######## block 1 ########
Block 1, metal 1:
Bar = 50 µm. Cells faint in the background.
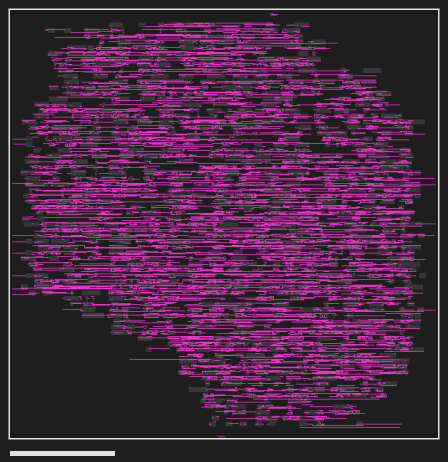

### config.mk
export PLATFORM = sky130hd
export DESIGN_NAME = btb_table
export DESIGN_NICKNAME = d
export VERILOG_FILES = /design/src/rtl/lc3b_types.sv /design/src/rtl/btb_sat_counter.sv /design/src/rtl/btb_table.sv
export SDC_FILE = /design/constraint.sdc
export NUM_CORES = 1
export LEC_CHECK = 0
export CAP_MARGIN = 10
export CORE_MARGIN = 5
export CORE_UTILIZATION = 38
export DETAILED_ROUTE_END_ITERATION = 8
export GPL_ROUTABILITY_DRIVEN = 0
export PLACE_DENSITY = 0.53
export SETUP_SLACK_MARGIN = 0.3
export SYNTH_ARGS = -nofsm -noshare
export SYNTH_HDL_FRONTEND = slang
export SYNTH_SLANG_ARGS = --single-unit
### constraint.sdc
create_clock -name clk -period 6.9 [get_ports clk]
set_clock_uncertainty 0.2 [all_clocks]
set_input_delay 0.69 -clock clk [delete_from_list [all_inputs] [get_ports clk]]
set_output_delay 0.69 -clock clk [all_outputs]
set_load 0.005 [all_outputs]
### src/rtl/lc3b_types.sv
// Shared LC-3b type definitions and BTB counter encodings.
package lc3b_types;

    typedef logic [15:0] lc3b_word;

    // 2-bit branch prediction saturating counter
    typedef logic [1:0] lc3b_btb_ctr;

    localparam lc3b_btb_ctr BTB_CTR_STRONG_NT    = 2'b00;
    localparam lc3b_btb_ctr BTB_CTR_WEAK_NT      = 2'b01;
    localparam lc3b_btb_ctr BTB_CTR_WEAK_TAKEN   = 2'b10;
    localparam lc3b_btb_ctr BTB_CTR_STRONG_TAKEN = 2'b11;

endpackage

### src/rtl/btb_sat_counter.sv
// Next-state function of a 2-bit saturating branch predictor counter.
module btb_sat_counter
    import lc3b_types::*;
(
    input  lc3b_btb_ctr ctr,
    input  logic        taken,
    output lc3b_btb_ctr next_ctr
);

    // Step toward taken or not-taken, holding at either end of the range
    always_comb begin
        next_ctr = ctr;
        unique case (ctr)
            BTB_CTR_STRONG_NT:    next_ctr = taken ? BTB_CTR_WEAK_NT      : BTB_CTR_STRONG_NT;
            BTB_CTR_WEAK_NT:      next_ctr = taken ? BTB_CTR_WEAK_TAKEN   : BTB_CTR_STRONG_NT;
            BTB_CTR_WEAK_TAKEN:   next_ctr = taken ? BTB_CTR_STRONG_TAKEN : BTB_CTR_WEAK_NT;
            BTB_CTR_STRONG_TAKEN: next_ctr = taken ? BTB_CTR_STRONG_TAKEN : BTB_CTR_WEAK_TAKEN;
            default:              next_ctr = ctr;
        endcase
    end

endmodule

### src/rtl/btb_table.sv
// Direct-mapped branch target buffer storage: combinational lookup,
// registered allocate/train on resolved-branch updates.
module btb_table
    import lc3b_types::*;
#(
    parameter int unsigned INDEX_BITS = 3
) (
    input  logic        clk,
    input  logic        reset,
    input  lc3b_word    lookup_pc,
    output logic        hit,
    output lc3b_btb_ctr pred,
    output lc3b_word    target,
    input  logic        upd_valid,
    input  lc3b_word    upd_pc,
    input  logic        upd_taken,
    input  lc3b_word    upd_target
);

    localparam int unsigned ENTRIES  = 1 << INDEX_BITS;
    localparam int unsigned TAG_BITS = 15 - INDEX_BITS;

    typedef logic [INDEX_BITS-1:0] idx_t;
    typedef logic [TAG_BITS-1:0]   tag_t;

    logic        valid_q  [ENTRIES];
    tag_t        tag_q    [ENTRIES];
    lc3b_btb_ctr ctr_q    [ENTRIES];
    lc3b_word    target_q [ENTRIES];

    logic        valid_d  [ENTRIES];
    tag_t        tag_d    [ENTRIES];
    lc3b_btb_ctr ctr_d    [ENTRIES];
    lc3b_word    target_d [ENTRIES];

    idx_t        lookup_idx;
    tag_t        lookup_tag;
    idx_t        upd_idx;
    tag_t        upd_tag;
    logic        upd_hit;
    lc3b_btb_ctr upd_ctr_next;

    // Bit 0 of a word-aligned PC carries no information
    logic unused_pc_lsb;
    assign unused_pc_lsb = lookup_pc[0] ^ upd_pc[0];

    assign lookup_idx = lookup_pc[INDEX_BITS:1];
    assign lookup_tag = lookup_pc[15:INDEX_BITS+1];
    assign upd_idx    = upd_pc[INDEX_BITS:1];
    assign upd_tag    = upd_pc[15:INDEX_BITS+1];

    // Lookup as an AND-OR over all entries so an unknown index still
    // yields hit=0 when every valid bit is clear
    always_comb begin
        hit    = 1'b0;
        pred   = BTB_CTR_STRONG_NT;
        target = 16'h0000;
        for (int i = 0; i < ENTRIES; i++) begin
            if (valid_q[i] && (lookup_idx == idx_t'(i)) && (tag_q[i] == lookup_tag)) begin
                hit    = 1'b1;
                pred   = ctr_q[i];
                target = target_q[i];
            end
        end
    end

    // Update-side tag compare against the currently stored entry
    assign upd_hit = valid_q[upd_idx] && (tag_q[upd_idx] == upd_tag);

    btb_sat_counter u_sat_counter (
        .ctr      (ctr_q[upd_idx]),
        .taken    (upd_taken),
        .next_ctr (upd_ctr_next)
    );

    // Next-state: train on hit, allocate on taken miss, ignore not-taken miss
    always_comb begin
        valid_d  = valid_q;
        tag_d    = tag_q;
        ctr_d    = ctr_q;
        target_d = target_q;
        if (upd_valid) begin
            if (upd_hit) begin
                ctr_d[upd_idx] = upd_ctr_next;
                if (upd_taken) begin
                    target_d[upd_idx] = upd_target;
                end
            end else if (upd_taken) begin
                valid_d[upd_idx]  = 1'b1;
                tag_d[upd_idx]    = upd_tag;
                ctr_d[upd_idx]    = BTB_CTR_WEAK_TAKEN;
                target_d[upd_idx] = upd_target;
            end
        end
    end

    // Entry storage; reset wipes all history and overrides any update
    always_ff @(posedge clk) begin
        if (reset) begin
            for (int i = 0; i < ENTRIES; i++) begin
                valid_q[i]  <= 1'b0;
                tag_q[i]    <= '0;
                ctr_q[i]    <= BTB_CTR_STRONG_NT;
                target_q[i] <= 16'h0000;
            end
        end else begin
            valid_q  <= valid_d;
            tag_q    <= tag_d;
            ctr_q    <= ctr_d;
            target_q <= target_d;
        end
    end

endmodule

######## block 2 ########
<file path="src/rtl/tx_result_encoder.sv">
// Encodes an 8-bit result as ASCII (optional prefix, two hex digits, optional CR/LF)
// and feeds it one character per strobe to a UART transmitter, with a one-deep pending slot.
module tx_result_encoder #(
    parameter logic [7:0] PREFIX_CHAR = 8'h3D,
    parameter int         UPPER_HEX   = 1,
    parameter int         SEND_CRLF   = 1,
    parameter int         GAP         = 3
) (
    input  logic       clk,
    input  logic       Gl_rst,
    input  logic [7:0] L2_adder_data,
    input  logic       L2_adder_rdy,
    input  logic       bu_tx_busy,
    output logic [7:0] Gl_tx_data,
    output logic       Gl_tx_data_rdy,
    output logic       enc_busy,
    output logic       enc_overrun,
    input  logic       enc_clr_ovr
);

    typedef enum logic [2:0] {S_IDLE, S_PRE, S_HI, S_LO, S_CR, S_LF} state_t;

    localparam state_t     FIRST_ST = state_t'((PREFIX_CHAR != 8'h00) ? S_PRE : S_HI);
    localparam state_t     LAST_ST  = state_t'((SEND_CRLF != 0) ? S_LF : S_LO);
    localparam logic [3:0] GAP_L    = 4'(GAP);

    state_t     r_state;
    state_t     w_state_nx;
    state_t     w_after;
    logic [7:0] r_active;
    logic [7:0] r_slot;
    logic       r_slot_full;
    logic [3:0] r_gap;
    logic [7:0] w_char;
    logic       w_emit;
    logic       w_leave;
    logic       w_ovr_set;

    function automatic logic [7:0] hex_char(input logic [3:0] n);
        if (n < 4'd10)
            hex_char = 8'h30 + {4'h0, n};
        else
            hex_char = ((UPPER_HEX != 0) ? 8'h41 : 8'h61) + {4'h0, n} - 8'd10;
    endfunction

    assign w_emit    = (r_state != S_IDLE) && (r_gap == 4'd0) && !bu_tx_busy;
    assign w_leave   = w_emit && (r_state == LAST_ST);
    // A result arriving on the draining edge takes the slot being vacated.
    assign w_ovr_set = L2_adder_rdy && r_slot_full && !w_leave;
    assign w_after   = state_t'((r_slot_full || L2_adder_rdy) ? FIRST_ST : S_IDLE);
    assign enc_busy  = (r_state != S_IDLE) || r_slot_full;

    always_ff @(posedge clk or posedge Gl_rst) begin
        if (Gl_rst)
            r_state <= S_IDLE;
        else
            r_state <= w_state_nx;
    end

    always_comb begin
        w_state_nx = r_state;
        w_char     = 8'h00;
        case (r_state)
            S_IDLE: if (L2_adder_rdy) w_state_nx = FIRST_ST;
            S_PRE: begin
                w_char = PREFIX_CHAR;
                if (w_emit) w_state_nx = S_HI;
            end
            S_HI: begin
                w_char = hex_char(r_active[7:4]);
                if (w_emit) w_state_nx = S_LO;
            end
            S_LO: begin
                w_char = hex_char(r_active[3:0]);
                if (w_emit) w_state_nx = (SEND_CRLF != 0) ? S_CR : w_after;
            end
            S_CR: begin
                w_char = 8'h0D;
                if (w_emit) w_state_nx = S_LF;
            end
            S_LF: begin
                w_char = 8'h0A;
                if (w_emit) w_state_nx = w_after;
            end
            default: w_state_nx = S_IDLE;
        endcase
    end

    always_ff @(posedge clk) begin
        if ((r_state == S_IDLE && L2_adder_rdy) || (w_leave && !r_slot_full && L2_adder_rdy))
            r_active <= L2_adder_data;
        else if (w_leave && r_slot_full)
            r_active <= r_slot;
        if (L2_adder_rdy && r_state != S_IDLE && (r_slot_full ? w_leave : !w_leave))
            r_slot <= L2_adder_data;
    end

    always_ff @(posedge clk or posedge Gl_rst) begin
        if (Gl_rst) begin
            r_slot_full    <= 1'b0;
            r_gap          <= 4'd0;
            Gl_tx_data     <= 8'h00;
            Gl_tx_data_rdy <= 1'b0;
            enc_overrun    <= 1'b0;
        end else begin
            if (w_leave)
                r_slot_full <= r_slot_full && L2_adder_rdy;
            else if (L2_adder_rdy && r_state != S_IDLE)
                r_slot_full <= 1'b1;

            if (w_emit)
                r_gap <= GAP_L;
            else if (r_gap != 4'd0)
                r_gap <= r_gap - 4'd1;

            Gl_tx_data_rdy <= w_emit;
            if (w_emit)
                Gl_tx_data <= w_char;

            if (w_ovr_set)
                enc_overrun <= 1'b1;
            else if (enc_clr_ovr)
                enc_overrun <= 1'b0;
        end
    end

endmodule
</file>
<file path="config.mk">
export PLATFORM = sky130hd
export DESIGN_NAME = tx_result_encoder
export DESIGN_NICKNAME = d
export VERILOG_FILES = /design/src/rtl/tx_result_encoder.sv
export SDC_FILE = /design/constraint.sdc
export NUM_CORES = 1
export LEC_CHECK = 0
export CORE_MARGIN = 10
export CORE_UTILIZATION = 54
export DETAILED_ROUTE_END_ITERATION = 7
export PLACE_DENSITY = 0.77
export SKIP_LAST_GASP = 1
export SYNTH_ARGS = -nofsm -noshare
export SYNTH_HDL_FRONTEND = slang
export SYNTH_SLANG_ARGS = --single-unit
</file>
<file path="constraint.sdc">
create_clock -name clk -period 2.7 [get_ports clk]
set_clock_uncertainty 0.2 [all_clocks]
set_input_delay 0.675 -clock clk [delete_from_list [all_inputs] [get_ports clk]]
set_output_delay 0.675 -clock clk [all_outputs]
set_load 0.02 [all_outputs]
</file>
######## block 3 ########
==> src/rtl/sprite_scanner.sv <==
// Per-line OAM scanner: walks all OAM entries, selects up to N_SLOTS objects on the
// current line and feeds them to the sprite store. Optional macro SPRITE_SCAN_OVF_EN adds scan_ovf.
module sprite_scanner #(
    parameter int N_ENTRIES     = 40,
    parameter int N_SLOTS       = 10,
    parameter int CYC_PER_ENTRY = 2
) (
    input  logic               clk,
    input  logic               nreset,
    input  logic               scan_start,
    input  logic [7:0]         ly,
    input  logic               obj_tall,
    input  logic [7:0]         oam_rd_y,
    output logic [5:0]         oam_a,
    output logic               oam_rd,
    output logic               store_clr,
    output logic [N_SLOTS-1:0] store_wr,
    output logic [5:0]         store_idx,
    output logic [3:0]         store_line,
    output logic               scan_busy,
    output logic               scan_done,
    output logic [3:0]         hit_count
`ifdef SPRITE_SCAN_OVF_EN
    ,
    output logic               scan_ovf
`endif
);

    typedef enum logic [1:0] {IDLE, ADDR, CMP, DONE} state_t;

    state_t             state_reg;
    logic [5:0]         entry_reg;
    logic [3:0]         hit_count_reg;
    logic [8:0]         diff;
    logic               hit;
    logic               slot_free;
    logic [N_SLOTS-1:0] slot_onehot;

    // The FSM hard-codes one address cycle plus one compare cycle per entry.
    generate
        if (CYC_PER_ENTRY != 2) begin : g_bad_cfg
            $error("sprite_scanner supports CYC_PER_ENTRY == 2 only");
        end
    endgenerate

    // Offset by 16 so sprites partially above the screen still match; negatives wrap high.
    assign diff      = {1'b0, ly} + 9'd16 - {1'b0, oam_rd_y};
    assign hit       = diff < (obj_tall ? 9'd16 : 9'd8);
    assign slot_free = hit_count_reg < 4'(N_SLOTS);
    assign hit_count = hit_count_reg;

    generate
        for (genvar gi = 0; gi < N_SLOTS; gi++) begin : g_slot_sel
            assign slot_onehot[gi] = (hit_count_reg == 4'(gi));
        end
    endgenerate

    always_ff @(posedge clk) begin
        if (!nreset) begin
            state_reg     <= IDLE;
            entry_reg     <= '0;
            hit_count_reg <= '0;
            oam_a         <= '0;
            oam_rd        <= 1'b0;
            store_clr     <= 1'b0;
            store_wr      <= '0;
            store_idx     <= '0;
            store_line    <= '0;
            scan_busy     <= 1'b0;
            scan_done     <= 1'b0;
`ifdef SPRITE_SCAN_OVF_EN
            scan_ovf      <= 1'b0;
`endif
        end else begin
            store_clr  <= 1'b0;
            store_wr   <= '0;
            store_idx  <= '0;
            store_line <= '0;
            scan_done  <= 1'b0;
            oam_rd     <= 1'b0;
            // A new start always wins, which also drops any write from an in-flight compare.
            if (scan_start) begin
                state_reg     <= ADDR;
                entry_reg     <= '0;
                hit_count_reg <= '0;
                oam_a         <= '0;
                oam_rd        <= 1'b1;
                store_clr     <= 1'b1;
                scan_busy     <= 1'b1;
`ifdef SPRITE_SCAN_OVF_EN
                scan_ovf      <= 1'b0;
`endif
            end else begin
                case (state_reg)
                    ADDR: state_reg <= CMP;
                    CMP: begin
                        if (hit && slot_free) begin
                            store_wr      <= slot_onehot;
                            store_idx     <= entry_reg;
                            store_line    <= diff[3:0];
                            hit_count_reg <= hit_count_reg + 4'd1;
                        end
`ifdef SPRITE_SCAN_OVF_EN
                        if (hit && !slot_free) begin
                            scan_ovf <= 1'b1;
                        end
`endif
                        if (entry_reg == 6'(N_ENTRIES - 1)) begin
                            state_reg <= DONE;
                            scan_busy <= 1'b0;
                            scan_done <= 1'b1;
                        end else begin
                            state_reg <= ADDR;
                            entry_reg <= entry_reg + 6'd1;
                            oam_a     <= entry_reg + 6'd1;
                            oam_rd    <= 1'b1;
                        end
                    end
                    DONE:    state_reg <= IDLE;
                    default: state_reg <= IDLE;
                endcase
            end
        end
    end

endmodule

==> config.mk <==
export PLATFORM = sky130hd
export DESIGN_NAME = sprite_scanner
export DESIGN_NICKNAME = d
export VERILOG_FILES = /design/src/rtl/sprite_scanner.sv
export SDC_FILE = /design/constraint.sdc
export NUM_CORES = 1
export LEC_CHECK = 0
export CAP_MARGIN = 20
export CORE_MARGIN = 1
export CORE_UTILIZATION = 43
export DETAILED_ROUTE_END_ITERATION = 10
export PLACE_DENSITY = 0.78
export SLEW_MARGIN = 0
export SYNTH_ARGS = -nofsm -noshare
export SYNTH_HDL_FRONTEND = slang
export SYNTH_SLANG_ARGS = --single-unit
==> constraint.sdc <==
create_clock -name clk -period 3.8 [get_ports clk]
set_clock_uncertainty 0.15 [all_clocks]
set_input_delay 0.38 -clock clk [delete_from_list [all_inputs] [get_ports clk]]
set_output_delay 0.38 -clock clk [all_outputs]
set_load 0.02 [all_outputs]
######## block 4 ########
--- src/rtl/io_input_ctrl_pkg.sv ---
// Shared definitions for the memory-mapped input peripheral.
// - RegWidth: width of the load address and load data bus.
// - IoAddr*: full-match addresses of the three readable registers.
// - io_reg_e / decode_addr: maps a load address to the register it selects.
package io_input_ctrl_pkg;

  localparam int unsigned RegWidth = 16;

  localparam logic [RegWidth-1:0] IoAddrSw      = 16'hFFF0;
  localparam logic [RegWidth-1:0] IoAddrKey     = 16'hFFF1;
  localparam logic [RegWidth-1:0] IoAddrKeyEdge = 16'hFFF2;

  typedef enum logic [1:0] {
    RegSw,
    RegKey,
    RegKeyEdge,
    RegNone
  } io_reg_e;

  function automatic io_reg_e decode_addr(input logic [RegWidth-1:0] addr);
    case (addr)
      IoAddrSw:      return RegSw;
      IoAddrKey:     return RegKey;
      IoAddrKeyEdge: return RegKeyEdge;
      default:       return RegNone;
    endcase
  endfunction

endpackage

--- src/rtl/io_input_ctrl_if.sv ---
// Load-side read port between the Memory stage and the input peripheral.
// - rd_en   : Memory stage is executing a load this cycle
// - rd_addr : load address
// - rd_hit  : address decodes to a peripheral register (qualified by rd_en)
// - rd_data : zero-extended read data, 0 when rd_hit is low
// master = Memory stage, slave = peripheral.
interface io_input_ctrl_if;
  import io_input_ctrl_pkg::*;

  logic                rd_en;
  logic [RegWidth-1:0] rd_addr;
  logic                rd_hit;
  logic [RegWidth-1:0] rd_data;

  modport master (
    output rd_en,
    output rd_addr,
    input  rd_hit,
    input  rd_data
  );

  modport slave (
    input  rd_en,
    input  rd_addr,
    output rd_hit,
    output rd_data
  );

endinterface

--- src/rtl/io_debounce_bit.sv ---
// Single-bit synchroniser plus debouncer for an asynchronous board input.
// - clk_i    : core clock
// - rst_ni   : asynchronous active-low reset
// - raw_i    : raw input, asynchronous to clk_i
// - stable_o : debounced level; follows raw_i only after it has differed
//              from the current level for DebounceCycles consecutive cycles
// ResetLevel sets the reset value of both sync flops and of the stable flop,
// so a bit held at its idle level through reset produces no spurious change.
module io_debounce_bit #(
  parameter int unsigned DebounceCycles = 4,
  parameter int unsigned CntWidth       = 3,
  parameter logic        ResetLevel     = 1'b0
) (
  input  logic clk_i,
  input  logic rst_ni,
  input  logic raw_i,
  output logic stable_o
);

  localparam logic [CntWidth-1:0] CntLast = CntWidth'(DebounceCycles - 1);

  logic [1:0]          sync_q;
  logic [CntWidth-1:0] cnt_q, cnt_d;
  logic                stable_q, stable_d;

  // Two-flop synchroniser; sync_q[1] is the metastability-safe sample.
  always_ff @(posedge clk_i or negedge rst_ni) begin
    if (!rst_ni) begin
      sync_q <= {2{ResetLevel}};
    end else begin
      sync_q <= {sync_q[0], raw_i};
    end
  end

  // Count consecutive cycles of disagreement; any agreement restarts the count,
  // so a glitch shorter than DebounceCycles never reaches stable_q.
  always_comb begin
    cnt_d    = '0;
    stable_d = stable_q;
    if (sync_q[1] != stable_q) begin
      if (cnt_q == CntLast) begin
        stable_d = sync_q[1];
      end else begin
        cnt_d = cnt_q + CntWidth'(1);
      end
    end
  end

  always_ff @(posedge clk_i or negedge rst_ni) begin
    if (!rst_ni) begin
      cnt_q    <= '0;
      stable_q <= ResetLevel;
    end else begin
      cnt_q    <= cnt_d;
      stable_q <= stable_d;
    end
  end

  assign stable_o = stable_q;

endmodule

--- src/rtl/io_input_ctrl.sv ---
// Memory-mapped input peripheral: debounced slide switches and push-buttons
// plus sticky press-event bits, read by the Memory stage through a load port.
// - clk_i       : core clock (pipeline clock)
// - rst_ni      : asynchronous active-low reset
// - sw_i        : raw slide switches, asynchronous
// - key_i       : raw push-buttons, active-low, asynchronous
// - rd_if       : load read port (slave side), combinational same-cycle data
// - key_event_o : OR of all sticky key-press event bits
// Registers: IoAddrSw -> switches, IoAddrKey -> pressed keys,
// IoAddrKeyEdge -> press events, cleared by a load from that address.
module io_input_ctrl
  import io_input_ctrl_pkg::*;
#(
  parameter int unsigned SwWidth        = 10,
  parameter int unsigned KeyWidth       = 4,
  parameter int unsigned DebounceCycles = 4,
  parameter int unsigned CntWidth       = 3
) (
  input  logic                clk_i,
  input  logic                rst_ni,
  input  logic [SwWidth-1:0]  sw_i,
  input  logic [KeyWidth-1:0] key_i,
  io_input_ctrl_if.slave      rd_if,
  output logic                key_event_o
);

  logic [SwWidth-1:0]  sw_stable;
  logic [KeyWidth-1:0] key_stable;
  logic [KeyWidth-1:0] key_pressed;
  logic [KeyWidth-1:0] pressed_q;
  logic [KeyWidth-1:0] key_edge_q, key_edge_d;
  io_reg_e             rd_sel;
  logic                edge_clear;

  for (genvar i = 0; i < SwWidth; i++) begin : gen_sw
    io_debounce_bit #(
      .DebounceCycles(DebounceCycles),
      .CntWidth      (CntWidth),
      .ResetLevel    (1'b0)
    ) u_sw_db (
      .clk_i   (clk_i),
      .rst_ni  (rst_ni),
      .raw_i   (sw_i[i]),
      .stable_o(sw_stable[i])
    );
  end

  // Keys idle high, so they reset to the released level.
  for (genvar i = 0; i < KeyWidth; i++) begin : gen_key
    io_debounce_bit #(
      .DebounceCycles(DebounceCycles),
      .CntWidth      (CntWidth),
      .ResetLevel    (1'b1)
    ) u_key_db (
      .clk_i   (clk_i),
      .rst_ni  (rst_ni),
      .raw_i   (key_i[i]),
      .stable_o(key_stable[i])
    );
  end

  assign key_pressed = ~key_stable;

  assign rd_sel     = decode_addr(rd_if.rd_addr);
  assign edge_clear = rd_if.rd_en && (rd_sel == RegKeyEdge);

  // Newly detected presses are OR-ed in after the clear so an event arriving
  // on the same edge as a clearing read is kept for the next read.
  always_comb begin
    key_edge_d = edge_clear ? '0 : key_edge_q;
    key_edge_d = key_edge_d | (key_pressed & ~pressed_q);
  end

  always_ff @(posedge clk_i or negedge rst_ni) begin
    if (!rst_ni) begin
      pressed_q  <= '0;
      key_edge_q <= '0;
    end else begin
      pressed_q  <= key_pressed;
      key_edge_q <= key_edge_d;
    end
  end

  assign key_event_o = |key_edge_q;

  // Read mux; the KEYEDGE read returns the pre-clear value.
  always_comb begin
    rd_if.rd_hit  = 1'b0;
    rd_if.rd_data = '0;
    if (rd_if.rd_en) begin
      unique case (rd_sel)
        RegSw: begin
          rd_if.rd_hit  = 1'b1;
          rd_if.rd_data = RegWidth'(sw_stable);
        end
        RegKey: begin
          rd_if.rd_hit  = 1'b1;
          rd_if.rd_data = RegWidth'(key_pressed);
        end
        RegKeyEdge: begin
          rd_if.rd_hit  = 1'b1;
          rd_if.rd_data = RegWidth'(key_edge_q);
        end
        RegNone: begin
          rd_if.rd_hit  = 1'b0;
          rd_if.rd_data = '0;
        end
      endcase
    end
  end

endmodule

--- src/flat_wrapper.sv ---
// flat-port wrapper written by rule: the top's interface ports become plain ports
module io_input_ctrl_flat import io_input_ctrl_pkg::*;
#(
  parameter int unsigned SwWidth        = 10,
  parameter int unsigned KeyWidth       = 4,
  parameter int unsigned DebounceCycles = 4,
  parameter int unsigned CntWidth       = 3
)
  (clk_i, rst_ni, sw_i, key_i, key_event_o, rd_if_rd_en, rd_if_rd_addr, rd_if_rd_hit, rd_if_rd_data);
  io_input_ctrl_if rd_if_i ();
  input  logic clk_i;
  input  logic rst_ni;
  input  logic [SwWidth-1:0] sw_i;
  input  logic [KeyWidth-1:0] key_i;
  output logic key_event_o;
  input wire logic [$bits(rd_if_i.rd_en)-1:0] rd_if_rd_en;
  input wire logic [$bits(rd_if_i.rd_addr)-1:0] rd_if_rd_addr;
  output wire logic [$bits(rd_if_i.rd_hit)-1:0] rd_if_rd_hit;
  output wire logic [$bits(rd_if_i.rd_data)-1:0] rd_if_rd_data;
  assign rd_if_i.rd_en = rd_if_rd_en;
  assign rd_if_i.rd_addr = rd_if_rd_addr;
  assign rd_if_rd_hit = rd_if_i.rd_hit;
  assign rd_if_rd_data = rd_if_i.rd_data;
  io_input_ctrl #(.SwWidth(SwWidth), .KeyWidth(KeyWidth), .DebounceCycles(DebounceCycles), .CntWidth(CntWidth)) u_core (.clk_i(clk_i), .rst_ni(rst_ni), .sw_i(sw_i), .key_i(key_i), .rd_if(rd_if_i), .key_event_o(key_event_o));
endmodule
--- config.mk ---
export PLATFORM = sky130hd
export DESIGN_NAME = io_input_ctrl_flat
export DESIGN_NICKNAME = d
export VERILOG_FILES = /design/src/rtl/io_input_ctrl_pkg.sv /design/src/rtl/io_input_ctrl_if.sv /design/src/rtl/io_debounce_bit.sv /design/src/rtl/io_input_ctrl.sv /design/src/flat_wrapper.sv
export SDC_FILE = /design/constraint.sdc
export NUM_CORES = 1
export LEC_CHECK = 0
export ABC_AREA = 0
export CORE_MARGIN = 2
export CORE_UTILIZATION = 40
export DETAILED_ROUTE_END_ITERATION = 7
export MAX_ROUTING_LAYER = met4
export PLACE_DENSITY = 0.69
export SYNTH_ARGS = -nofsm -noshare
export SYNTH_HDL_FRONTEND = slang
export SYNTH_SLANG_ARGS = --single-unit
--- constraint.sdc ---
create_clock -name clk_i -period 2 [get_ports clk_i]
set_clock_uncertainty 0.1 [all_clocks]
set_input_delay 0.5 -clock clk_i [delete_from_list [all_inputs] [get_ports clk_i]]
set_output_delay 0.5 -clock clk_i [all_outputs]
set_load 0.05 [all_outputs]
Block 4, track usage over the die:
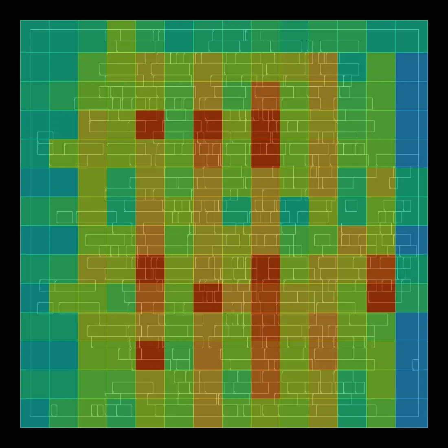
per-cell routed wire length: 13.3 µm
met1 Usage GRT: 18.1%
layer with the highest usage: met2
GR Layer Usage met3: 2.73%
GRT met2 Usage: 21.0%

==> ci_impl_report.md, block 4 <==
## PnR job results

| Metric | Value |
|---|---|
| Largest net degree at the start of global routing | `35` |
| Endpoints failing setup | `11` |
| Simple share | `15.1%` |
| Failing checks | `setup timing` |
| Tot Pwr | `4.92 mW` |
| Placed Instances | `417` |
| CTS buffer count | `9` |
| CP cell instances | `buf_6 -> nand4bb_4 -> or4_4 -> buf_12 -> nor3_4 -> buf_12` |
| Status | `complete, but fails checks` |
| RD Place Congestion | `0.815` |
| FFs w/ async S/R, synth | `100%` |
| Drt total wl | `5.82 mm` |
| Number of DRC markers in iteration 0 | `62` |
| Top Layout Cells | `dfrtp_1, nor3b_1, inv_1, nor2b_1` |
| R2r setup slk | `0.66 ns` |
| Comb area leader | `simple AND/OR/NAND/NOR gates` |
| CP required | `1.40 ns` |
| Worst hold endpoint | `u_core.gen_sw[9].u_sw_db.sync_q[1]` |
| Startpoint types | `input pin` |
| Fin worst setup slack | `-0.500 ns` |
| Sw power | `1.34 mW` |
| Log Warnings | `29` |
| Synthesized registers | `92` |
| RR Endpoint | `u_core.gen_sw[2].u_sw_db.stable_o` |
| Die area | `9490 µm²` |
| Reg-to-reg startpoint | `u_core.gen_sw[2].u_sw_db.cnt_q[0]` |
| WP buf/inv | `3` |
| Syn avg cell area | `13.6 µm²` |
| GRT Util Overall | `13.9%` |
| Starting density of the core | `40.6%` |
| Inverters | `15` |
| # DRC | `0` |
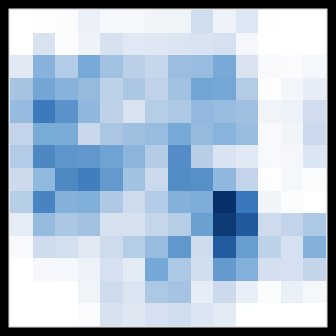
Block 3: wiring heat map
14 x 14 tiles, from white (low) to dark blue (high), scaled to the fullest tile. Values are wire area over tile area, all layers added.
The fullest tile reaches 0.52. 13% of the tiles are nearly empty. 14% of the tiles are over half the peak. The mean over all tiles is 0.14. The densest ninth of the die: left middle.
GRT Util Overall: 18.1%
per-cell routed wire length: 12.3 µm
vias after detailed routing: 1608

==> ci_impl_report.md, block 3 <==
## PnR job results

| Metric | Value |
|---|---|
| Post-DP HPWL | `2.82 mm` |
| VDD IR-drop max | `0.218 mV` |
| CTS sink count | `36` |
| GRT met2 Usage | `30.8%` |
| CP top delay family | `simple AND/OR/NAND/NOR gates` |
| Die area | `4670 µm²` |
| Adder-cell share of the synthesized area | `16.3%` |
| R2r setup slk | `1.20 ns` |
| Clock-cell share | `2.86%` |
| Finished Cell Area | `2710 µm²` |
| WL met1 | `1.66 mm` |
| Number of DRC markers in iteration 0 | `80` |
| Cell internal pwr | `587 µW` |
| CP cell instances | `clkdlybuf4s50_1 -> inv_1 -> ha_1 -> ha_1 -> a211oi_1 -> nor2_1 -> nor2_1 -> ha_1 -> o21ai_0 -> or4b_4 -> or4_4 -> buf_12 -> nor4_1` |
| # diodes | `0` |
| Max reg flops | `10` |
| Endpoints failing setup | `0` |
| FFs w/ async S/R, synth | `0%` |
| Total grt overflow | `0` |
| Reg-to-reg startpoint | `state_reg[0]` |
| Placed Instances | `315` |
| Flops | `36` |
| P_comb | `156 µW` |
| Area leader, netlist | `dfxtp_1` |
| Drt pass-1 iters | `4` |
| Top pwr grp | `registers` |
| Commonest cells post-synth | `dfxtp_1, inv_1, ha_1` |
| Via-to-Cell Ratio | `4.98` |
| Max_slew headroom | `49.7%` |
| Status | `finished, final reports clean` |
| CP required | `3.83 ns` |
| Chip Area, Yosys | `1890 µm²` |
| Crit. End Element | `flip-flop` |
Block 2, metal 1:
Bar = 20 µm. Cells faint in the background.
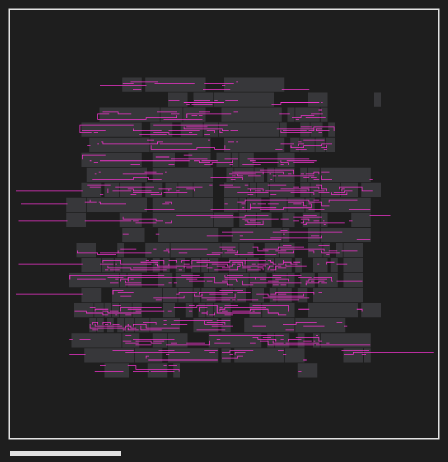
The layer holds 44% of the routed length. The longest straight run is 17.0 µm. 191 nets have wire on it.
met1 Usage GRT: 14.2%
vias after detailed routing: 1341
drt total wl: 3.63 mm

==> ci_impl_report.md, block 2 <==
## PnR job results

| Metric | Value |
|---|---|
| Worst EP arrival | `1.69 ns` |
| Area Overhead vs Synth | `21.7%` |
| Adder-cell share of the synthesized area | `4.92%` |
| Top cell area share | `27.0%` |
| Seq area share | `41.9%` |
| Status | `finished, final reports clean` |
| Max_slew headroom | `58.1%` |
| Initial antenna violation count | `0` |
| Vias in the first global route | `1260` |
| Synthesized registers | `33` |
| Synth Net Count | `183` |
| DRT antenna net count | `0` |
| Number of enable flip-flop cells | `16` |
| Root Buffer | `clkbuf_4` |
| Syn avg cell area | `10.9 µm²` |
| Endpoints failing setup | `0` |
Block 1, metal layers overlaid:
Bar = 50 µm. Two of the layers only.
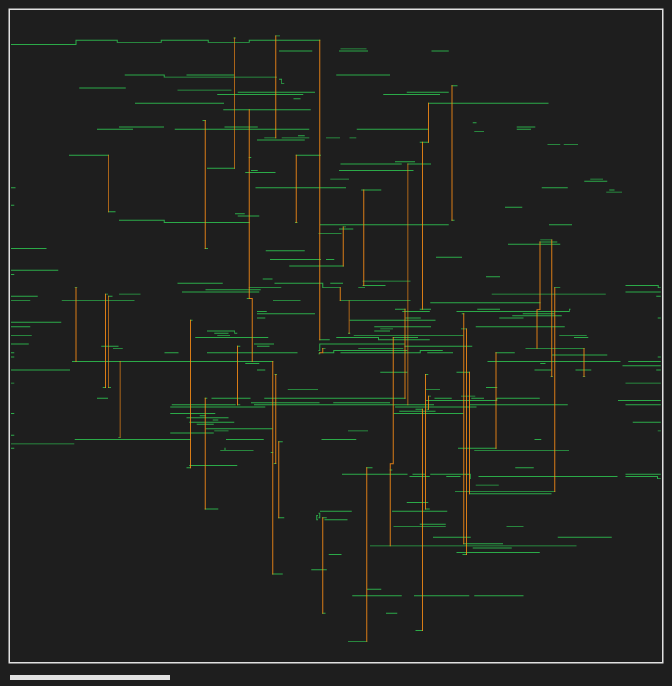
Key: orange = metal 4 [wire length 1540 µm]; green = metal 3 [wire length 3150 µm]
vias after detailed routing: 13600
GRT Util Overall: 23.8%
drt total wl: 51.6 mm
per-cell routed wire length: 22.5 µm

About 'metal 1' of block 1:
The layer holds 45% of the routed length. 1694 nets have wire on it. The layer carries 23.4 mm of wire. The longest straight run is 71.8 µm. The wires run mostly horizontal.
met1 Usage GRT: 34.2%

==> ci_impl_report.md, block 1 <==
## PnR job results

| Metric | Value |
|---|---|
| Status | `finished, final reports clean` |
| Dominant logic cell type in the layout | `nand2_1` |
| Clock Tree Buf Depth | `3` |
| Fmax | `187 MHz` |
| Xor/xnor share | `6.41%` |
| Netlist Area Pre-Place | `14300 µm²` |
| CTS buffer count | `30` |
| Cell internal pwr | `2.57 mW` |
| Area leader, netlist | `dfxtp_1` |
| Layer with the highest usage | `met2` |
| Cell Type Count | `55` |
| Max FO, Critical Path | `19` |
| Clk latency late pin | `0.57 ns` |
| Combinational share of cell area | `52.4%` |
| # rows | `71` |
| Well tap count | `511` |
| RR Endpoint | `tag_q[40]` |
| # port buffers | `68` |
| H-tree Lvls | `1` |

## Gallery

A small window of the routed layout.
Plate I
Bar = 5 µm. Region (143, 143) to (163, 163) µm. Cells in gray, sequential cells in the stronger gray; small squares are vias.
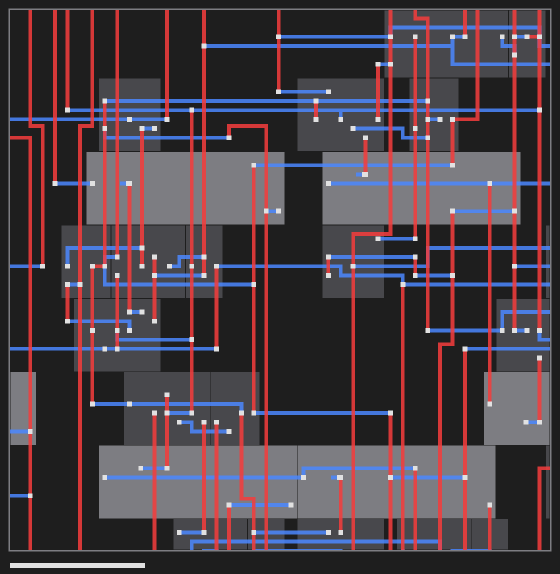
Plate II
Bar = 5 µm. Region (41, 41) to (61, 61) µm. Cells in gray, sequential cells in the stronger gray; small squares are vias.
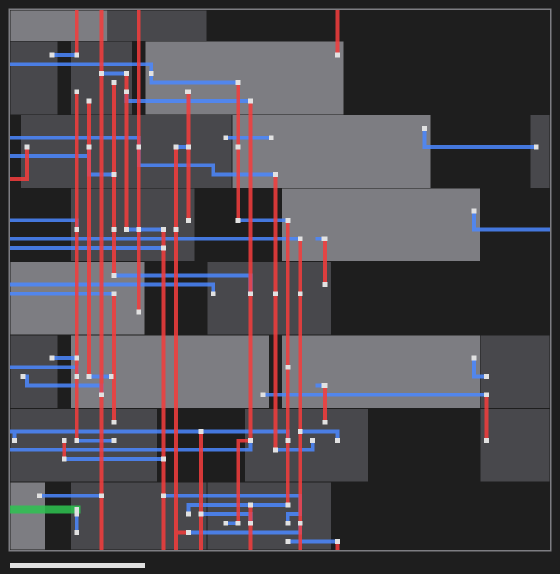
Plate III
Bar = 5 µm. Region (63, 63) to (83, 83) µm. Cells in gray, sequential cells in the stronger gray; small squares are vias.
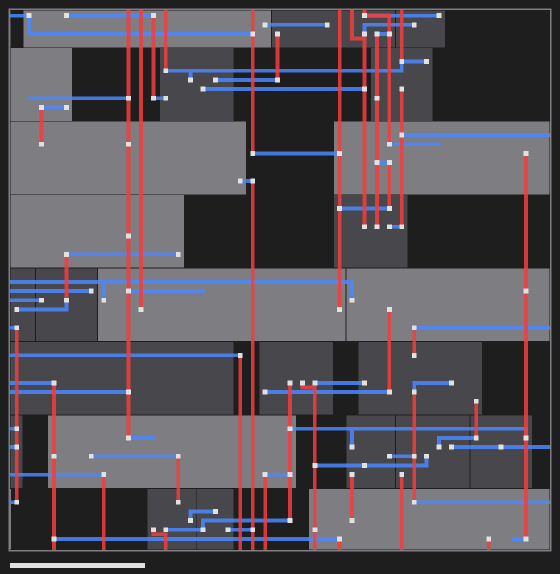
Plate IV
Bar = 5 µm. Region (48, 48) to (68, 68) µm. Cells in gray, sequential cells in the stronger gray; small squares are vias.
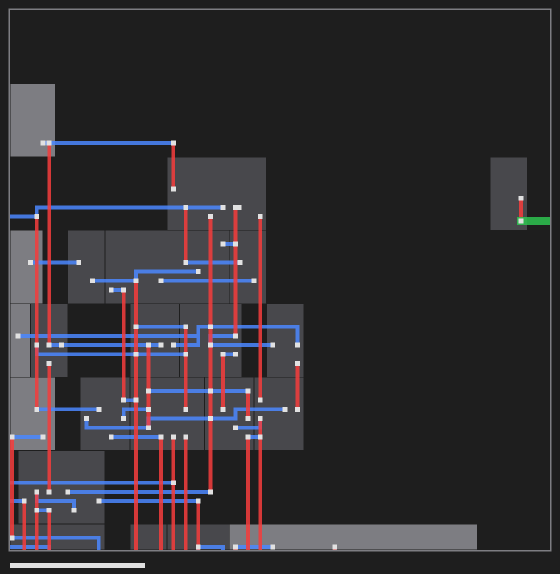
Of these, smallest die: Plate II
block 2 -> Plate IV
block 1 -> Plate I
block 4 -> Plate III
block 3 -> Plate II

Key to Plate I:
Key: blue = metal 1; red = metal 2
Sequential cells in the window: 4. Netlist names of flops here include tag_q (4). 17 logic cells have their middle in the window. Most frequent: dfxtp_1 (4), nand3_1 (3).


######## block 5 ########
Block 5, wiring heat map:
18 x 18 tiles, from white (low) to dark blue (high), scaled to the fullest tile. Values are wire area over tile area, all layers added.
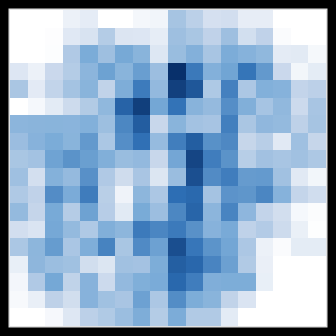

## config.mk

```make
export PLATFORM = sky130hd
export DESIGN_NAME = memory_io
export DESIGN_NICKNAME = d
export VERILOG_FILES = /design/src/rtl/lc3_mem_pkg.sv /design/src/rtl/io_device_regs.sv /design/src/rtl/memory_io.sv
export SDC_FILE = /design/constraint.sdc
export NUM_CORES = 1
export LEC_CHECK = 0
export ABC_AREA = 1
export CORE_MARGIN = 4
export CORE_UTILIZATION = 47
export CTS_BUF_LIST = sky130_fd_sc_hd__clkbuf_8
export DETAILED_ROUTE_END_ITERATION = 16
export GPL_TIMING_DRIVEN = 0
export PLACE_DENSITY = 0.84
export SYNTH_ARGS = -nofsm -noshare
export SYNTH_HDL_FRONTEND = slang
export SYNTH_SLANG_ARGS = --single-unit
export TNS_END_PERCENT = 10
```

## constraint.sdc

```tcl
create_clock -name i_CLK -period 3.9 [get_ports i_CLK]
set_input_delay 0.39 -clock i_CLK [delete_from_list [all_inputs] [get_ports i_CLK]]
set_output_delay 0.39 -clock i_CLK [all_outputs]
set_load 0.05 [all_outputs]
```

## src/rtl/lc3_mem_pkg.sv

```systemverilog
`default_nettype none
// ============================================================================
//  Module   : lc3_mem_pkg
//  Purpose  : Shared constants for the LC-3 memory/IO responder: memory-mapped
//             device register addresses, device-page prefix, responder FSM
//             state encoding and R_W encoding.
//  Revision : 1.0 - initial release
// ============================================================================
package lc3_mem_pkg;

    // Device page occupies xFE00-xFFFF, identified by the top seven MAR bits.
    localparam logic [6:0]  c_DEV_PAGE  = 7'h7F;

    localparam logic [15:0] c_KBSR_ADDR = 16'hFE00;
    localparam logic [15:0] c_KBDR_ADDR = 16'hFE02;
    localparam logic [15:0] c_DSR_ADDR  = 16'hFE04;
    localparam logic [15:0] c_DDR_ADDR  = 16'hFE06;

    // Responder FSM states.
    localparam logic [1:0]  c_ST_IDLE   = 2'd0;
    localparam logic [1:0]  c_ST_ACCESS = 2'd1;
    localparam logic [1:0]  c_ST_DONE   = 2'd2;

    // R_W encoding on the datapath interface.
    localparam logic        c_RW_READ   = 1'b0;
    localparam logic        c_RW_WRITE  = 1'b1;

endpackage : lc3_mem_pkg
`default_nettype wire

```

## src/rtl/io_device_regs.sv

```systemverilog
`default_nettype none
// ============================================================================
//  Module   : io_device_regs
//  Purpose  : LC-3 memory-mapped device registers (KBSR/KBDR/DSR/DDR):
//             keyboard capture with overrun drop, display valid/ready
//             handshake, read mux and keyboard interrupt request.
//  Ports    : i_clk/i_rst      - clock, synchronous active-high reset
//             i_commit         - one-cycle strobe committing the access below
//             i_addr/i_rw      - latched access address and direction
//             i_wr_ie          - write data bit 14 (KBSR interrupt enable)
//             i_wr_char        - write data bits 7:0 (display character)
//             i_kb_valid/data  - keyboard character strobe and value
//             i_ddr_ready      - display accepts the pending character
//             o_rdata          - zero-extended read data of addressed register
//             o_ddr_valid/data - display character handshake
//             o_kb_int         - KBSR[15] & KBSR[14]
//  Revision : 1.0 - initial release
// ============================================================================
module io_device_regs
    import lc3_mem_pkg::*;
#(
    parameter int ADDR_W = 16,
    parameter int DATA_W = 16
) (
    input  logic              i_clk,
    input  logic              i_rst,
    input  logic              i_commit,
    input  logic [ADDR_W-1:0] i_addr,
    input  logic              i_rw,
    input  logic              i_wr_ie,
    input  logic [7:0]        i_wr_char,
    input  logic              i_kb_valid,
    input  logic [7:0]        i_kb_data,
    input  logic              i_ddr_ready,
    output logic [DATA_W-1:0] o_rdata,
    output logic              o_ddr_valid,
    output logic [7:0]        o_ddr_data,
    output logic              o_kb_int
);

    logic        r_kb_ready;   // KBSR[15]
    logic        r_kb_ie;      // KBSR[14]
    logic [7:0]  r_kbdr;
    logic        r_dsr_ready;  // DSR[15]
    logic        r_ddr_valid;
    logic [7:0]  r_ddr_data;

    logic        w_sel_kbsr;
    logic        w_sel_kbdr;
    logic        w_sel_dsr;
    logic        w_sel_ddr;
    logic        w_kbdr_rd;
    logic        w_kbsr_wr;
    logic        w_ddr_wr;
    logic [15:0] w_rd16;

    assign w_sel_kbsr = (i_addr == ADDR_W'(c_KBSR_ADDR));
    assign w_sel_kbdr = (i_addr == ADDR_W'(c_KBDR_ADDR));
    assign w_sel_dsr  = (i_addr == ADDR_W'(c_DSR_ADDR));
    assign w_sel_ddr  = (i_addr == ADDR_W'(c_DDR_ADDR));

    assign w_kbdr_rd  = i_commit && (i_rw == c_RW_READ)  && w_sel_kbdr;
    assign w_kbsr_wr  = i_commit && (i_rw == c_RW_WRITE) && w_sel_kbsr;
    // A display write only takes effect when the display is ready.
    assign w_ddr_wr   = i_commit && (i_rw == c_RW_WRITE) && w_sel_ddr && r_dsr_ready;

    always_ff @(posedge i_clk) begin
        if (i_rst) begin
            r_kb_ready  <= 1'b0;
            r_kb_ie     <= 1'b0;
            r_kbdr      <= 8'h00;
            r_dsr_ready <= 1'b1;
            r_ddr_valid <= 1'b0;
            r_ddr_data  <= 8'h00;
        end else begin
            // A character arriving in the same cycle as the KBDR read that
            // empties the buffer is accepted, so the ready flag stays set.
            if (i_kb_valid && (!r_kb_ready || w_kbdr_rd)) begin
                r_kbdr     <= i_kb_data;
                r_kb_ready <= 1'b1;
            end else if (w_kbdr_rd) begin
                r_kb_ready <= 1'b0;
            end

            if (w_kbsr_wr) begin
                r_kb_ie <= i_wr_ie;
            end

            // r_dsr_ready and r_ddr_valid are mutually exclusive, so these
            // two branches can never both apply.
            if (w_ddr_wr) begin
                r_ddr_data  <= i_wr_char;
                r_ddr_valid <= 1'b1;
                r_dsr_ready <= 1'b0;
            end else if (r_ddr_valid && i_ddr_ready) begin
                r_ddr_valid <= 1'b0;
                r_dsr_ready <= 1'b1;
            end
        end
    end

    always_comb begin
        w_rd16 = 16'h0000;
        if (w_sel_kbsr) begin
            w_rd16 = {r_kb_ready, r_kb_ie, 14'd0};
        end else if (w_sel_kbdr) begin
            w_rd16 = {8'h00, r_kbdr};
        end else if (w_sel_dsr) begin
            w_rd16 = {r_dsr_ready, 15'd0};
        end else if (w_sel_ddr) begin
            w_rd16 = {8'h00, r_ddr_data};
        end
    end

    assign o_rdata     = DATA_W'(w_rd16);
    assign o_ddr_valid = r_ddr_valid;
    assign o_ddr_data  = r_ddr_data;
    assign o_kb_int    = r_kb_ready & r_kb_ie;

endmodule : io_device_regs
`default_nettype wire

```

## src/rtl/memory_io.sv

```systemverilog
`default_nettype none
// ============================================================================
//  Module   : memory_io
//  Purpose  : LC-3 memory/IO responder answering the microsequencer's
//             MIO_EN/R handshake. Each request runs WAIT_STATES ACCESS cycles
//             against either an external synchronous RAM or the device
//             registers, then holds o_R_Bit until MIO_EN is released.
//  Ports    : i_CLK/i_Reset         - clock, synchronous active-high reset
//             i_MIO_EN/i_R_W        - request and direction (1 = write)
//             i_MAR/i_MDR           - access address and write data
//             o_R_Bit/o_Mem_Data    - completion flag and captured read data
//             o_Mem_EN/WE/Addr/Wdata, i_Mem_Rdata - synchronous RAM port
//             i_KB_Valid/i_KB_Data  - keyboard character input
//             o_DDR_Valid/o_DDR_Data/i_DDR_Ready - display handshake
//             o_KB_INT              - keyboard interrupt request
//  Revision : 1.0 - initial release
// ============================================================================
module memory_io
    import lc3_mem_pkg::*;
#(
    parameter int WAIT_STATES = 2,
    parameter int ADDR_W      = 16,
    parameter int DATA_W      = 16
) (
    input  logic              i_CLK,
    input  logic              i_Reset,
    input  logic              i_MIO_EN,
    input  logic              i_R_W,
    input  logic [ADDR_W-1:0] i_MAR,
    input  logic [DATA_W-1:0] i_MDR,
    output logic              o_R_Bit,
    output logic [DATA_W-1:0] o_Mem_Data,
    output logic              o_Mem_EN,
    output logic              o_Mem_WE,
    output logic [ADDR_W-1:0] o_Mem_Addr,
    output logic [DATA_W-1:0] o_Mem_Wdata,
    input  logic [DATA_W-1:0] i_Mem_Rdata,
    input  logic              i_KB_Valid,
    input  logic [7:0]        i_KB_Data,
    output logic              o_DDR_Valid,
    output logic [7:0]        o_DDR_Data,
    input  logic              i_DDR_Ready,
    output logic              o_KB_INT
);

    localparam logic [3:0] c_WAIT_LOAD = 4'(WAIT_STATES);

    logic [1:0]        r_state;
    logic [3:0]        r_cnt;
    logic [ADDR_W-1:0] r_mar;
    logic [DATA_W-1:0] r_mdr;
    logic              r_rw;
    logic              r_dev;
    logic              r_r_bit;
    logic [DATA_W-1:0] r_mem_data;

    logic              w_req_dev;
    logic              w_first;
    logic              w_last;
    logic              w_dev_commit;
    logic [DATA_W-1:0] w_dev_rdata;

    assign w_req_dev    = (i_MAR[ADDR_W-1 -: 7] == c_DEV_PAGE);
    assign w_first      = (r_state == c_ST_ACCESS) && (r_cnt == c_WAIT_LOAD);
    // The final ACCESS cycle only completes if the request is still held;
    // a dropped MIO_EN in that cycle is an abort with no side effects.
    assign w_last       = (r_state == c_ST_ACCESS) && (r_cnt == 4'd1) && i_MIO_EN;
    assign w_dev_commit = w_last && r_dev;

    // The RAM strobe depends only on the first ACCESS cycle, so a write
    // issued there stands even if the request is later aborted.
    assign o_Mem_EN    = w_first && !r_dev;
    assign o_Mem_WE    = o_Mem_EN && (r_rw == c_RW_WRITE);
    assign o_Mem_Addr  = r_mar;
    assign o_Mem_Wdata = r_mdr;
    assign o_R_Bit     = r_r_bit;
    assign o_Mem_Data  = r_mem_data;

    always_ff @(posedge i_CLK) begin
        if (i_Reset) begin
            r_state    <= c_ST_IDLE;
            r_cnt      <= 4'd0;
            r_mar      <= '0;
            r_mdr      <= '0;
            r_rw       <= c_RW_READ;
            r_dev      <= 1'b0;
            r_r_bit    <= 1'b0;
            r_mem_data <= '0;
        end else begin
            case (r_state)
                c_ST_IDLE: begin
                    if (i_MIO_EN) begin
                        r_mar   <= i_MAR;
                        r_mdr   <= i_MDR;
                        r_rw    <= i_R_W;
                        r_dev   <= w_req_dev;
                        r_cnt   <= c_WAIT_LOAD;
                        r_state <= c_ST_ACCESS;
                    end
                end
                c_ST_ACCESS: begin
                    if (!i_MIO_EN) begin
                        r_state <= c_ST_IDLE;
                    end else begin
                        r_cnt <= r_cnt - 4'd1;
                        if (w_last) begin
                            // RAM data is valid here because the strobe was
                            // at least one cycle earlier (WAIT_STATES >= 2).
                            if (r_rw == c_RW_READ) begin
                                r_mem_data <= r_dev ? w_dev_rdata : i_Mem_Rdata;
                            end
                            r_r_bit <= 1'b1;
                            r_state <= c_ST_DONE;
                        end
                    end
                end
                c_ST_DONE: begin
                    if (!i_MIO_EN) begin
                        r_r_bit <= 1'b0;
                        r_state <= c_ST_IDLE;
                    end
                end
                default: begin
                    r_state <= c_ST_IDLE;
                end
            endcase
        end
    end

    io_device_regs #(
        .ADDR_W (ADDR_W),
        .DATA_W (DATA_W)
    ) u_io_device_regs (
        .i_clk       (i_CLK),
        .i_rst       (i_Reset),
        .i_commit    (w_dev_commit),
        .i_addr      (r_mar),
        .i_rw        (r_rw),
        .i_wr_ie     (r_mdr[14]),
        .i_wr_char   (r_mdr[7:0]),
        .i_kb_valid  (i_KB_Valid),
        .i_kb_data   (i_KB_Data),
        .i_ddr_ready (i_DDR_Ready),
        .o_rdata     (w_dev_rdata),
        .o_ddr_valid (o_DDR_Valid),
        .o_ddr_data  (o_DDR_Data),
        .o_kb_int    (o_KB_INT)
    );

endmodule : memory_io
`default_nettype wire

```

######## block 6 ########
===== config.mk =====
export PLATFORM = sky130hd
export DESIGN_NAME = alu_operand_loader_flat
export DESIGN_NICKNAME = d
export VERILOG_FILES = /design/src/rtl/alu_operand_loader_pkg.sv /design/src/rtl/alu_operand_loader_if.sv /design/src/rtl/alu_operand_loader_key_debounce.sv /design/src/rtl/alu_operand_loader.sv /design/src/flat_wrapper.sv
export SDC_FILE = /design/constraint.sdc
export NUM_CORES = 1
export LEC_CHECK = 0
export CELL_PAD_IN_SITES_DETAIL_PLACEMENT = 0
export CELL_PAD_IN_SITES_GLOBAL_PLACEMENT = 1
export CORE_UTILIZATION = 42
export CTS_CLUSTER_DIAMETER = 50
export DETAILED_ROUTE_END_ITERATION = 8
export PLACE_DENSITY_LB_ADDON = 0.1
export SLEW_MARGIN = 0
export SYNTH_ARGS = -nofsm -noshare
export SYNTH_HDL_FRONTEND = slang
export SYNTH_HIERARCHICAL = 1
export SYNTH_SLANG_ARGS = --single-unit

===== constraint.sdc =====
create_clock -name CLK -period 2.2 [get_ports CLK]
set_input_delay 0.44 -clock CLK [delete_from_list [all_inputs] [get_ports CLK]]
set_output_delay 0.44 -clock CLK [all_outputs]
set_load 0.1 [all_outputs]

===== src/rtl/alu_operand_loader_pkg.sv =====
// Shared types and constants for the ALU operand loader: FSM state encoding,
// key indices and default data widths.
package alu_loader_pkg;

  typedef enum logic [2:0] {
    WAIT_A  = 3'd0,
    WAIT_B  = 3'd1,
    WAIT_OP = 3'd2,
    COMMIT  = 3'd3,
    HOLD    = 3'd4
  } loader_state_t;

  localparam int KEY_ENTER  = 0;
  localparam int KEY_CANCEL = 1;

  localparam int DEF_SW_W   = 16;
  localparam int DEF_DATA_W = 32;
  localparam int SEXT_W     = DEF_DATA_W - DEF_SW_W;

endpackage


===== src/rtl/alu_operand_loader_if.sv =====
// Board-side bundle of the operand loader: raw switches and keys in,
// registered ALU operands, opcode, commit pulse and state out.
interface alu_operand_loader_if #(
  parameter int SW_W   = 16,
  parameter int DATA_W = 32
);

  logic [SW_W-1:0]   sw_data;
  logic              sw_sext;
  logic [3:0]        key_n;
  logic [DATA_W-1:0] port_a;
  logic [DATA_W-1:0] port_b;
  logic [3:0]        aluop;
  logic              op_valid;
  logic [2:0]        state_o;

  modport master (
    output sw_data, sw_sext, key_n,
    input  port_a, port_b, aluop, op_valid, state_o
  );

  modport slave (
    input  sw_data, sw_sext, key_n,
    output port_a, port_b, aluop, op_valid, state_o
  );

endinterface


===== src/rtl/alu_operand_loader_key_debounce.sv =====
// Synchronises one active-low push-button, debounces it and emits a one-cycle
// press pulse on each accepted released-to-pressed change.
module key_debounce #(
  parameter int DEBOUNCE_CYCLES = 500000
) (
  input  logic CLK,
  input  logic nRST,
  input  logic key_n,
  output logic level,
  output logic press
);

  localparam int CNT_W = (DEBOUNCE_CYCLES > 1) ? $clog2(DEBOUNCE_CYCLES) : 1;
  localparam logic [CNT_W-1:0] CNT_LAST = CNT_W'(DEBOUNCE_CYCLES - 1);

  logic             r_sync1;
  logic             r_sync2;
  logic             r_level;
  logic             r_levelQ;
  logic             r_press;
  logic [CNT_W-1:0] r_cnt;

  always_ff @(posedge CLK or negedge nRST) begin
    if (!nRST) begin
      r_sync1 <= 1'b1;
      r_sync2 <= 1'b1;
    end else begin
      r_sync1 <= key_n;
      r_sync2 <= r_sync1;
    end
  end

  // Any sample agreeing with the accepted level restarts the stability count.
  always_ff @(posedge CLK or negedge nRST) begin
    if (!nRST) begin
      r_cnt   <= '0;
      r_level <= 1'b1;
    end else if (r_sync2 == r_level) begin
      r_cnt <= '0;
    end else if (r_cnt == CNT_LAST) begin
      r_level <= r_sync2;
      r_cnt   <= '0;
    end else begin
      r_cnt <= r_cnt + 1'b1;
    end
  end

  always_ff @(posedge CLK or negedge nRST) begin
    if (!nRST) begin
      r_levelQ <= 1'b1;
      r_press  <= 1'b0;
    end else begin
      r_levelQ <= r_level;
      r_press  <= r_levelQ & ~r_level;
    end
  end

  assign level = r_level;
  assign press = r_press;

endmodule


===== src/rtl/alu_operand_loader.sv =====
// Operand load sequencer: captures A, B and the opcode from the switches on
// debounced enter presses and presents them as stable registered ALU inputs.
module alu_operand_loader
  import alu_loader_pkg::*;
#(
  parameter int DEBOUNCE_CYCLES = 500000,
  parameter int SW_W            = DEF_SW_W,
  parameter int DATA_W          = DEF_DATA_W
) (
  input  logic                 CLK,
  input  logic                 nRST,
  alu_operand_loader_if.slave  bus
);

  logic [SW_W:0]     r_swSync1;
  logic [SW_W:0]     r_swSync2;
  loader_state_t     r_state;
  loader_state_t     w_stateNext;
  logic [DATA_W-1:0] r_portA;
  logic [DATA_W-1:0] r_portB;
  logic [DATA_W-1:0] w_portANext;
  logic [DATA_W-1:0] w_portBNext;
  logic [DATA_W-1:0] w_ext;
  logic [3:0]        r_aluop;
  logic [3:0]        w_aluopNext;
  logic              r_opValid;
  logic              w_enterPress;
  logic              w_cancelPress;
  logic              w_enterLevel;
  logic              w_cancelLevel;
  logic              w_unused;

  key_debounce #(.DEBOUNCE_CYCLES(DEBOUNCE_CYCLES)) u_enter (
    .CLK   (CLK),
    .nRST  (nRST),
    .key_n (bus.key_n[KEY_ENTER]),
    .level (w_enterLevel),
    .press (w_enterPress)
  );

  key_debounce #(.DEBOUNCE_CYCLES(DEBOUNCE_CYCLES)) u_cancel (
    .CLK   (CLK),
    .nRST  (nRST),
    .key_n (bus.key_n[KEY_CANCEL]),
    .level (w_cancelLevel),
    .press (w_cancelPress)
  );

  assign w_unused = &{1'b0, bus.key_n[3:2], w_enterLevel, w_cancelLevel};

  // The sign-extend select travels with the data so both are captured coherently.
  always_ff @(posedge CLK or negedge nRST) begin
    if (!nRST) begin
      r_swSync1 <= '0;
      r_swSync2 <= '0;
    end else begin
      r_swSync1 <= {bus.sw_sext, bus.sw_data};
      r_swSync2 <= r_swSync1;
    end
  end

  assign w_ext = r_swSync2[SW_W]
               ? {{(DATA_W-SW_W){r_swSync2[SW_W-1]}}, r_swSync2[SW_W-1:0]}
               : {{(DATA_W-SW_W){1'b0}}, r_swSync2[SW_W-1:0]};

  always_ff @(posedge CLK or negedge nRST) begin
    if (!nRST) begin
      r_state   <= WAIT_A;
      r_portA   <= '0;
      r_portB   <= '0;
      r_aluop   <= '0;
      r_opValid <= 1'b0;
    end else begin
      r_state   <= w_stateNext;
      r_portA   <= w_portANext;
      r_portB   <= w_portBNext;
      r_aluop   <= w_aluopNext;
      r_opValid <= (w_stateNext == COMMIT);
    end
  end

  // Cancel overrides everything, including an enter press landing on the same cycle.
  always_comb begin
    w_stateNext = r_state;
    w_portANext = r_portA;
    w_portBNext = r_portB;
    w_aluopNext = r_aluop;
    if (w_cancelPress) begin
      w_stateNext = WAIT_A;
      w_portANext = '0;
      w_portBNext = '0;
      w_aluopNext = '0;
    end else begin
      case (r_state)
        WAIT_A: begin
          if (w_enterPress) begin
            w_portANext = w_ext;
            w_stateNext = WAIT_B;
          end
        end
        WAIT_B: begin
          if (w_enterPress) begin
            w_portBNext = w_ext;
            w_stateNext = WAIT_OP;
          end
        end
        WAIT_OP: begin
          if (w_enterPress) begin
            w_aluopNext = r_swSync2[3:0];
            w_stateNext = COMMIT;
          end
        end
        COMMIT: w_stateNext = HOLD;
        HOLD: begin
          if (w_enterPress) begin
            w_stateNext = WAIT_A;
          end
        end
        default: w_stateNext = WAIT_A;
      endcase
    end
  end

  assign bus.port_a   = r_portA;
  assign bus.port_b   = r_portB;
  assign bus.aluop    = r_aluop;
  assign bus.op_valid = r_opValid;
  assign bus.state_o  = r_state;

endmodule


===== src/flat_wrapper.sv =====
// flat-port wrapper written by rule: the top's interface ports become plain ports
module alu_operand_loader_flat import alu_loader_pkg::*;
#(
  parameter int DEBOUNCE_CYCLES = 500000,
  parameter int SW_W            = DEF_SW_W,
  parameter int DATA_W          = DEF_DATA_W
)
  (CLK, nRST, bus_sw_data, bus_sw_sext, bus_key_n, bus_port_a, bus_port_b, bus_aluop, bus_op_valid, bus_state_o);
  alu_operand_loader_if #(.SW_W(SW_W), .DATA_W(DATA_W)) bus_i ();
  input  logic CLK;
  input  logic nRST;
  input wire logic [$bits(bus_i.sw_data)-1:0] bus_sw_data;
  input wire logic [$bits(bus_i.sw_sext)-1:0] bus_sw_sext;
  input wire logic [$bits(bus_i.key_n)-1:0] bus_key_n;
  output wire logic [$bits(bus_i.port_a)-1:0] bus_port_a;
  output wire logic [$bits(bus_i.port_b)-1:0] bus_port_b;
  output wire logic [$bits(bus_i.aluop)-1:0] bus_aluop;
  output wire logic [$bits(bus_i.op_valid)-1:0] bus_op_valid;
  output wire logic [$bits(bus_i.state_o)-1:0] bus_state_o;
  assign bus_i.sw_data = bus_sw_data;
  assign bus_i.sw_sext = bus_sw_sext;
  assign bus_i.key_n = bus_key_n;
  assign bus_port_a = bus_i.port_a;
  assign bus_port_b = bus_i.port_b;
  assign bus_aluop = bus_i.aluop;
  assign bus_op_valid = bus_i.op_valid;
  assign bus_state_o = bus_i.state_o;
  alu_operand_loader #(.DEBOUNCE_CYCLES(DEBOUNCE_CYCLES), .SW_W(SW_W), .DATA_W(DATA_W)) u_core (.CLK(CLK), .nRST(nRST), .bus(bus_i));
endmodule

######## block 7 ########
### src/rtl/sys_clk_monitor.sv
// System clock frequency monitor: counts i_sys_clk cycles per reference period
// and reports lock plus a sticky loss-of-lock fault.
module sys_clk_monitor #(
  parameter int EXP_COUNT    = 50250,
  parameter int TOLERANCE    = 64,
  parameter int LOCK_WINDOWS = 4,
  parameter int CNT_W        = 20
) (
  input  logic             i_sys_clk,
  input  logic             i_rst,
  input  logic             i_ref,
  input  logic             i_fault_clr,
  output logic             o_locked,
  output logic             o_fault,
  output logic [CNT_W-1:0] o_last_count,
  output logic             o_count_valid
);

  localparam int GR_W   = $clog2(LOCK_WINDOWS + 1);
  // Lower bound floors at zero so a wide tolerance cannot wrap around
  localparam int LO_INT = (EXP_COUNT > TOLERANCE) ? (EXP_COUNT - TOLERANCE) : 0;

  localparam logic [CNT_W-1:0] LO_BOUND    = CNT_W'(LO_INT);
  localparam logic [CNT_W-1:0] HI_BOUND    = CNT_W'(EXP_COUNT + TOLERANCE);
  localparam logic [CNT_W-1:0] TIMEOUT_VAL = CNT_W'(EXP_COUNT + TOLERANCE + 1);
  localparam logic [GR_W-1:0]  LOCK_GOAL   = GR_W'(LOCK_WINDOWS);

  typedef enum logic [1:0] {
    ARM     = 2'd0,
    MEASURE = 2'd1,
    LOCKED  = 2'd2
  } state_t;

  state_t           state;
  state_t           state_nxt;
  logic             s1;
  logic             s2;
  logic             s3;
  logic [CNT_W-1:0] cnt;
  logic [CNT_W-1:0] cnt_nxt;
  logic [GR_W-1:0]  good_run;
  logic [GR_W-1:0]  good_run_nxt;
  logic             locked_nxt;
  logic             fault_nxt;
  logic [CNT_W-1:0] last_count_nxt;
  logic             valid_nxt;

  logic             edge_det;
  logic [CNT_W-1:0] period;
  logic             in_range;
  logic             timeout;

  assign edge_det = s2 & ~s3;
  assign period   = cnt + 1'b1;
  assign in_range = (period >= LO_BOUND) && (period <= HI_BOUND);
  // A real edge on the threshold cycle takes priority over the timeout
  assign timeout  = !edge_det && (period == TIMEOUT_VAL);

  always_comb begin
    state_nxt      = state;
    cnt_nxt        = edge_det ? '0 : period;
    good_run_nxt   = good_run;
    locked_nxt     = o_locked;
    fault_nxt      = o_fault & ~i_fault_clr;
    last_count_nxt = o_last_count;
    valid_nxt      = 1'b0;

    case (state)
      ARM: begin
        if (edge_det) begin
          state_nxt = MEASURE;
        end else if (period == TIMEOUT_VAL) begin
          cnt_nxt = '0;
        end
      end

      MEASURE: begin
        if (edge_det) begin
          valid_nxt      = 1'b1;
          last_count_nxt = period;
          if (in_range) begin
            good_run_nxt = good_run + 1'b1;
            if (good_run + 1'b1 == LOCK_GOAL) begin
              state_nxt  = LOCKED;
              locked_nxt = 1'b1;
            end
          end else begin
            good_run_nxt = '0;
          end
        end else if (timeout) begin
          valid_nxt      = 1'b1;
          last_count_nxt = TIMEOUT_VAL;
          cnt_nxt        = '0;
          good_run_nxt   = '0;
          state_nxt      = ARM;
        end
      end

      LOCKED: begin
        if (edge_det) begin
          valid_nxt      = 1'b1;
          last_count_nxt = period;
          if (!in_range) begin
            locked_nxt   = 1'b0;
            fault_nxt    = 1'b1;
            good_run_nxt = '0;
            state_nxt    = MEASURE;
          end
        end else if (timeout) begin
          valid_nxt      = 1'b1;
          last_count_nxt = TIMEOUT_VAL;
          cnt_nxt        = '0;
          locked_nxt     = 1'b0;
          fault_nxt      = 1'b1;
          good_run_nxt   = '0;
          state_nxt      = ARM;
        end
      end

      default: begin
        state_nxt = ARM;
      end
    endcase
  end

  always_ff @(posedge i_sys_clk) begin
    if (i_rst) begin
      s1            <= 1'b0;
      s2            <= 1'b0;
      s3            <= 1'b0;
      state         <= ARM;
      cnt           <= '0;
      good_run      <= '0;
      o_locked      <= 1'b0;
      o_fault       <= 1'b0;
      o_last_count  <= '0;
      o_count_valid <= 1'b0;
    end else begin
      s1            <= i_ref;
      s2            <= s1;
      s3            <= s2;
      state         <= state_nxt;
      cnt           <= cnt_nxt;
      good_run      <= good_run_nxt;
      o_locked      <= locked_nxt;
      o_fault       <= fault_nxt;
      o_last_count  <= last_count_nxt;
      o_count_valid <= valid_nxt;
    end
  end

endmodule
### config.mk
export PLATFORM = sky130hd
export DESIGN_NAME = sys_clk_monitor
export DESIGN_NICKNAME = d
export VERILOG_FILES = /design/src/rtl/sys_clk_monitor.sv
export SDC_FILE = /design/constraint.sdc
export NUM_CORES = 1
export LEC_CHECK = 0
export ABC_AREA = 1
export CAP_MARGIN = 20
export CORE_MARGIN = 1.5
export CORE_UTILIZATION = 30
export CTS_BUF_LIST = sky130_fd_sc_hd__clkbuf_8
export DETAILED_ROUTE_END_ITERATION = 7
export PLACE_DENSITY = 0.58
export SYNTH_ARGS = -nofsm -noshare
export SYNTH_HDL_FRONTEND = slang
export SYNTH_SLANG_ARGS = --single-unit
### constraint.sdc
create_clock -name i_sys_clk -period 6.05 [get_ports i_sys_clk]
set_input_delay 1.21 -clock i_sys_clk [delete_from_list [all_inputs] [get_ports i_sys_clk]]
set_output_delay 1.21 -clock i_sys_clk [all_outputs]
set_load 0.01 [all_outputs]
Block 5, a small window of the routed layout:
Bar = 5 µm. Region (59, 59) to (79, 79) µm. Cells in gray, sequential cells in the stronger gray; small squares are vias.
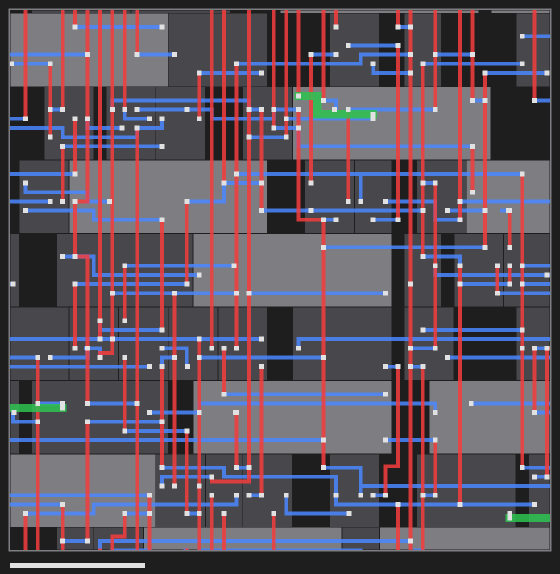
Key: blue = metal 1; green = metal 3; red = metal 2
Netlist names of flops here include o_Mem_Data (6), r_rw (1). Most frequent: a21oi_1 (13), dfxtp_1 (7), nor2_1 (4). 37 logic cells have their middle in the window. Sequential cells in the window: 7.

Block 5, track usage over the die:
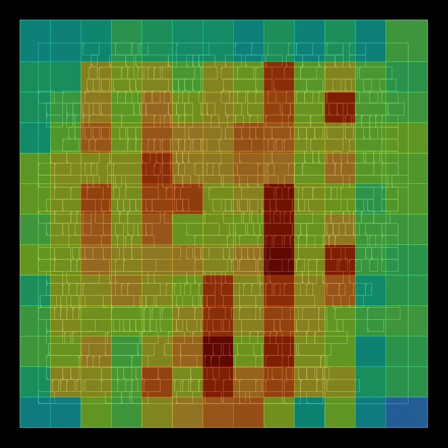
GRT met2 Usage: 40.1%
Final Util: 72.1%
layer with the highest usage: met2
GRT Util Overall: 23.4%

## Picture notes: 'wiring heat map' of block 5
The emptiest ninth of the die: bottom right. The fullest tile reaches 0.51. 11% of the tiles are nearly empty. 23% of the tiles are over half the peak.
vias after detailed routing: 3437
per-cell routed wire length: 14.1 µm
drt total wl: 9.75 mm

==> ci_impl_report.md, block 5 <==
## PnR job results

| Metric | Value |
|---|---|
| Largest class | `sequential cells` |
| Clk pwr | `800 µW` |
| Fmax | `413 MHz` |
| Top pwr grp | `registers` |
| RR Endpoint | `o_Mem_Data[7]` |
| Multi-input gates | `316` |
| Die x size | `92.2 µm` |
| Status | `finished, final reports clean` |
| Layout cells sized above 1 | `7.58%` |
| Log Warnings | `28` |
| Root Buffer | `clkbuf_8` |
| PwrDens | `405 nW/µm²` |
| Startpoint types | `flip-flop` |
| Hold Crit Depth | `4` |
| Top area cell types | `dfxtp_1, nor2_1, o21ai_0` |
| Drt pass-1 iters | `4` |
| Number of non-filler instances in the completed layout | `690` |
| Layout clock buffer count | `10` |
| Slew at the pin with the worst max-slew slack | `0.590 ns` |
| Sequential share of power | `42.6%` |
| CP top delay family | `buffers and inverters` |
| Clock Tree Buf Depth | `2` |
| Clock-pin slew on the worst setup and hold paths | `0.08 ns` |
| WP buf/inv | `2` |
| Crit. End Element | `output port` |
| Data buffer area share | `27.6%` |
| Starting density of the core | `48.8%` |
| Critical path depth | `5` |
| Met2 wire len | `4.84 mm` |
| Clock-cell share | `5.51%` |
| WL met1 | `4.22 mm` |
| Clk latency late pin | `0.35 ns` |
| Synthesized registers | `77` |
| FFs w/ async S/R, synth | `0%` |
| Max Cap Violations | `0` |
| First-pass GRT wire length | `16.0 mm` |
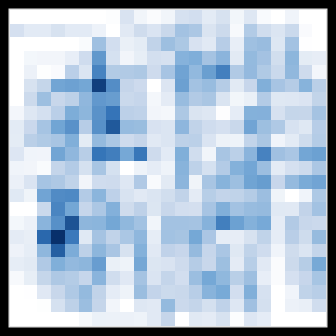
Block 6: wiring heat map
23 x 23 tiles, from white (low) to dark blue (high), scaled to the fullest tile. Values are wire area over tile area, all layers added.
The fullest tile reaches 0.46. The mean over all tiles is 0.12. 9.5% of the tiles are nearly empty. 9.8% of the tiles are over half the peak.
vias after detailed routing: 3340
drt total wl: 9.77 mm
per-cell routed wire length: 13.9 µm
GRT Util Overall: 16.3%

Block 6, a small window of the routed layout:
Bar = 5 µm. Region (76, 76) to (96, 96) µm. Cells in gray, sequential cells in the stronger gray; small squares are vias.
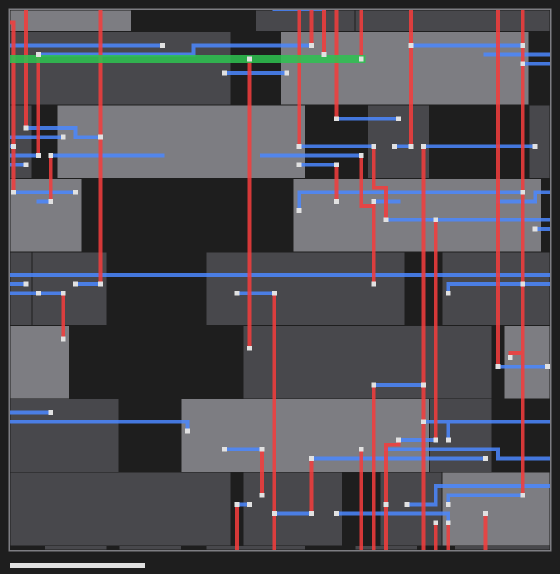
Key: red = metal 2; blue = metal 1; green = metal 3
Netlist names of flops here include u_core/bus.port_a (2). 14 logic cells have their middle in the window. Sequential cells in the window: 4. Most frequent: dfrtp_1 (4), nand2b_1 (3), clkbuf_16 (2).

==> ci_impl_report.md, block 6 <==
## PnR job results

| Metric | Value |
|---|---|
| CP max stage cell | `or4_4` |
| Die area | `13300 µm²` |
| Post-DP HPWL | `6.63 mm` |
| Status | `finished, final reports clean` |
| Highest metal used | `met4` |
| Flop area | `3110 µm²` |
| Largest net degree at the start of global routing | `49` |
| # Post-CTS Setup Buffers | `0` |
| Logic cell area | `1880 µm²` |
| Fmax | `523 MHz` |
| Met1 Usage GRT | `21.5%` |
| Log Warnings | `28` |
| Commonest cells post-synth | `dfrtp_1, nand2b_1, mux2i_1` |
| R2r setup slk | `0.29 ns` |
| Synth Warn # | `6` |
| P_comb | `145 µW` |
| Vias in the first global route | `3351` |
| Area leader, netlist | `dfrtp_1` |
| Placed cell area | `6530 µm²` |
Block 7, wiring heat map:
19 x 19 tiles, from white (low) to dark blue (high), scaled to the fullest tile. Values are wire area over tile area, all layers added.
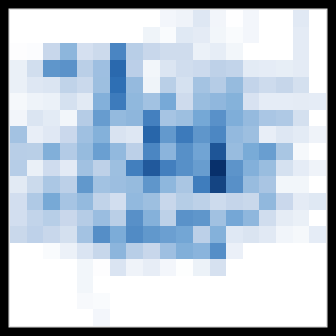
The fullest tile reaches 0.47. The densest ninth of the die: middle. The mean over all tiles is 0.10. 13% of the tiles are over half the peak. The emptiest ninth of the die: bottom right.
drt total wl: 6.18 mm
GRT Util Overall: 13.7%
vias after detailed routing: 2430
per-cell routed wire length: 11.5 µm

Block 7, track usage over the die:
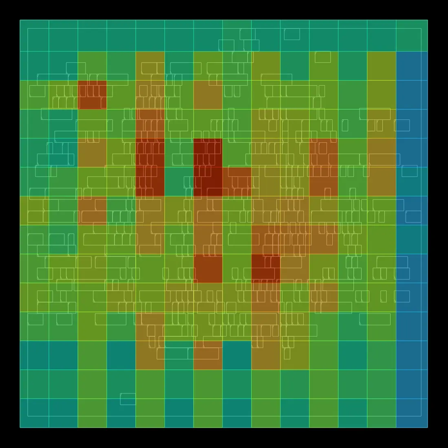
layer with the highest usage: met2
met1 Usage GRT: 18.4%

==> ci_impl_report.md, block 7 <==
## PnR job results

| Metric | Value |
|---|---|
| Static Leak | `1.29 nW` |
| CP max stage cell | `clkdlybuf4s50_1` |
| Synth top cell by count | `nand2_1` |
| Register share after synthesis | `38.3%` |
| Worst hold endpoint | `s2` |
| Met3 wire len | `217 µm` |
| Layout cells sized above 1 | `6.78%` |
| Multi-input gates | `294` |
| Final Max Slew Viols | `0` |
| Synth Warn # | `0` |
| # DRC | `0` |
| Synth Net Count | `414` |
| Dpl ws | `2.36 ns` |
| Clock-cell share | `3.75%` |
| Top pwr grp | `registers` |
| Mapped Cells | `401` |
| Number of enable flip-flop cells | `0` |
| PwrDens | `263 nW/µm²` |
| Combinational share of cell area | `45.2%` |
| VDD IR-drop max | `0.118 mV` |
| Hold Crit Start | `s1` |
| Chip Area, Yosys | `2660 µm²` |
| Clk_skew | `0.0115 ns` |
| Status | `finished, final reports clean` |
| Highest metal used | `met4` |
| Tot Pwr | `827 µW` |
| FFs w/ async S/R, synth | `0%` |
| Flops | `51` |
| Hold crit path type | `flip-flop to flip-flop` |
| Clock-pin slew on the worst setup and hold paths | `0.10 ns` |
| Dominant logic cell type in the layout | `nand2_1` |
| Simple share | `37.9%` |
| Clk latency late pin | `0.31 ns` |
| WL met1 | `3.22 mm` |
| Critical path class | `input pin to flip-flop` |
| Setup TNS | `0 ns` |
| RD Place Congestion | `0.858` |
| Drt pass-1 iters | `4` |
| Xor/xnor share | `1.32%` |
| Final Util | `36.2%` |

==> layout pictures side by side <==
Metal layers overlaid.
Bar = 20 µm. Two of the layers only.
image #1
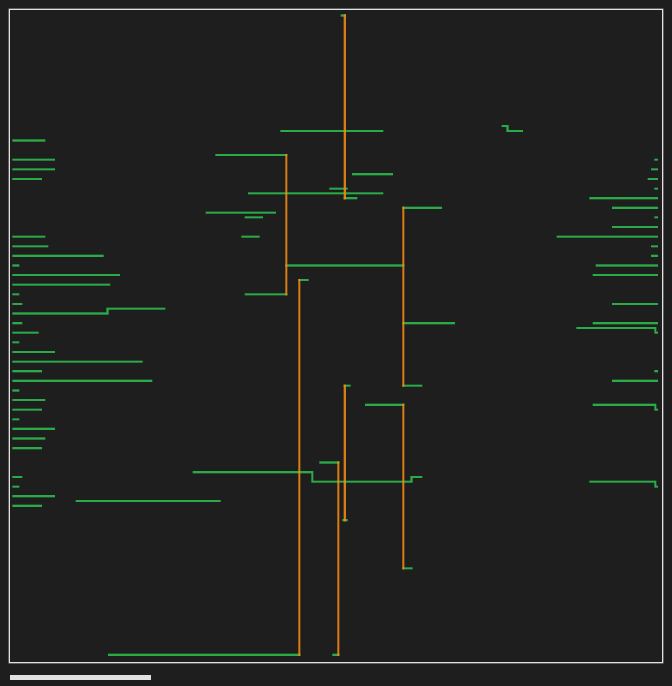
image #2
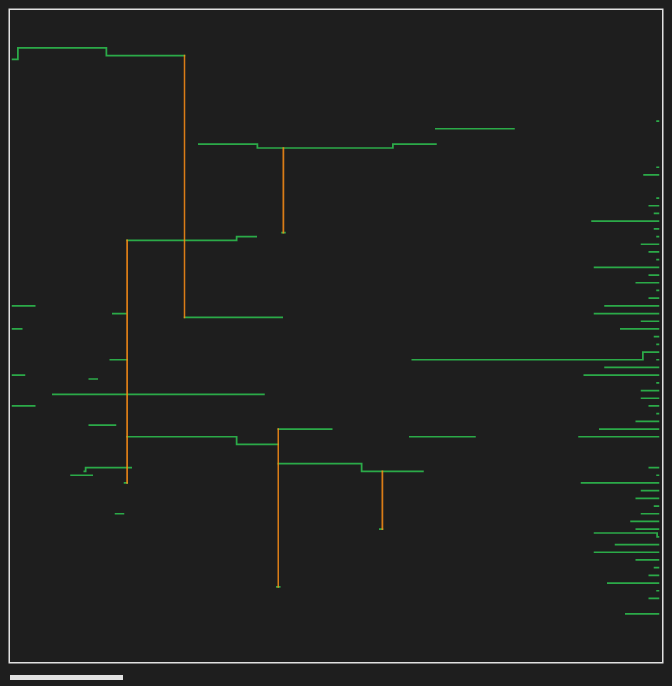
image #3
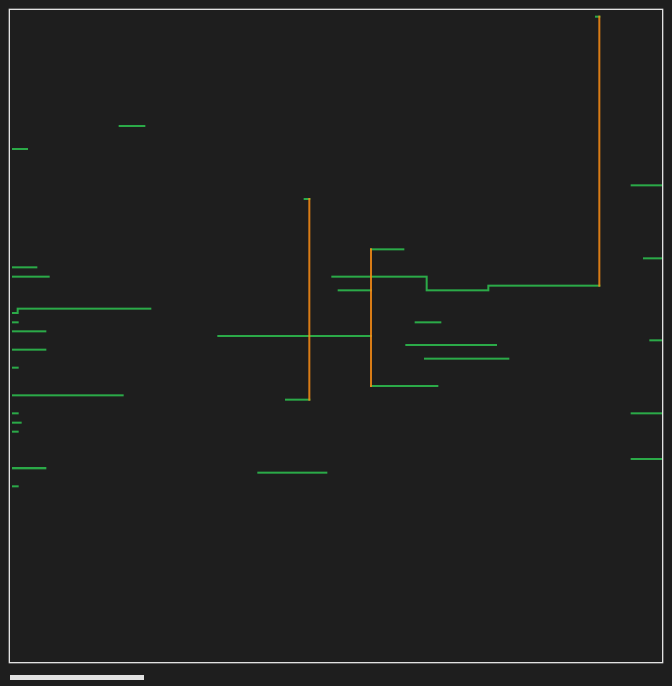
- block 6 = image #2
- block 5 = image #1
- block 7 = image #3

Key to image #1:
Key: orange = metal 4 [wire length 193 µm]; green = metal 3 [wire length 494 µm]


######## block 8 ########
**config.mk**
```make
export PLATFORM = sky130hd
export DESIGN_NAME = mcycle_ctrl_flat
export DESIGN_NICKNAME = d
export VERILOG_FILES = /design/src/rtl/mcycle_ctrl_if.sv /design/src/rtl/mcycle_ctrl.sv /design/src/flat_wrapper.sv
export SDC_FILE = /design/constraint.sdc
export NUM_CORES = 1
export LEC_CHECK = 0
export CAP_MARGIN = 30
export CORE_UTILIZATION = 41
export CTS_BUF_LIST = sky130_fd_sc_hd__clkbuf_16
export DETAILED_ROUTE_END_ITERATION = 8
export MAX_ROUTING_LAYER = met4
export PLACE_DENSITY = 0.76
export SYNTH_ARGS = -nofsm -noshare
export SYNTH_HDL_FRONTEND = slang
export SYNTH_SLANG_ARGS = --single-unit
export TNS_END_PERCENT = 1
```
**constraint.sdc**
```tcl
create_clock -name clk -period 5.3 [get_ports clk]
set_clock_uncertainty 0.2 [all_clocks]
set_input_delay 1.59 -clock clk [delete_from_list [all_inputs] [get_ports clk]]
set_output_delay 1.59 -clock clk [all_outputs]
set_load 0.05 [all_outputs]
```
**src/rtl/mcycle_ctrl_if.sv**
```systemverilog
// Memory-side bus of the multi-cycle controller.
// The controller is the master; the memory is the slave.
interface mcycle_ctrl_if;
    logic [31:0] instr_in;
    logic        mem_ack;
    logic        mem_req;
    logic        mem_we;
    logic        mem_sel;

    modport master (
        input  instr_in,
        input  mem_ack,
        output mem_req,
        output mem_we,
        output mem_sel
    );

    modport slave (
        output instr_in,
        output mem_ack,
        input  mem_req,
        input  mem_we,
        input  mem_sel
    );
endinterface

```
**src/rtl/mcycle_ctrl.sv**
```systemverilog
// Multi-cycle MIPS-subset control unit: IF/ID/EX/MEM/WB FSM.
// Define MCYCLE_CTRL_ILLEGAL_TRAP_EN to park in S_TRAP on bad opcodes.
module mcycle_ctrl #(
    parameter logic [31:0] PC_INIT = 32'h0000_3000
) (
    input  logic        clk,
    input  logic        rst_n,
    mcycle_ctrl_if.master bus,
    input  logic        zero,
    output logic [31:0] pc,
    output logic [31:0] ir,
    output logic [4:0]  ALUctr,
    output logic        reg_we,
    output logic        reg_dst,
    output logic        mem_to_reg,
    output logic        illegal
);

    localparam logic [2:0] S_IF   = 3'd0;
    localparam logic [2:0] S_ID   = 3'd1;
    localparam logic [2:0] S_EX   = 3'd2;
    localparam logic [2:0] S_MEM  = 3'd3;
    localparam logic [2:0] S_WB   = 3'd4;
    localparam logic [2:0] S_TRAP = 3'd5;

    logic [2:0]  state;
    logic [5:0]  op;
    logic [5:0]  funct;
    logic [4:0]  dec_alu;
    logic        dec_ok;
    logic        k_r;
    logic        k_j;
    logic        k_lw;
    logic        k_sw;
    logic        k_beq;
    logic [31:0] boff;
    logic [31:0] jtgt;

    assign op    = ir[31:26];
    assign funct = ir[5:0];
    assign boff  = {{14{ir[15]}}, ir[15:0], 2'b00};
    assign jtgt  = {pc[31:28], ir[25:0], 2'b00};

    // Decode the held instruction into ALU op and instruction class
    always_comb begin
        dec_alu = 5'b00000;
        dec_ok  = 1'b1;
        k_r     = 1'b0;
        k_j     = 1'b0;
        k_lw    = 1'b0;
        k_sw    = 1'b0;
        k_beq   = 1'b0;
        case (op)
            6'h00: begin
                k_r = 1'b1;
                case (funct)
                    6'h21: dec_alu = 5'b00000;
                    6'h23: dec_alu = 5'b00001;
                    6'h2A: dec_alu = 5'b00010;
                    6'h24: dec_alu = 5'b00011;
                    6'h27: dec_alu = 5'b00100;
                    6'h25: dec_alu = 5'b00101;
                    6'h26: dec_alu = 5'b00110;
                    6'h00: dec_alu = 5'b00111;
                    6'h02: dec_alu = 5'b01000;
                    6'h2B: dec_alu = 5'b01001;
                    6'h04: dec_alu = 5'b01100;
                    6'h03: dec_alu = 5'b01101;
                    6'h07: dec_alu = 5'b01110;
                    6'h06: dec_alu = 5'b01111;
                    default: dec_ok = 1'b0;
                endcase
            end
            6'h02: k_j = 1'b1;
            6'h04: begin
                k_beq   = 1'b1;
                dec_alu = 5'b00001;
            end
            6'h09: dec_alu = 5'b10000;
            6'h0A: dec_alu = 5'b10001;
            6'h0B: dec_alu = 5'b10010;
            6'h0C: dec_alu = 5'b10011;
            6'h0D: dec_alu = 5'b10100;
            6'h0E: dec_alu = 5'b10101;
            6'h23: begin
                k_lw    = 1'b1;
                dec_alu = 5'b10000;
            end
            6'h2B: begin
                k_sw    = 1'b1;
                dec_alu = 5'b10000;
            end
            default: dec_ok = 1'b0;
        endcase
    end

    // FSM, pc, ir and ALUctr registers
    always_ff @(posedge clk) begin
        if (!rst_n) begin
            state  <= S_IF;
            pc     <= PC_INIT;
            ir     <= 32'h0;
            ALUctr <= 5'b00000;
        end else begin
            case (state)
                S_IF: begin
                    if (bus.mem_ack) begin
                        ir    <= bus.instr_in;
                        pc    <= pc + 32'd4;
                        state <= S_ID;
                    end
                end
                S_ID: begin
                    ALUctr <= dec_alu;
                    unique case (1'b1)
                        k_j: begin
                            pc    <= jtgt;
                            state <= S_IF;
                        end
                        !dec_ok: begin
`ifdef MCYCLE_CTRL_ILLEGAL_TRAP_EN
                            state <= S_TRAP;
`else
                            state <= S_IF;
`endif
                        end
                        default: state <= S_EX;
                    endcase
                end
                S_EX: begin
                    if (k_beq) begin
                        if (zero) pc <= pc + boff;
                        state <= S_IF;
                    end else if (k_lw || k_sw) begin
                        state <= S_MEM;
                    end else begin
                        state <= S_WB;
                    end
                end
                S_MEM: begin
                    if (bus.mem_ack) state <= k_lw ? S_WB : S_IF;
                end
                S_WB:   state <= S_IF;
                S_TRAP: state <= S_TRAP;
                default: state <= S_IF;
            endcase
        end
    end

`ifdef MCYCLE_CTRL_ILLEGAL_TRAP_EN
    // Sticky illegal flag, cleared only by reset
    always_ff @(posedge clk) begin
        if (!rst_n) illegal <= 1'b0;
        else if (state == S_ID && !dec_ok) illegal <= 1'b1;
    end
`else
    assign illegal = 1'b0;
`endif

    // Strobes are forced low while reset is held
    assign bus.mem_req = rst_n && (state == S_IF || state == S_MEM);
    assign bus.mem_sel = rst_n && (state == S_MEM);
    assign bus.mem_we  = rst_n && (state == S_MEM) && k_sw;
    assign reg_we      = rst_n && (state == S_WB);
    assign reg_dst     = rst_n && (state == S_WB) && k_r;
    assign mem_to_reg  = rst_n && (state == S_WB) && k_lw;

endmodule

```
**src/flat_wrapper.sv**
```systemverilog
// flat-port wrapper written by rule: the top's interface ports become plain ports
module mcycle_ctrl_flat 
#(
    parameter logic [31:0] PC_INIT = 32'h0000_3000
)
  (clk, rst_n, zero, pc, ir, ALUctr, reg_we, reg_dst, mem_to_reg, illegal, bus_instr_in, bus_mem_ack, bus_mem_req, bus_mem_we, bus_mem_sel);
  mcycle_ctrl_if bus_i ();
  input  logic clk;
  input  logic rst_n;
  input  logic zero;
  output logic [31:0] pc;
  output logic [31:0] ir;
  output logic [4:0] ALUctr;
  output logic reg_we;
  output logic reg_dst;
  output logic mem_to_reg;
  output logic illegal;
  input wire logic [$bits(bus_i.instr_in)-1:0] bus_instr_in;
  input wire logic [$bits(bus_i.mem_ack)-1:0] bus_mem_ack;
  output wire logic [$bits(bus_i.mem_req)-1:0] bus_mem_req;
  output wire logic [$bits(bus_i.mem_we)-1:0] bus_mem_we;
  output wire logic [$bits(bus_i.mem_sel)-1:0] bus_mem_sel;
  assign bus_i.instr_in = bus_instr_in;
  assign bus_i.mem_ack = bus_mem_ack;
  assign bus_mem_req = bus_i.mem_req;
  assign bus_mem_we = bus_i.mem_we;
  assign bus_mem_sel = bus_i.mem_sel;
  mcycle_ctrl #(.PC_INIT(PC_INIT)) u_core (.clk(clk), .rst_n(rst_n), .bus(bus_i), .zero(zero), .pc(pc), .ir(ir), .ALUctr(ALUctr), .reg_we(reg_we), .reg_dst(reg_dst), .mem_to_reg(mem_to_reg), .illegal(illegal));
endmodule
```
######## block 9 ########
--- config.mk ---
export PLATFORM = sky130hd
export DESIGN_NAME = config_rx_flat
export DESIGN_NICKNAME = d
export VERILOG_FILES = /design/src/rtl/config_rx_if.sv /design/src/rtl/config_rx.sv /design/src/flat_wrapper.sv
export SDC_FILE = /design/constraint.sdc
export NUM_CORES = 1
export LEC_CHECK = 0
export ABC_AREA = 1
export CORE_MARGIN = 2
export CORE_UTILIZATION = 40
export CTS_BUF_LIST = sky130_fd_sc_hd__clkbuf_8
export DETAILED_ROUTE_END_ITERATION = 10
export PLACE_DENSITY = 0.6
export SYNTH_ARGS = -nofsm -noshare
export SYNTH_HDL_FRONTEND = slang
export SYNTH_SLANG_ARGS = --single-unit
--- constraint.sdc ---
create_clock -name CLOCK -period 2.6 [get_ports CLOCK]
set_input_delay 0.52 -clock CLOCK [delete_from_list [all_inputs] [get_ports CLOCK]]
set_output_delay 0.52 -clock CLOCK [all_outputs]
set_load 0.05 [all_outputs]
--- src/rtl/config_rx_if.sv ---
// rtl/config_rx_if.sv - serial configuration link and decoded-word bundle for config_rx
interface config_rx_if #(
  parameter int C_NO_CFG_BITS = 24
);
  logic                     TX_CLK;
  logic                     TX_DAT;
  logic                     TX_OE_N;
  logic [C_NO_CFG_BITS-1:0] CFG_WORD;
  logic                     CFG_VALID;
  logic                     CFG_ERROR;
  logic                     BUSY;
`ifdef CONFIG_RX_WORD_COUNT_EN
  logic [15:0]              WORD_COUNT;
  logic [7:0]               ERROR_COUNT;

  modport master (output TX_CLK, TX_DAT, TX_OE_N,
                  input  CFG_WORD, CFG_VALID, CFG_ERROR, BUSY, WORD_COUNT, ERROR_COUNT);
  modport slave  (input  TX_CLK, TX_DAT, TX_OE_N,
                  output CFG_WORD, CFG_VALID, CFG_ERROR, BUSY, WORD_COUNT, ERROR_COUNT);
`else
  modport master (output TX_CLK, TX_DAT, TX_OE_N,
                  input  CFG_WORD, CFG_VALID, CFG_ERROR, BUSY);
  modport slave  (input  TX_CLK, TX_DAT, TX_OE_N,
                  output CFG_WORD, CFG_VALID, CFG_ERROR, BUSY);
`endif
endinterface

--- src/rtl/config_rx.sv ---
// rtl/config_rx.sv - 3-wire config link receiver; CONFIG_RX_WORD_COUNT_EN adds word/error counters
module config_rx #(
  parameter int CLOCK_PERIOD_PS = 20833,
  parameter int BIT_PERIOD_NS   = 400,
  parameter int C_NO_CFG_BITS   = 24,
  parameter int TIMEOUT_BITS    = 4
) (
  input  logic        CLOCK,
  input  logic        RESET,
  config_rx_if.slave  link
);
  localparam int N              = C_NO_CFG_BITS;
  localparam int TIMEOUT_CYCLES = (TIMEOUT_BITS * BIT_PERIOD_NS * 1000) / CLOCK_PERIOD_PS;
  localparam int CW             = $clog2(N + 2);
  localparam int TW             = $clog2(TIMEOUT_CYCLES + 1);

  typedef enum logic [1:0] {IDLE, SHIFT, FLUSH} state_t;

  state_t         state, state_nxt;
  logic [2:0]     clk_sync;
  logic [1:0]     dat_sync;
  logic [1:0]     oe_sync;
  logic [N-1:0]   shreg, shreg_nxt;
  logic [CW-1:0]  bit_cnt, cnt_nxt;
  logic [TW-1:0]  tmo_cnt;
  logic [N-1:0]   cfg_word;
  logic           cfg_valid, cfg_error, busy;
  logic           clk_rise, dat, oe_n;
  logic           shift_rise, frame_end, frame_good, tmo_hit;

  always_ff @(posedge CLOCK or posedge RESET) begin
    if (RESET) begin
      clk_sync <= '0;
      dat_sync <= '0;
      oe_sync  <= '1;
    end else begin
      clk_sync <= {clk_sync[1:0], link.TX_CLK};
      dat_sync <= {dat_sync[0], link.TX_DAT};
      oe_sync  <= {oe_sync[0], link.TX_OE_N};
    end
  end

  assign clk_rise = clk_sync[1] & ~clk_sync[2];
  assign dat      = dat_sync[1];
  assign oe_n     = oe_sync[1];

  // An edge landing in the end-of-frame cycle is folded in before the count is judged
  assign shift_rise = (state == SHIFT) && clk_rise;
  assign shreg_nxt  = shift_rise ? {shreg[N-2:0], dat} : shreg;
  assign cnt_nxt    = (shift_rise && bit_cnt != CW'(N + 1)) ? bit_cnt + CW'(1) : bit_cnt;
  assign frame_end  = (state == SHIFT) && oe_n;
  assign frame_good = frame_end && (cnt_nxt == CW'(N));
  assign tmo_hit    = (state == SHIFT) && !oe_n && !clk_rise && (tmo_cnt == TW'(TIMEOUT_CYCLES - 1));

  always_ff @(posedge CLOCK or posedge RESET) begin
    if (RESET) state <= IDLE;
    else       state <= state_nxt;
  end

  always_comb begin
    state_nxt = state;
    case (state)
      IDLE:    if (!oe_n) state_nxt = SHIFT;
      SHIFT: begin
        if (oe_n)         state_nxt = IDLE;
        else if (tmo_hit) state_nxt = FLUSH;
      end
      FLUSH:   if (oe_n) state_nxt = IDLE;
      default: state_nxt = IDLE;
    endcase
  end

  always_comb begin
    busy = (state != IDLE);
  end

  always_ff @(posedge CLOCK or posedge RESET) begin
    if (RESET) begin
      shreg     <= '0;
      bit_cnt   <= '0;
      tmo_cnt   <= '0;
      cfg_word  <= '0;
      cfg_valid <= 1'b0;
      cfg_error <= 1'b0;
    end else begin
      cfg_valid <= frame_good;
      cfg_error <= (frame_end && !frame_good) || tmo_hit;
      if (frame_good) cfg_word <= shreg_nxt;
      // Holding the counters clear in IDLE gives a fresh start on every SHIFT entry
      if (state == IDLE) begin
        shreg   <= '0;
        bit_cnt <= '0;
        tmo_cnt <= '0;
      end else if (state == SHIFT) begin
        shreg   <= shreg_nxt;
        bit_cnt <= cnt_nxt;
        tmo_cnt <= clk_rise ? '0 : tmo_cnt + TW'(1);
      end
    end
  end

  assign link.CFG_WORD  = cfg_word;
  assign link.CFG_VALID = cfg_valid;
  assign link.CFG_ERROR = cfg_error;
  assign link.BUSY      = busy;

`ifdef CONFIG_RX_WORD_COUNT_EN
  logic [15:0] word_count;
  logic [7:0]  error_count;

  always_ff @(posedge CLOCK or posedge RESET) begin
    if (RESET) begin
      word_count  <= '0;
      error_count <= '0;
    end else begin
      if (frame_good) word_count <= word_count + 16'd1;
      if (((frame_end && !frame_good) || tmo_hit) && error_count != 8'hFF)
        error_count <= error_count + 8'd1;
    end
  end

  assign link.WORD_COUNT  = word_count;
  assign link.ERROR_COUNT = error_count;
`endif
endmodule

--- src/flat_wrapper.sv ---
// flat-port wrapper written by rule: the top's interface ports become plain ports
module config_rx_flat 
#(
  parameter int CLOCK_PERIOD_PS = 20833,
  parameter int BIT_PERIOD_NS   = 400,
  parameter int C_NO_CFG_BITS   = 24,
  parameter int TIMEOUT_BITS    = 4
)
  (CLOCK, RESET, link_TX_CLK, link_TX_DAT, link_TX_OE_N, link_CFG_WORD, link_CFG_VALID, link_CFG_ERROR, link_BUSY);
  config_rx_if #(.C_NO_CFG_BITS(C_NO_CFG_BITS)) link_i ();
  input  logic CLOCK;
  input  logic RESET;
  input wire logic [$bits(link_i.TX_CLK)-1:0] link_TX_CLK;
  input wire logic [$bits(link_i.TX_DAT)-1:0] link_TX_DAT;
  input wire logic [$bits(link_i.TX_OE_N)-1:0] link_TX_OE_N;
  output wire logic [$bits(link_i.CFG_WORD)-1:0] link_CFG_WORD;
  output wire logic [$bits(link_i.CFG_VALID)-1:0] link_CFG_VALID;
  output wire logic [$bits(link_i.CFG_ERROR)-1:0] link_CFG_ERROR;
  output wire logic [$bits(link_i.BUSY)-1:0] link_BUSY;
  assign link_i.TX_CLK = link_TX_CLK;
  assign link_i.TX_DAT = link_TX_DAT;
  assign link_i.TX_OE_N = link_TX_OE_N;
  assign link_CFG_WORD = link_i.CFG_WORD;
  assign link_CFG_VALID = link_i.CFG_VALID;
  assign link_CFG_ERROR = link_i.CFG_ERROR;
  assign link_BUSY = link_i.BUSY;
  config_rx #(.CLOCK_PERIOD_PS(CLOCK_PERIOD_PS), .BIT_PERIOD_NS(BIT_PERIOD_NS), .C_NO_CFG_BITS(C_NO_CFG_BITS), .TIMEOUT_BITS(TIMEOUT_BITS)) u_core (.CLOCK(CLOCK), .RESET(RESET), .link(link_i));
endmodule
######## block 10 ########
==> config.mk <==
export PLATFORM = sky130hd
export DESIGN_NAME = rr_resource_scheduler_flat
export DESIGN_NICKNAME = d
export VERILOG_FILES = /design/src/rtl/rr_resource_scheduler_if.sv /design/src/rtl/rr_resource_scheduler.sv /design/src/flat_wrapper.sv
export SDC_FILE = /design/constraint.sdc
export NUM_CORES = 1
export LEC_CHECK = 0
export CORE_UTILIZATION = 60
export CTS_CLUSTER_DIAMETER = 50
export DETAILED_ROUTE_END_ITERATION = 7
export DONT_BUFFER_PORTS = 1
export PLACE_DENSITY = 0.77
export SKIP_CTS_REPAIR_TIMING = 1
export SLEW_MARGIN = 20
export SYNTH_ARGS = -nofsm -noshare
export SYNTH_HDL_FRONTEND = slang
export SYNTH_SLANG_ARGS = --single-unit
==> constraint.sdc <==
create_clock -name clk -period 5.18 [get_ports clk]
set_clock_uncertainty 0.1 [all_clocks]
set_input_delay 0.518 -clock clk [delete_from_list [all_inputs] [get_ports clk]]
set_output_delay 0.518 -clock clk [all_outputs]
set_load 0.05 [all_outputs]
==> src/rtl/rr_resource_scheduler_if.sv <==
// Handshake bundle between requesters and the round-robin scheduler.
// Requesters drive req/done/err_clr; the scheduler drives ownership status.
interface rr_resource_scheduler_if #(
  parameter int N = 4
);
  localparam int IDX_W = $clog2(N);

  logic [N-1:0]     req;
  logic [N-1:0]     done;
  logic             err_clr;
  logic [N-1:0]     grant;
  logic [IDX_W-1:0] grant_idx;
  logic             grant_valid;
  logic             busy;
  logic             timeout;
  logic [IDX_W-1:0] timeout_idx;
  logic             err_sticky;

  modport master (
    output req, done, err_clr,
    input  grant, grant_idx, grant_valid,
    input  busy, timeout, timeout_idx, err_sticky
  );

  modport slave (
    input  req, done, err_clr,
    output grant, grant_idx, grant_valid,
    output busy, timeout, timeout_idx, err_sticky
  );
endinterface

==> src/rtl/rr_resource_scheduler.sv <==
// Round-robin owner scheduler: held grants, release on done/req drop,
// forced release on hold timeout followed by a flush interval.
module rr_resource_scheduler #(
  parameter int N         = 4,
  parameter int TIMEOUT   = 256,
  parameter int FLUSH_LEN = 4
) (
  input logic clk,
  input logic rst,
  rr_resource_scheduler_if.slave bus
);
  localparam int IDX_W = $clog2(N);
  localparam int HW = (TIMEOUT > 0) ? $clog2(TIMEOUT + 1) : 1;
  localparam int FW = (FLUSH_LEN > 1) ? $clog2(FLUSH_LEN) : 1;

  typedef enum logic [1:0] {
    IDLE  = 2'd0,
    GRANT = 2'd1,
    FLUSH = 2'd2
  } state_t;

  state_t           state;
  logic [IDX_W-1:0] ptr;
  logic [HW-1:0]    hold_cnt;
  logic [FW-1:0]    flush_cnt;
  logic [N-1:0]     grant;
  logic [IDX_W-1:0] grant_idx;
  logic             busy;
  logic             timeout;
  logic [IDX_W-1:0] timeout_idx;
  logic             err_sticky;

  logic             found;
  logic [IDX_W-1:0] win;
  logic             rel;
  logic             expire;
  logic             err_set;
  logic [IDX_W-1:0] nxt_ptr;

  // Rotating search for the first requester at or after ptr.
  always_comb begin
    int j;
    j = 0;
    found = 1'b0;
    win = '0;
    for (int k = 0; k < N; k++) begin
      j = int'(ptr) + k;
      if (j >= N) j = j - N;
      if (!found && bus.req[j]) begin
        found = 1'b1;
        win = IDX_W'(j);
      end
    end
  end

  // Release, expiry and protocol-error conditions for the current cycle.
  always_comb begin
    rel = bus.done[grant_idx] | ~bus.req[grant_idx];
    expire = (TIMEOUT != 0) && !rel &&
             (hold_cnt == HW'(TIMEOUT - 1));
    nxt_ptr = (grant_idx == IDX_W'(N - 1)) ? '0
            : grant_idx + 1'b1;
    if (state == GRANT) err_set = |(bus.done & ~grant);
    else                err_set = |bus.done;
  end

  // Ownership FSM with registered outputs.
  always_ff @(posedge clk) begin
    if (rst) begin
      state       <= IDLE;
      ptr         <= '0;
      hold_cnt    <= '0;
      flush_cnt   <= '0;
      grant       <= '0;
      grant_idx   <= '0;
      busy        <= 1'b0;
      timeout     <= 1'b0;
      timeout_idx <= '0;
    end else begin
      timeout <= 1'b0;
      unique case (state)
        IDLE: begin
          if (found) begin
            grant     <= {{(N-1){1'b0}}, 1'b1} << win;
            grant_idx <= win;
            hold_cnt  <= '0;
            busy      <= 1'b1;
            state     <= GRANT;
          end
        end
        GRANT: begin
          if (hold_cnt != {HW{1'b1}})
            hold_cnt <= hold_cnt + 1'b1;
          if (rel) begin
            grant <= '0;
            ptr   <= nxt_ptr;
            busy  <= 1'b0;
            state <= IDLE;
          end else if (expire) begin
            grant       <= '0;
            ptr         <= nxt_ptr;
            timeout     <= 1'b1;
            timeout_idx <= grant_idx;
            flush_cnt   <= '0;
            state       <= FLUSH;
          end
        end
        FLUSH: begin
          if (flush_cnt == FW'(FLUSH_LEN - 1)) begin
            busy  <= 1'b0;
            state <= IDLE;
          end else begin
            flush_cnt <= flush_cnt + 1'b1;
          end
        end
        default: begin
          grant <= '0;
          busy  <= 1'b0;
          state <= IDLE;
        end
      endcase
    end
  end

  // Sticky error latch; a new error beats a same-cycle clear.
  always_ff @(posedge clk) begin
    if (rst)          err_sticky <= 1'b0;
    else if (err_set) err_sticky <= 1'b1;
    else if (bus.err_clr) err_sticky <= 1'b0;
  end

  assign bus.grant       = grant;
  assign bus.grant_idx   = grant_idx;
  assign bus.grant_valid = |grant;
  assign bus.busy        = busy;
  assign bus.timeout     = timeout;
  assign bus.timeout_idx = timeout_idx;
  assign bus.err_sticky  = err_sticky;
endmodule

==> src/flat_wrapper.sv <==
// flat-port wrapper written by rule: the top's interface ports become plain ports
module rr_resource_scheduler_flat 
#(
  parameter int N         = 4,
  parameter int TIMEOUT   = 256,
  parameter int FLUSH_LEN = 4
)
  (clk, rst, bus_req, bus_done, bus_err_clr, bus_grant, bus_grant_idx, bus_grant_valid, bus_busy, bus_timeout, bus_timeout_idx, bus_err_sticky);
  rr_resource_scheduler_if #(.N(N)) bus_i ();
  input logic clk;
  input logic rst;
  input wire logic [$bits(bus_i.req)-1:0] bus_req;
  input wire logic [$bits(bus_i.done)-1:0] bus_done;
  input wire logic [$bits(bus_i.err_clr)-1:0] bus_err_clr;
  output wire logic [$bits(bus_i.grant)-1:0] bus_grant;
  output wire logic [$bits(bus_i.grant_idx)-1:0] bus_grant_idx;
  output wire logic [$bits(bus_i.grant_valid)-1:0] bus_grant_valid;
  output wire logic [$bits(bus_i.busy)-1:0] bus_busy;
  output wire logic [$bits(bus_i.timeout)-1:0] bus_timeout;
  output wire logic [$bits(bus_i.timeout_idx)-1:0] bus_timeout_idx;
  output wire logic [$bits(bus_i.err_sticky)-1:0] bus_err_sticky;
  assign bus_i.req = bus_req;
  assign bus_i.done = bus_done;
  assign bus_i.err_clr = bus_err_clr;
  assign bus_grant = bus_i.grant;
  assign bus_grant_idx = bus_i.grant_idx;
  assign bus_grant_valid = bus_i.grant_valid;
  assign bus_busy = bus_i.busy;
  assign bus_timeout = bus_i.timeout;
  assign bus_timeout_idx = bus_i.timeout_idx;
  assign bus_err_sticky = bus_i.err_sticky;
  rr_resource_scheduler #(.N(N), .TIMEOUT(TIMEOUT), .FLUSH_LEN(FLUSH_LEN)) u_core (.clk(clk), .rst(rst), .bus(bus_i));
endmodule
Block 9, track usage over the die:
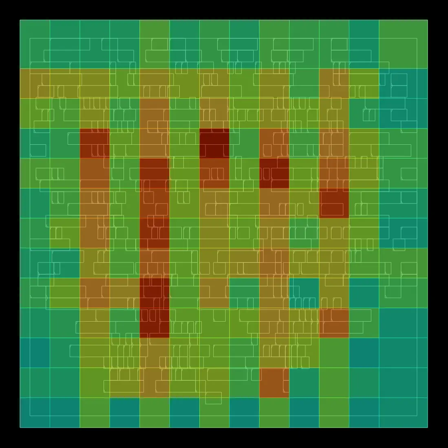
GRT met2 Usage: 26.5%
GR Layer Usage met3: 4.57%
GRT Util Overall: 16.2%

Block 9, metal layers overlaid:
Bar = 20 µm. Two of the layers only.
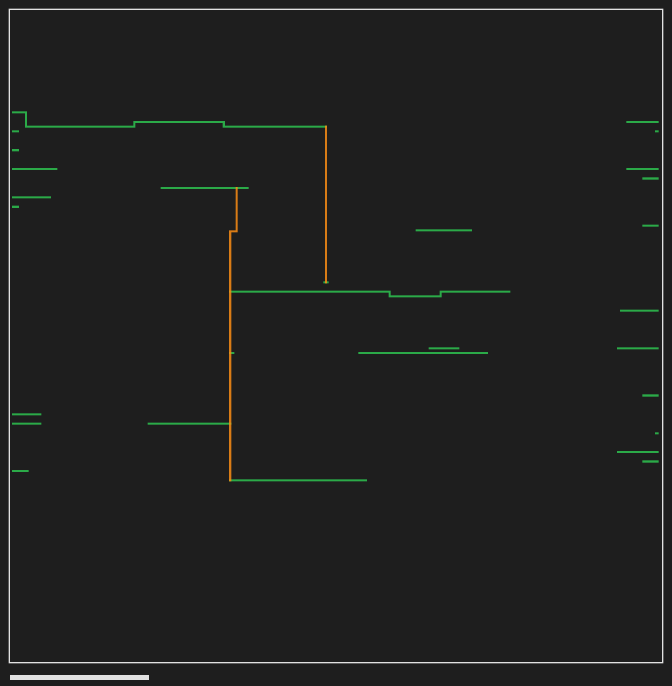
Key: orange = metal 4 [wire length 65.5 µm]; green = metal 3 [wire length 222 µm]
drt total wl: 6.26 mm
vias after detailed routing: 2393
per-cell routed wire length: 12.4 µm

==> ci_impl_report.md, block 9 <==
## PnR job results

| Metric | Value |
|---|---|
| Status | `finished, final reports clean` |
| Multi-input gates | `228` |
| Hold Crit Depth | `0` |
| Final Util | `49.4%` |
| FFs w/ async S/R, synth | `100%` |
| Sequential share of power | `49.5%` |
| RSZ-0062 raised after global routing | `false` |
| Post-layout min period | `2.18 ns` |
| CTS buffer count | `9` |
| CP max stage cell | `dfrtp_1` |
| Seq power | `1.19 mW` |
| Placed Instances | `487` |
| Clk_skew | `0.00892 ns` |
| Slowest cell delay on critical path | `0.42 ns` |
| Sw power | `683 µW` |
| Final period util | `83.8%` |
| Top pwr grp | `registers` |
| Final hold vios | `0` |
| Met1 Usage GRT | `21.1%` |
| Sw frac | `28.5%` |
| Initial antenna violation count | `0` |
| First-pass GRT wire length | `11.2 mm` |
| Synth Flop Type | `dfrtp_1` |
| Hold Crit Start | `u_core.clk_sync[0]` |
| Met2 wire len | `2.98 mm` |
| WP buf/inv | `2` |
| Post-DP HPWL | `4.05 mm` |
| Drt pass-1 iters | `4` |
| # rows | `32` |
| Top area cell types | `dfrtp_1, nand2_1, inv_1` |
| H-tree Lvls | `3` |
| CP cell instances | `inv_1 -> ha_1 -> nand2_1 -> inv_1 -> nand2_1 -> nand2_2 -> nand2_1 -> nand2_1 -> nand2_2 -> nor2_8 -> nand3_4 -> nand2_1 -> nand2_1` |
| Netlist Area Pre-Place | `3240 µm²` |
| Met3 wire len | `222 µm` |
| Signal buffers | `37` |
| CTS tree | `done` |
| Number of DRC markers in iteration 0 | `135` |
| CP required | `2.84 ns` |
| DIE HEIGHT | `94.0 µm` |
| Hold crit path type | `flip-flop to flip-flop` |
| Reg-to-reg startpoint | `u_core.bit_cnt[1]` |
| Finished Cell Area | `3840 µm²` |
| Combinational share of cell area | `30.9%` |
| Via-to-Cell Ratio | `4.76` |
| Crit. End Element | `flip-flop` |
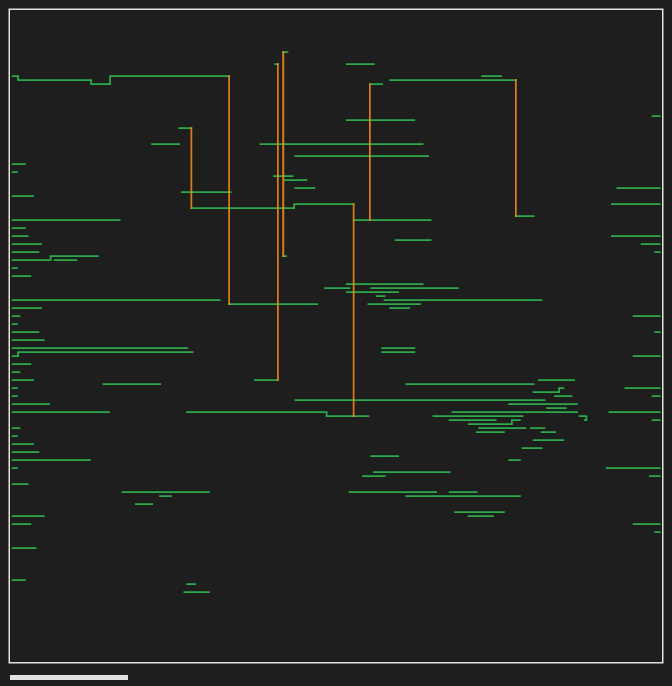
Block 8: metal layers overlaid
Bar = 20 µm. Two of the layers only.
Key: green = metal 3 [wire length 949 µm]; orange = metal 4 [wire length 223 µm]
drt total wl: 15.2 mm
per-cell routed wire length: 16.8 µm
GRT Util Overall: 25.6%
vias after detailed routing: 5373

==> ci_impl_report.md, block 8 <==
## PnR job results

| Metric | Value |
|---|---|
| Status | `finished, final reports clean` |
| VDD IR-drop max | `0.165 mV` |
| Finished Cell Area | `6340 µm²` |
| Vias in the first global route | `4993` |
| Hold Crit Depth | `2` |
| Area leader, netlist | `dfxtp_1` |
| P_comb | `463 µW` |
| Highest metal used | `met4` |
| # port buffers | `108` |
| Synth top cell by count | `nand2_1` |
| Startpoint types | `input pin` |
| CP top delay family | `buffers and inverters` |
| CP cell instances | `clkdlybuf4s50_1 -> nand4b_1 -> nor3b_1 -> buf_12` |
| CTS resizes | `0` |
| WL met1 | `6.73 mm` |
| Layout cells sized above 1 | `4.87%` |
| Final hold vios | `0` |
| Multi-input gates | `546` |
| Max Cap Violations | `0` |
| Sw power | `577 µW` |
| Flops | `70` |
| Fmax | `210 MHz` |
| Synth Warn # | `0` |
| CP required | `3.51 ns` |
| DRT antenna net count | `0` |
| Syn avg cell area | `7.14 µm²` |
| Reg2Reg Depth | `13` |
| Cell Type Count | `71` |
Block 10, metal layers overlaid:
Bar = 20 µm. Two of the layers only.
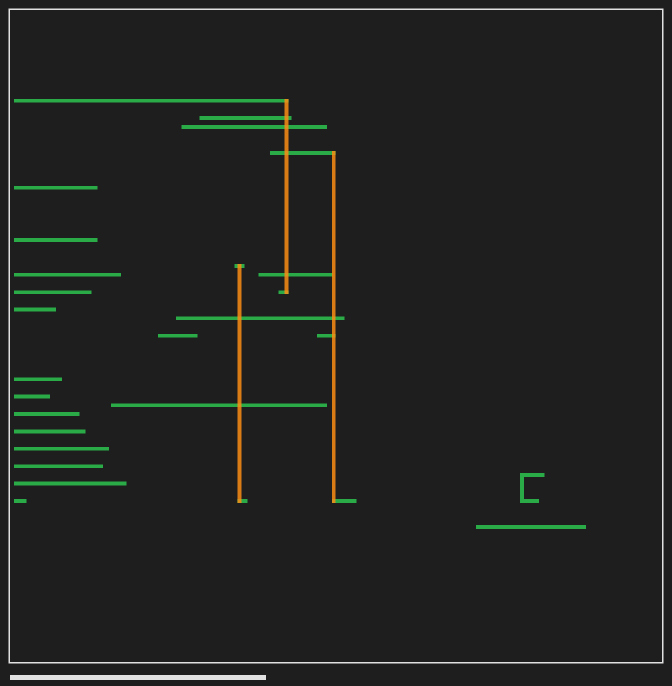
Key: orange = metal 4 [wire length 60.5 µm]; green = metal 3 [wire length 167 µm]
per-cell routed wire length: 15.7 µm
GRT Util Overall: 26.2%
vias after detailed routing: 1245
drt total wl: 2.98 mm

==> ci_impl_report.md, block 10 <==
## PnR job results

| Metric | Value |
|---|---|
| Cell internal pwr | `310 µW` |
| Clock Tree Buf Depth | `2` |
| Simple share | `27.2%` |
| Hold crit path type | `input pin to flip-flop` |
| Endpoints failing setup | `0` |
| Xor/xnor share | `1.22%` |
| Largest net degree at the start of global routing | `18` |
| Multi-input gates | `128` |
| R2r setup slk | `2.86 ns` |
| Total grt overflow | `0` |
| CP required | `4.56 ns` |
| Slew at the pin with the worst max-slew slack | `0.703 ns` |
| Hold Crit Depth | `1` |
| CTS buffer count | `3` |
| Data buffer area share | `0%` |
| Status | `finished, final reports clean` |
| CTS sink count | `26` |
| Sw power | `127 µW` |


## Gallery

Metal 1.
Bar = 20 µm. Cells faint in the background.
(a)
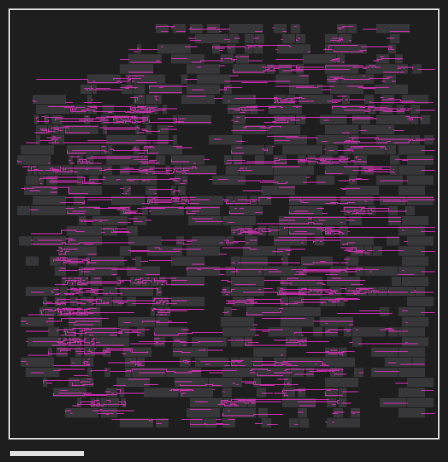
(b)
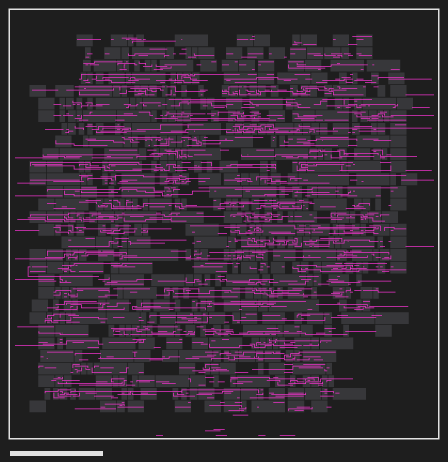
(c)
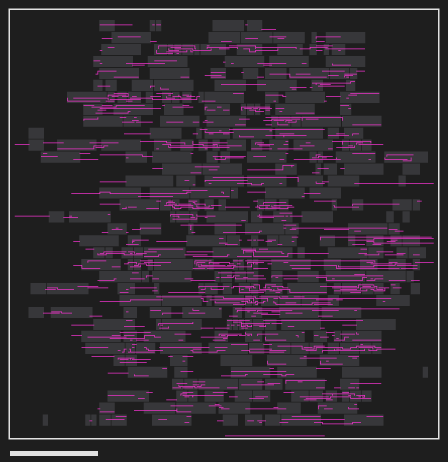
(d)
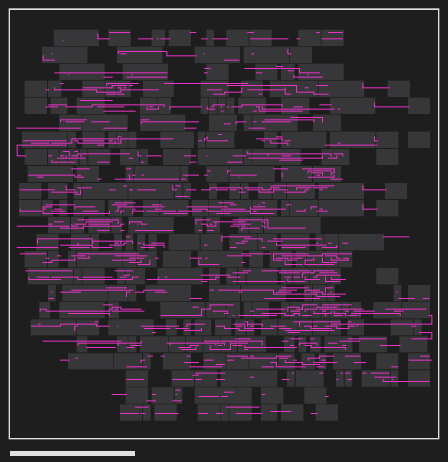
(e)
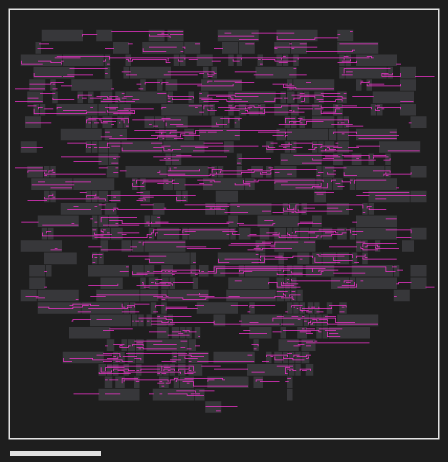
(f)
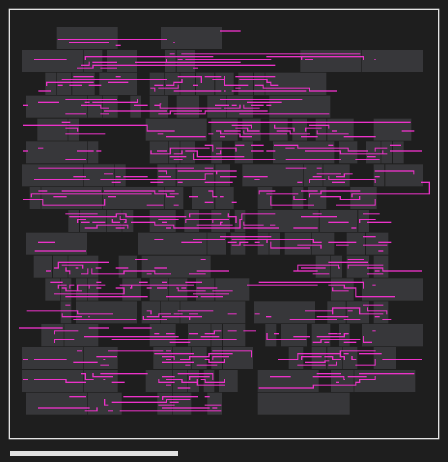
| from | picture |
|---|---|
| block 10 | (f) |
| block 5 | (b) |
| block 3 | (d) |
| block 4 | (c) |
| block 6 | (a) |
| block 9 | (e) |
- smallest die: (f)


## Gallery

Metal layers overlaid.
Bar = 20 µm. Two of the layers only.
picture 1
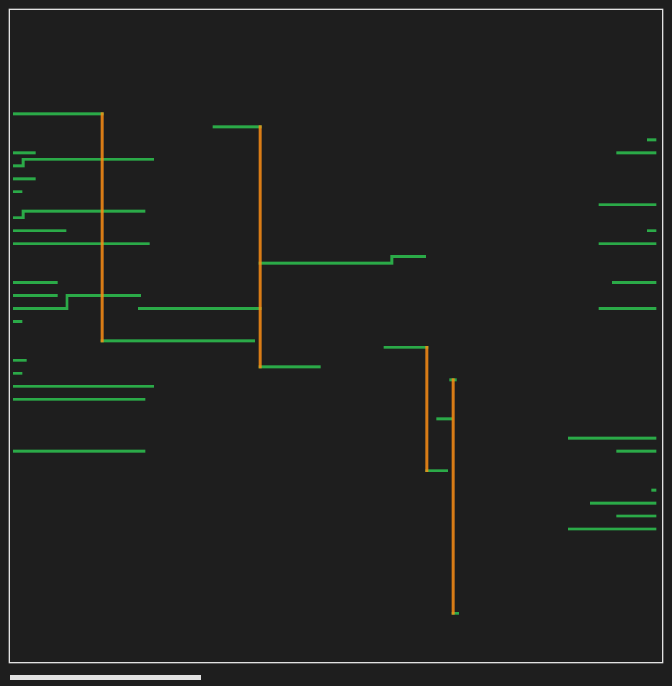
picture 2
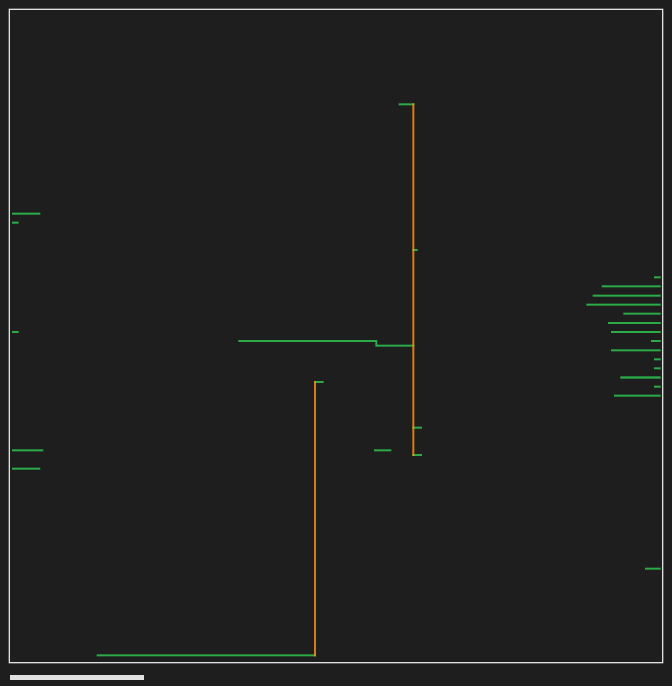
picture 3
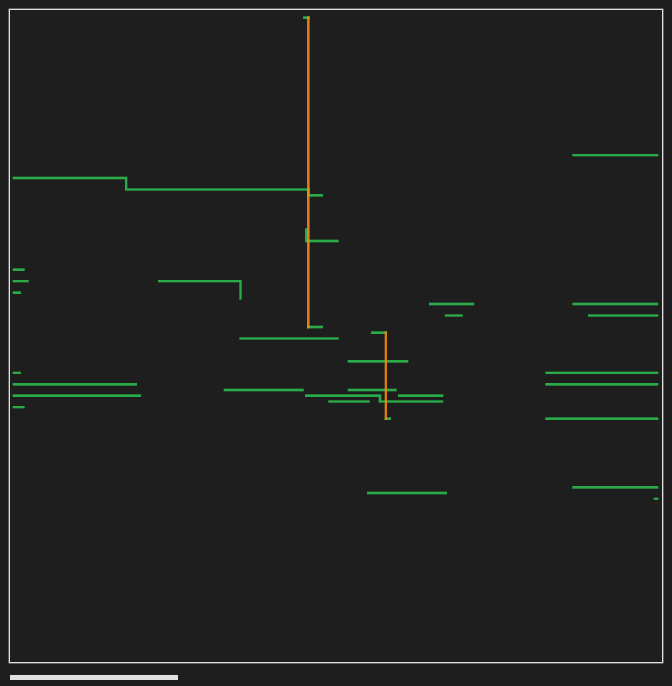
- smallest die: picture 1
- largest die: picture 2
| picture | from |
|---|---|
| picture 3 | block 2 |
| picture 2 | block 4 |
| picture 1 | block 3 |

Key to picture 1:
Key: orange = metal 4 [wire length 86.4 µm]; green = metal 3 [wire length 256 µm]

No activity file was given, so power comes from the tool's default toggle rates.
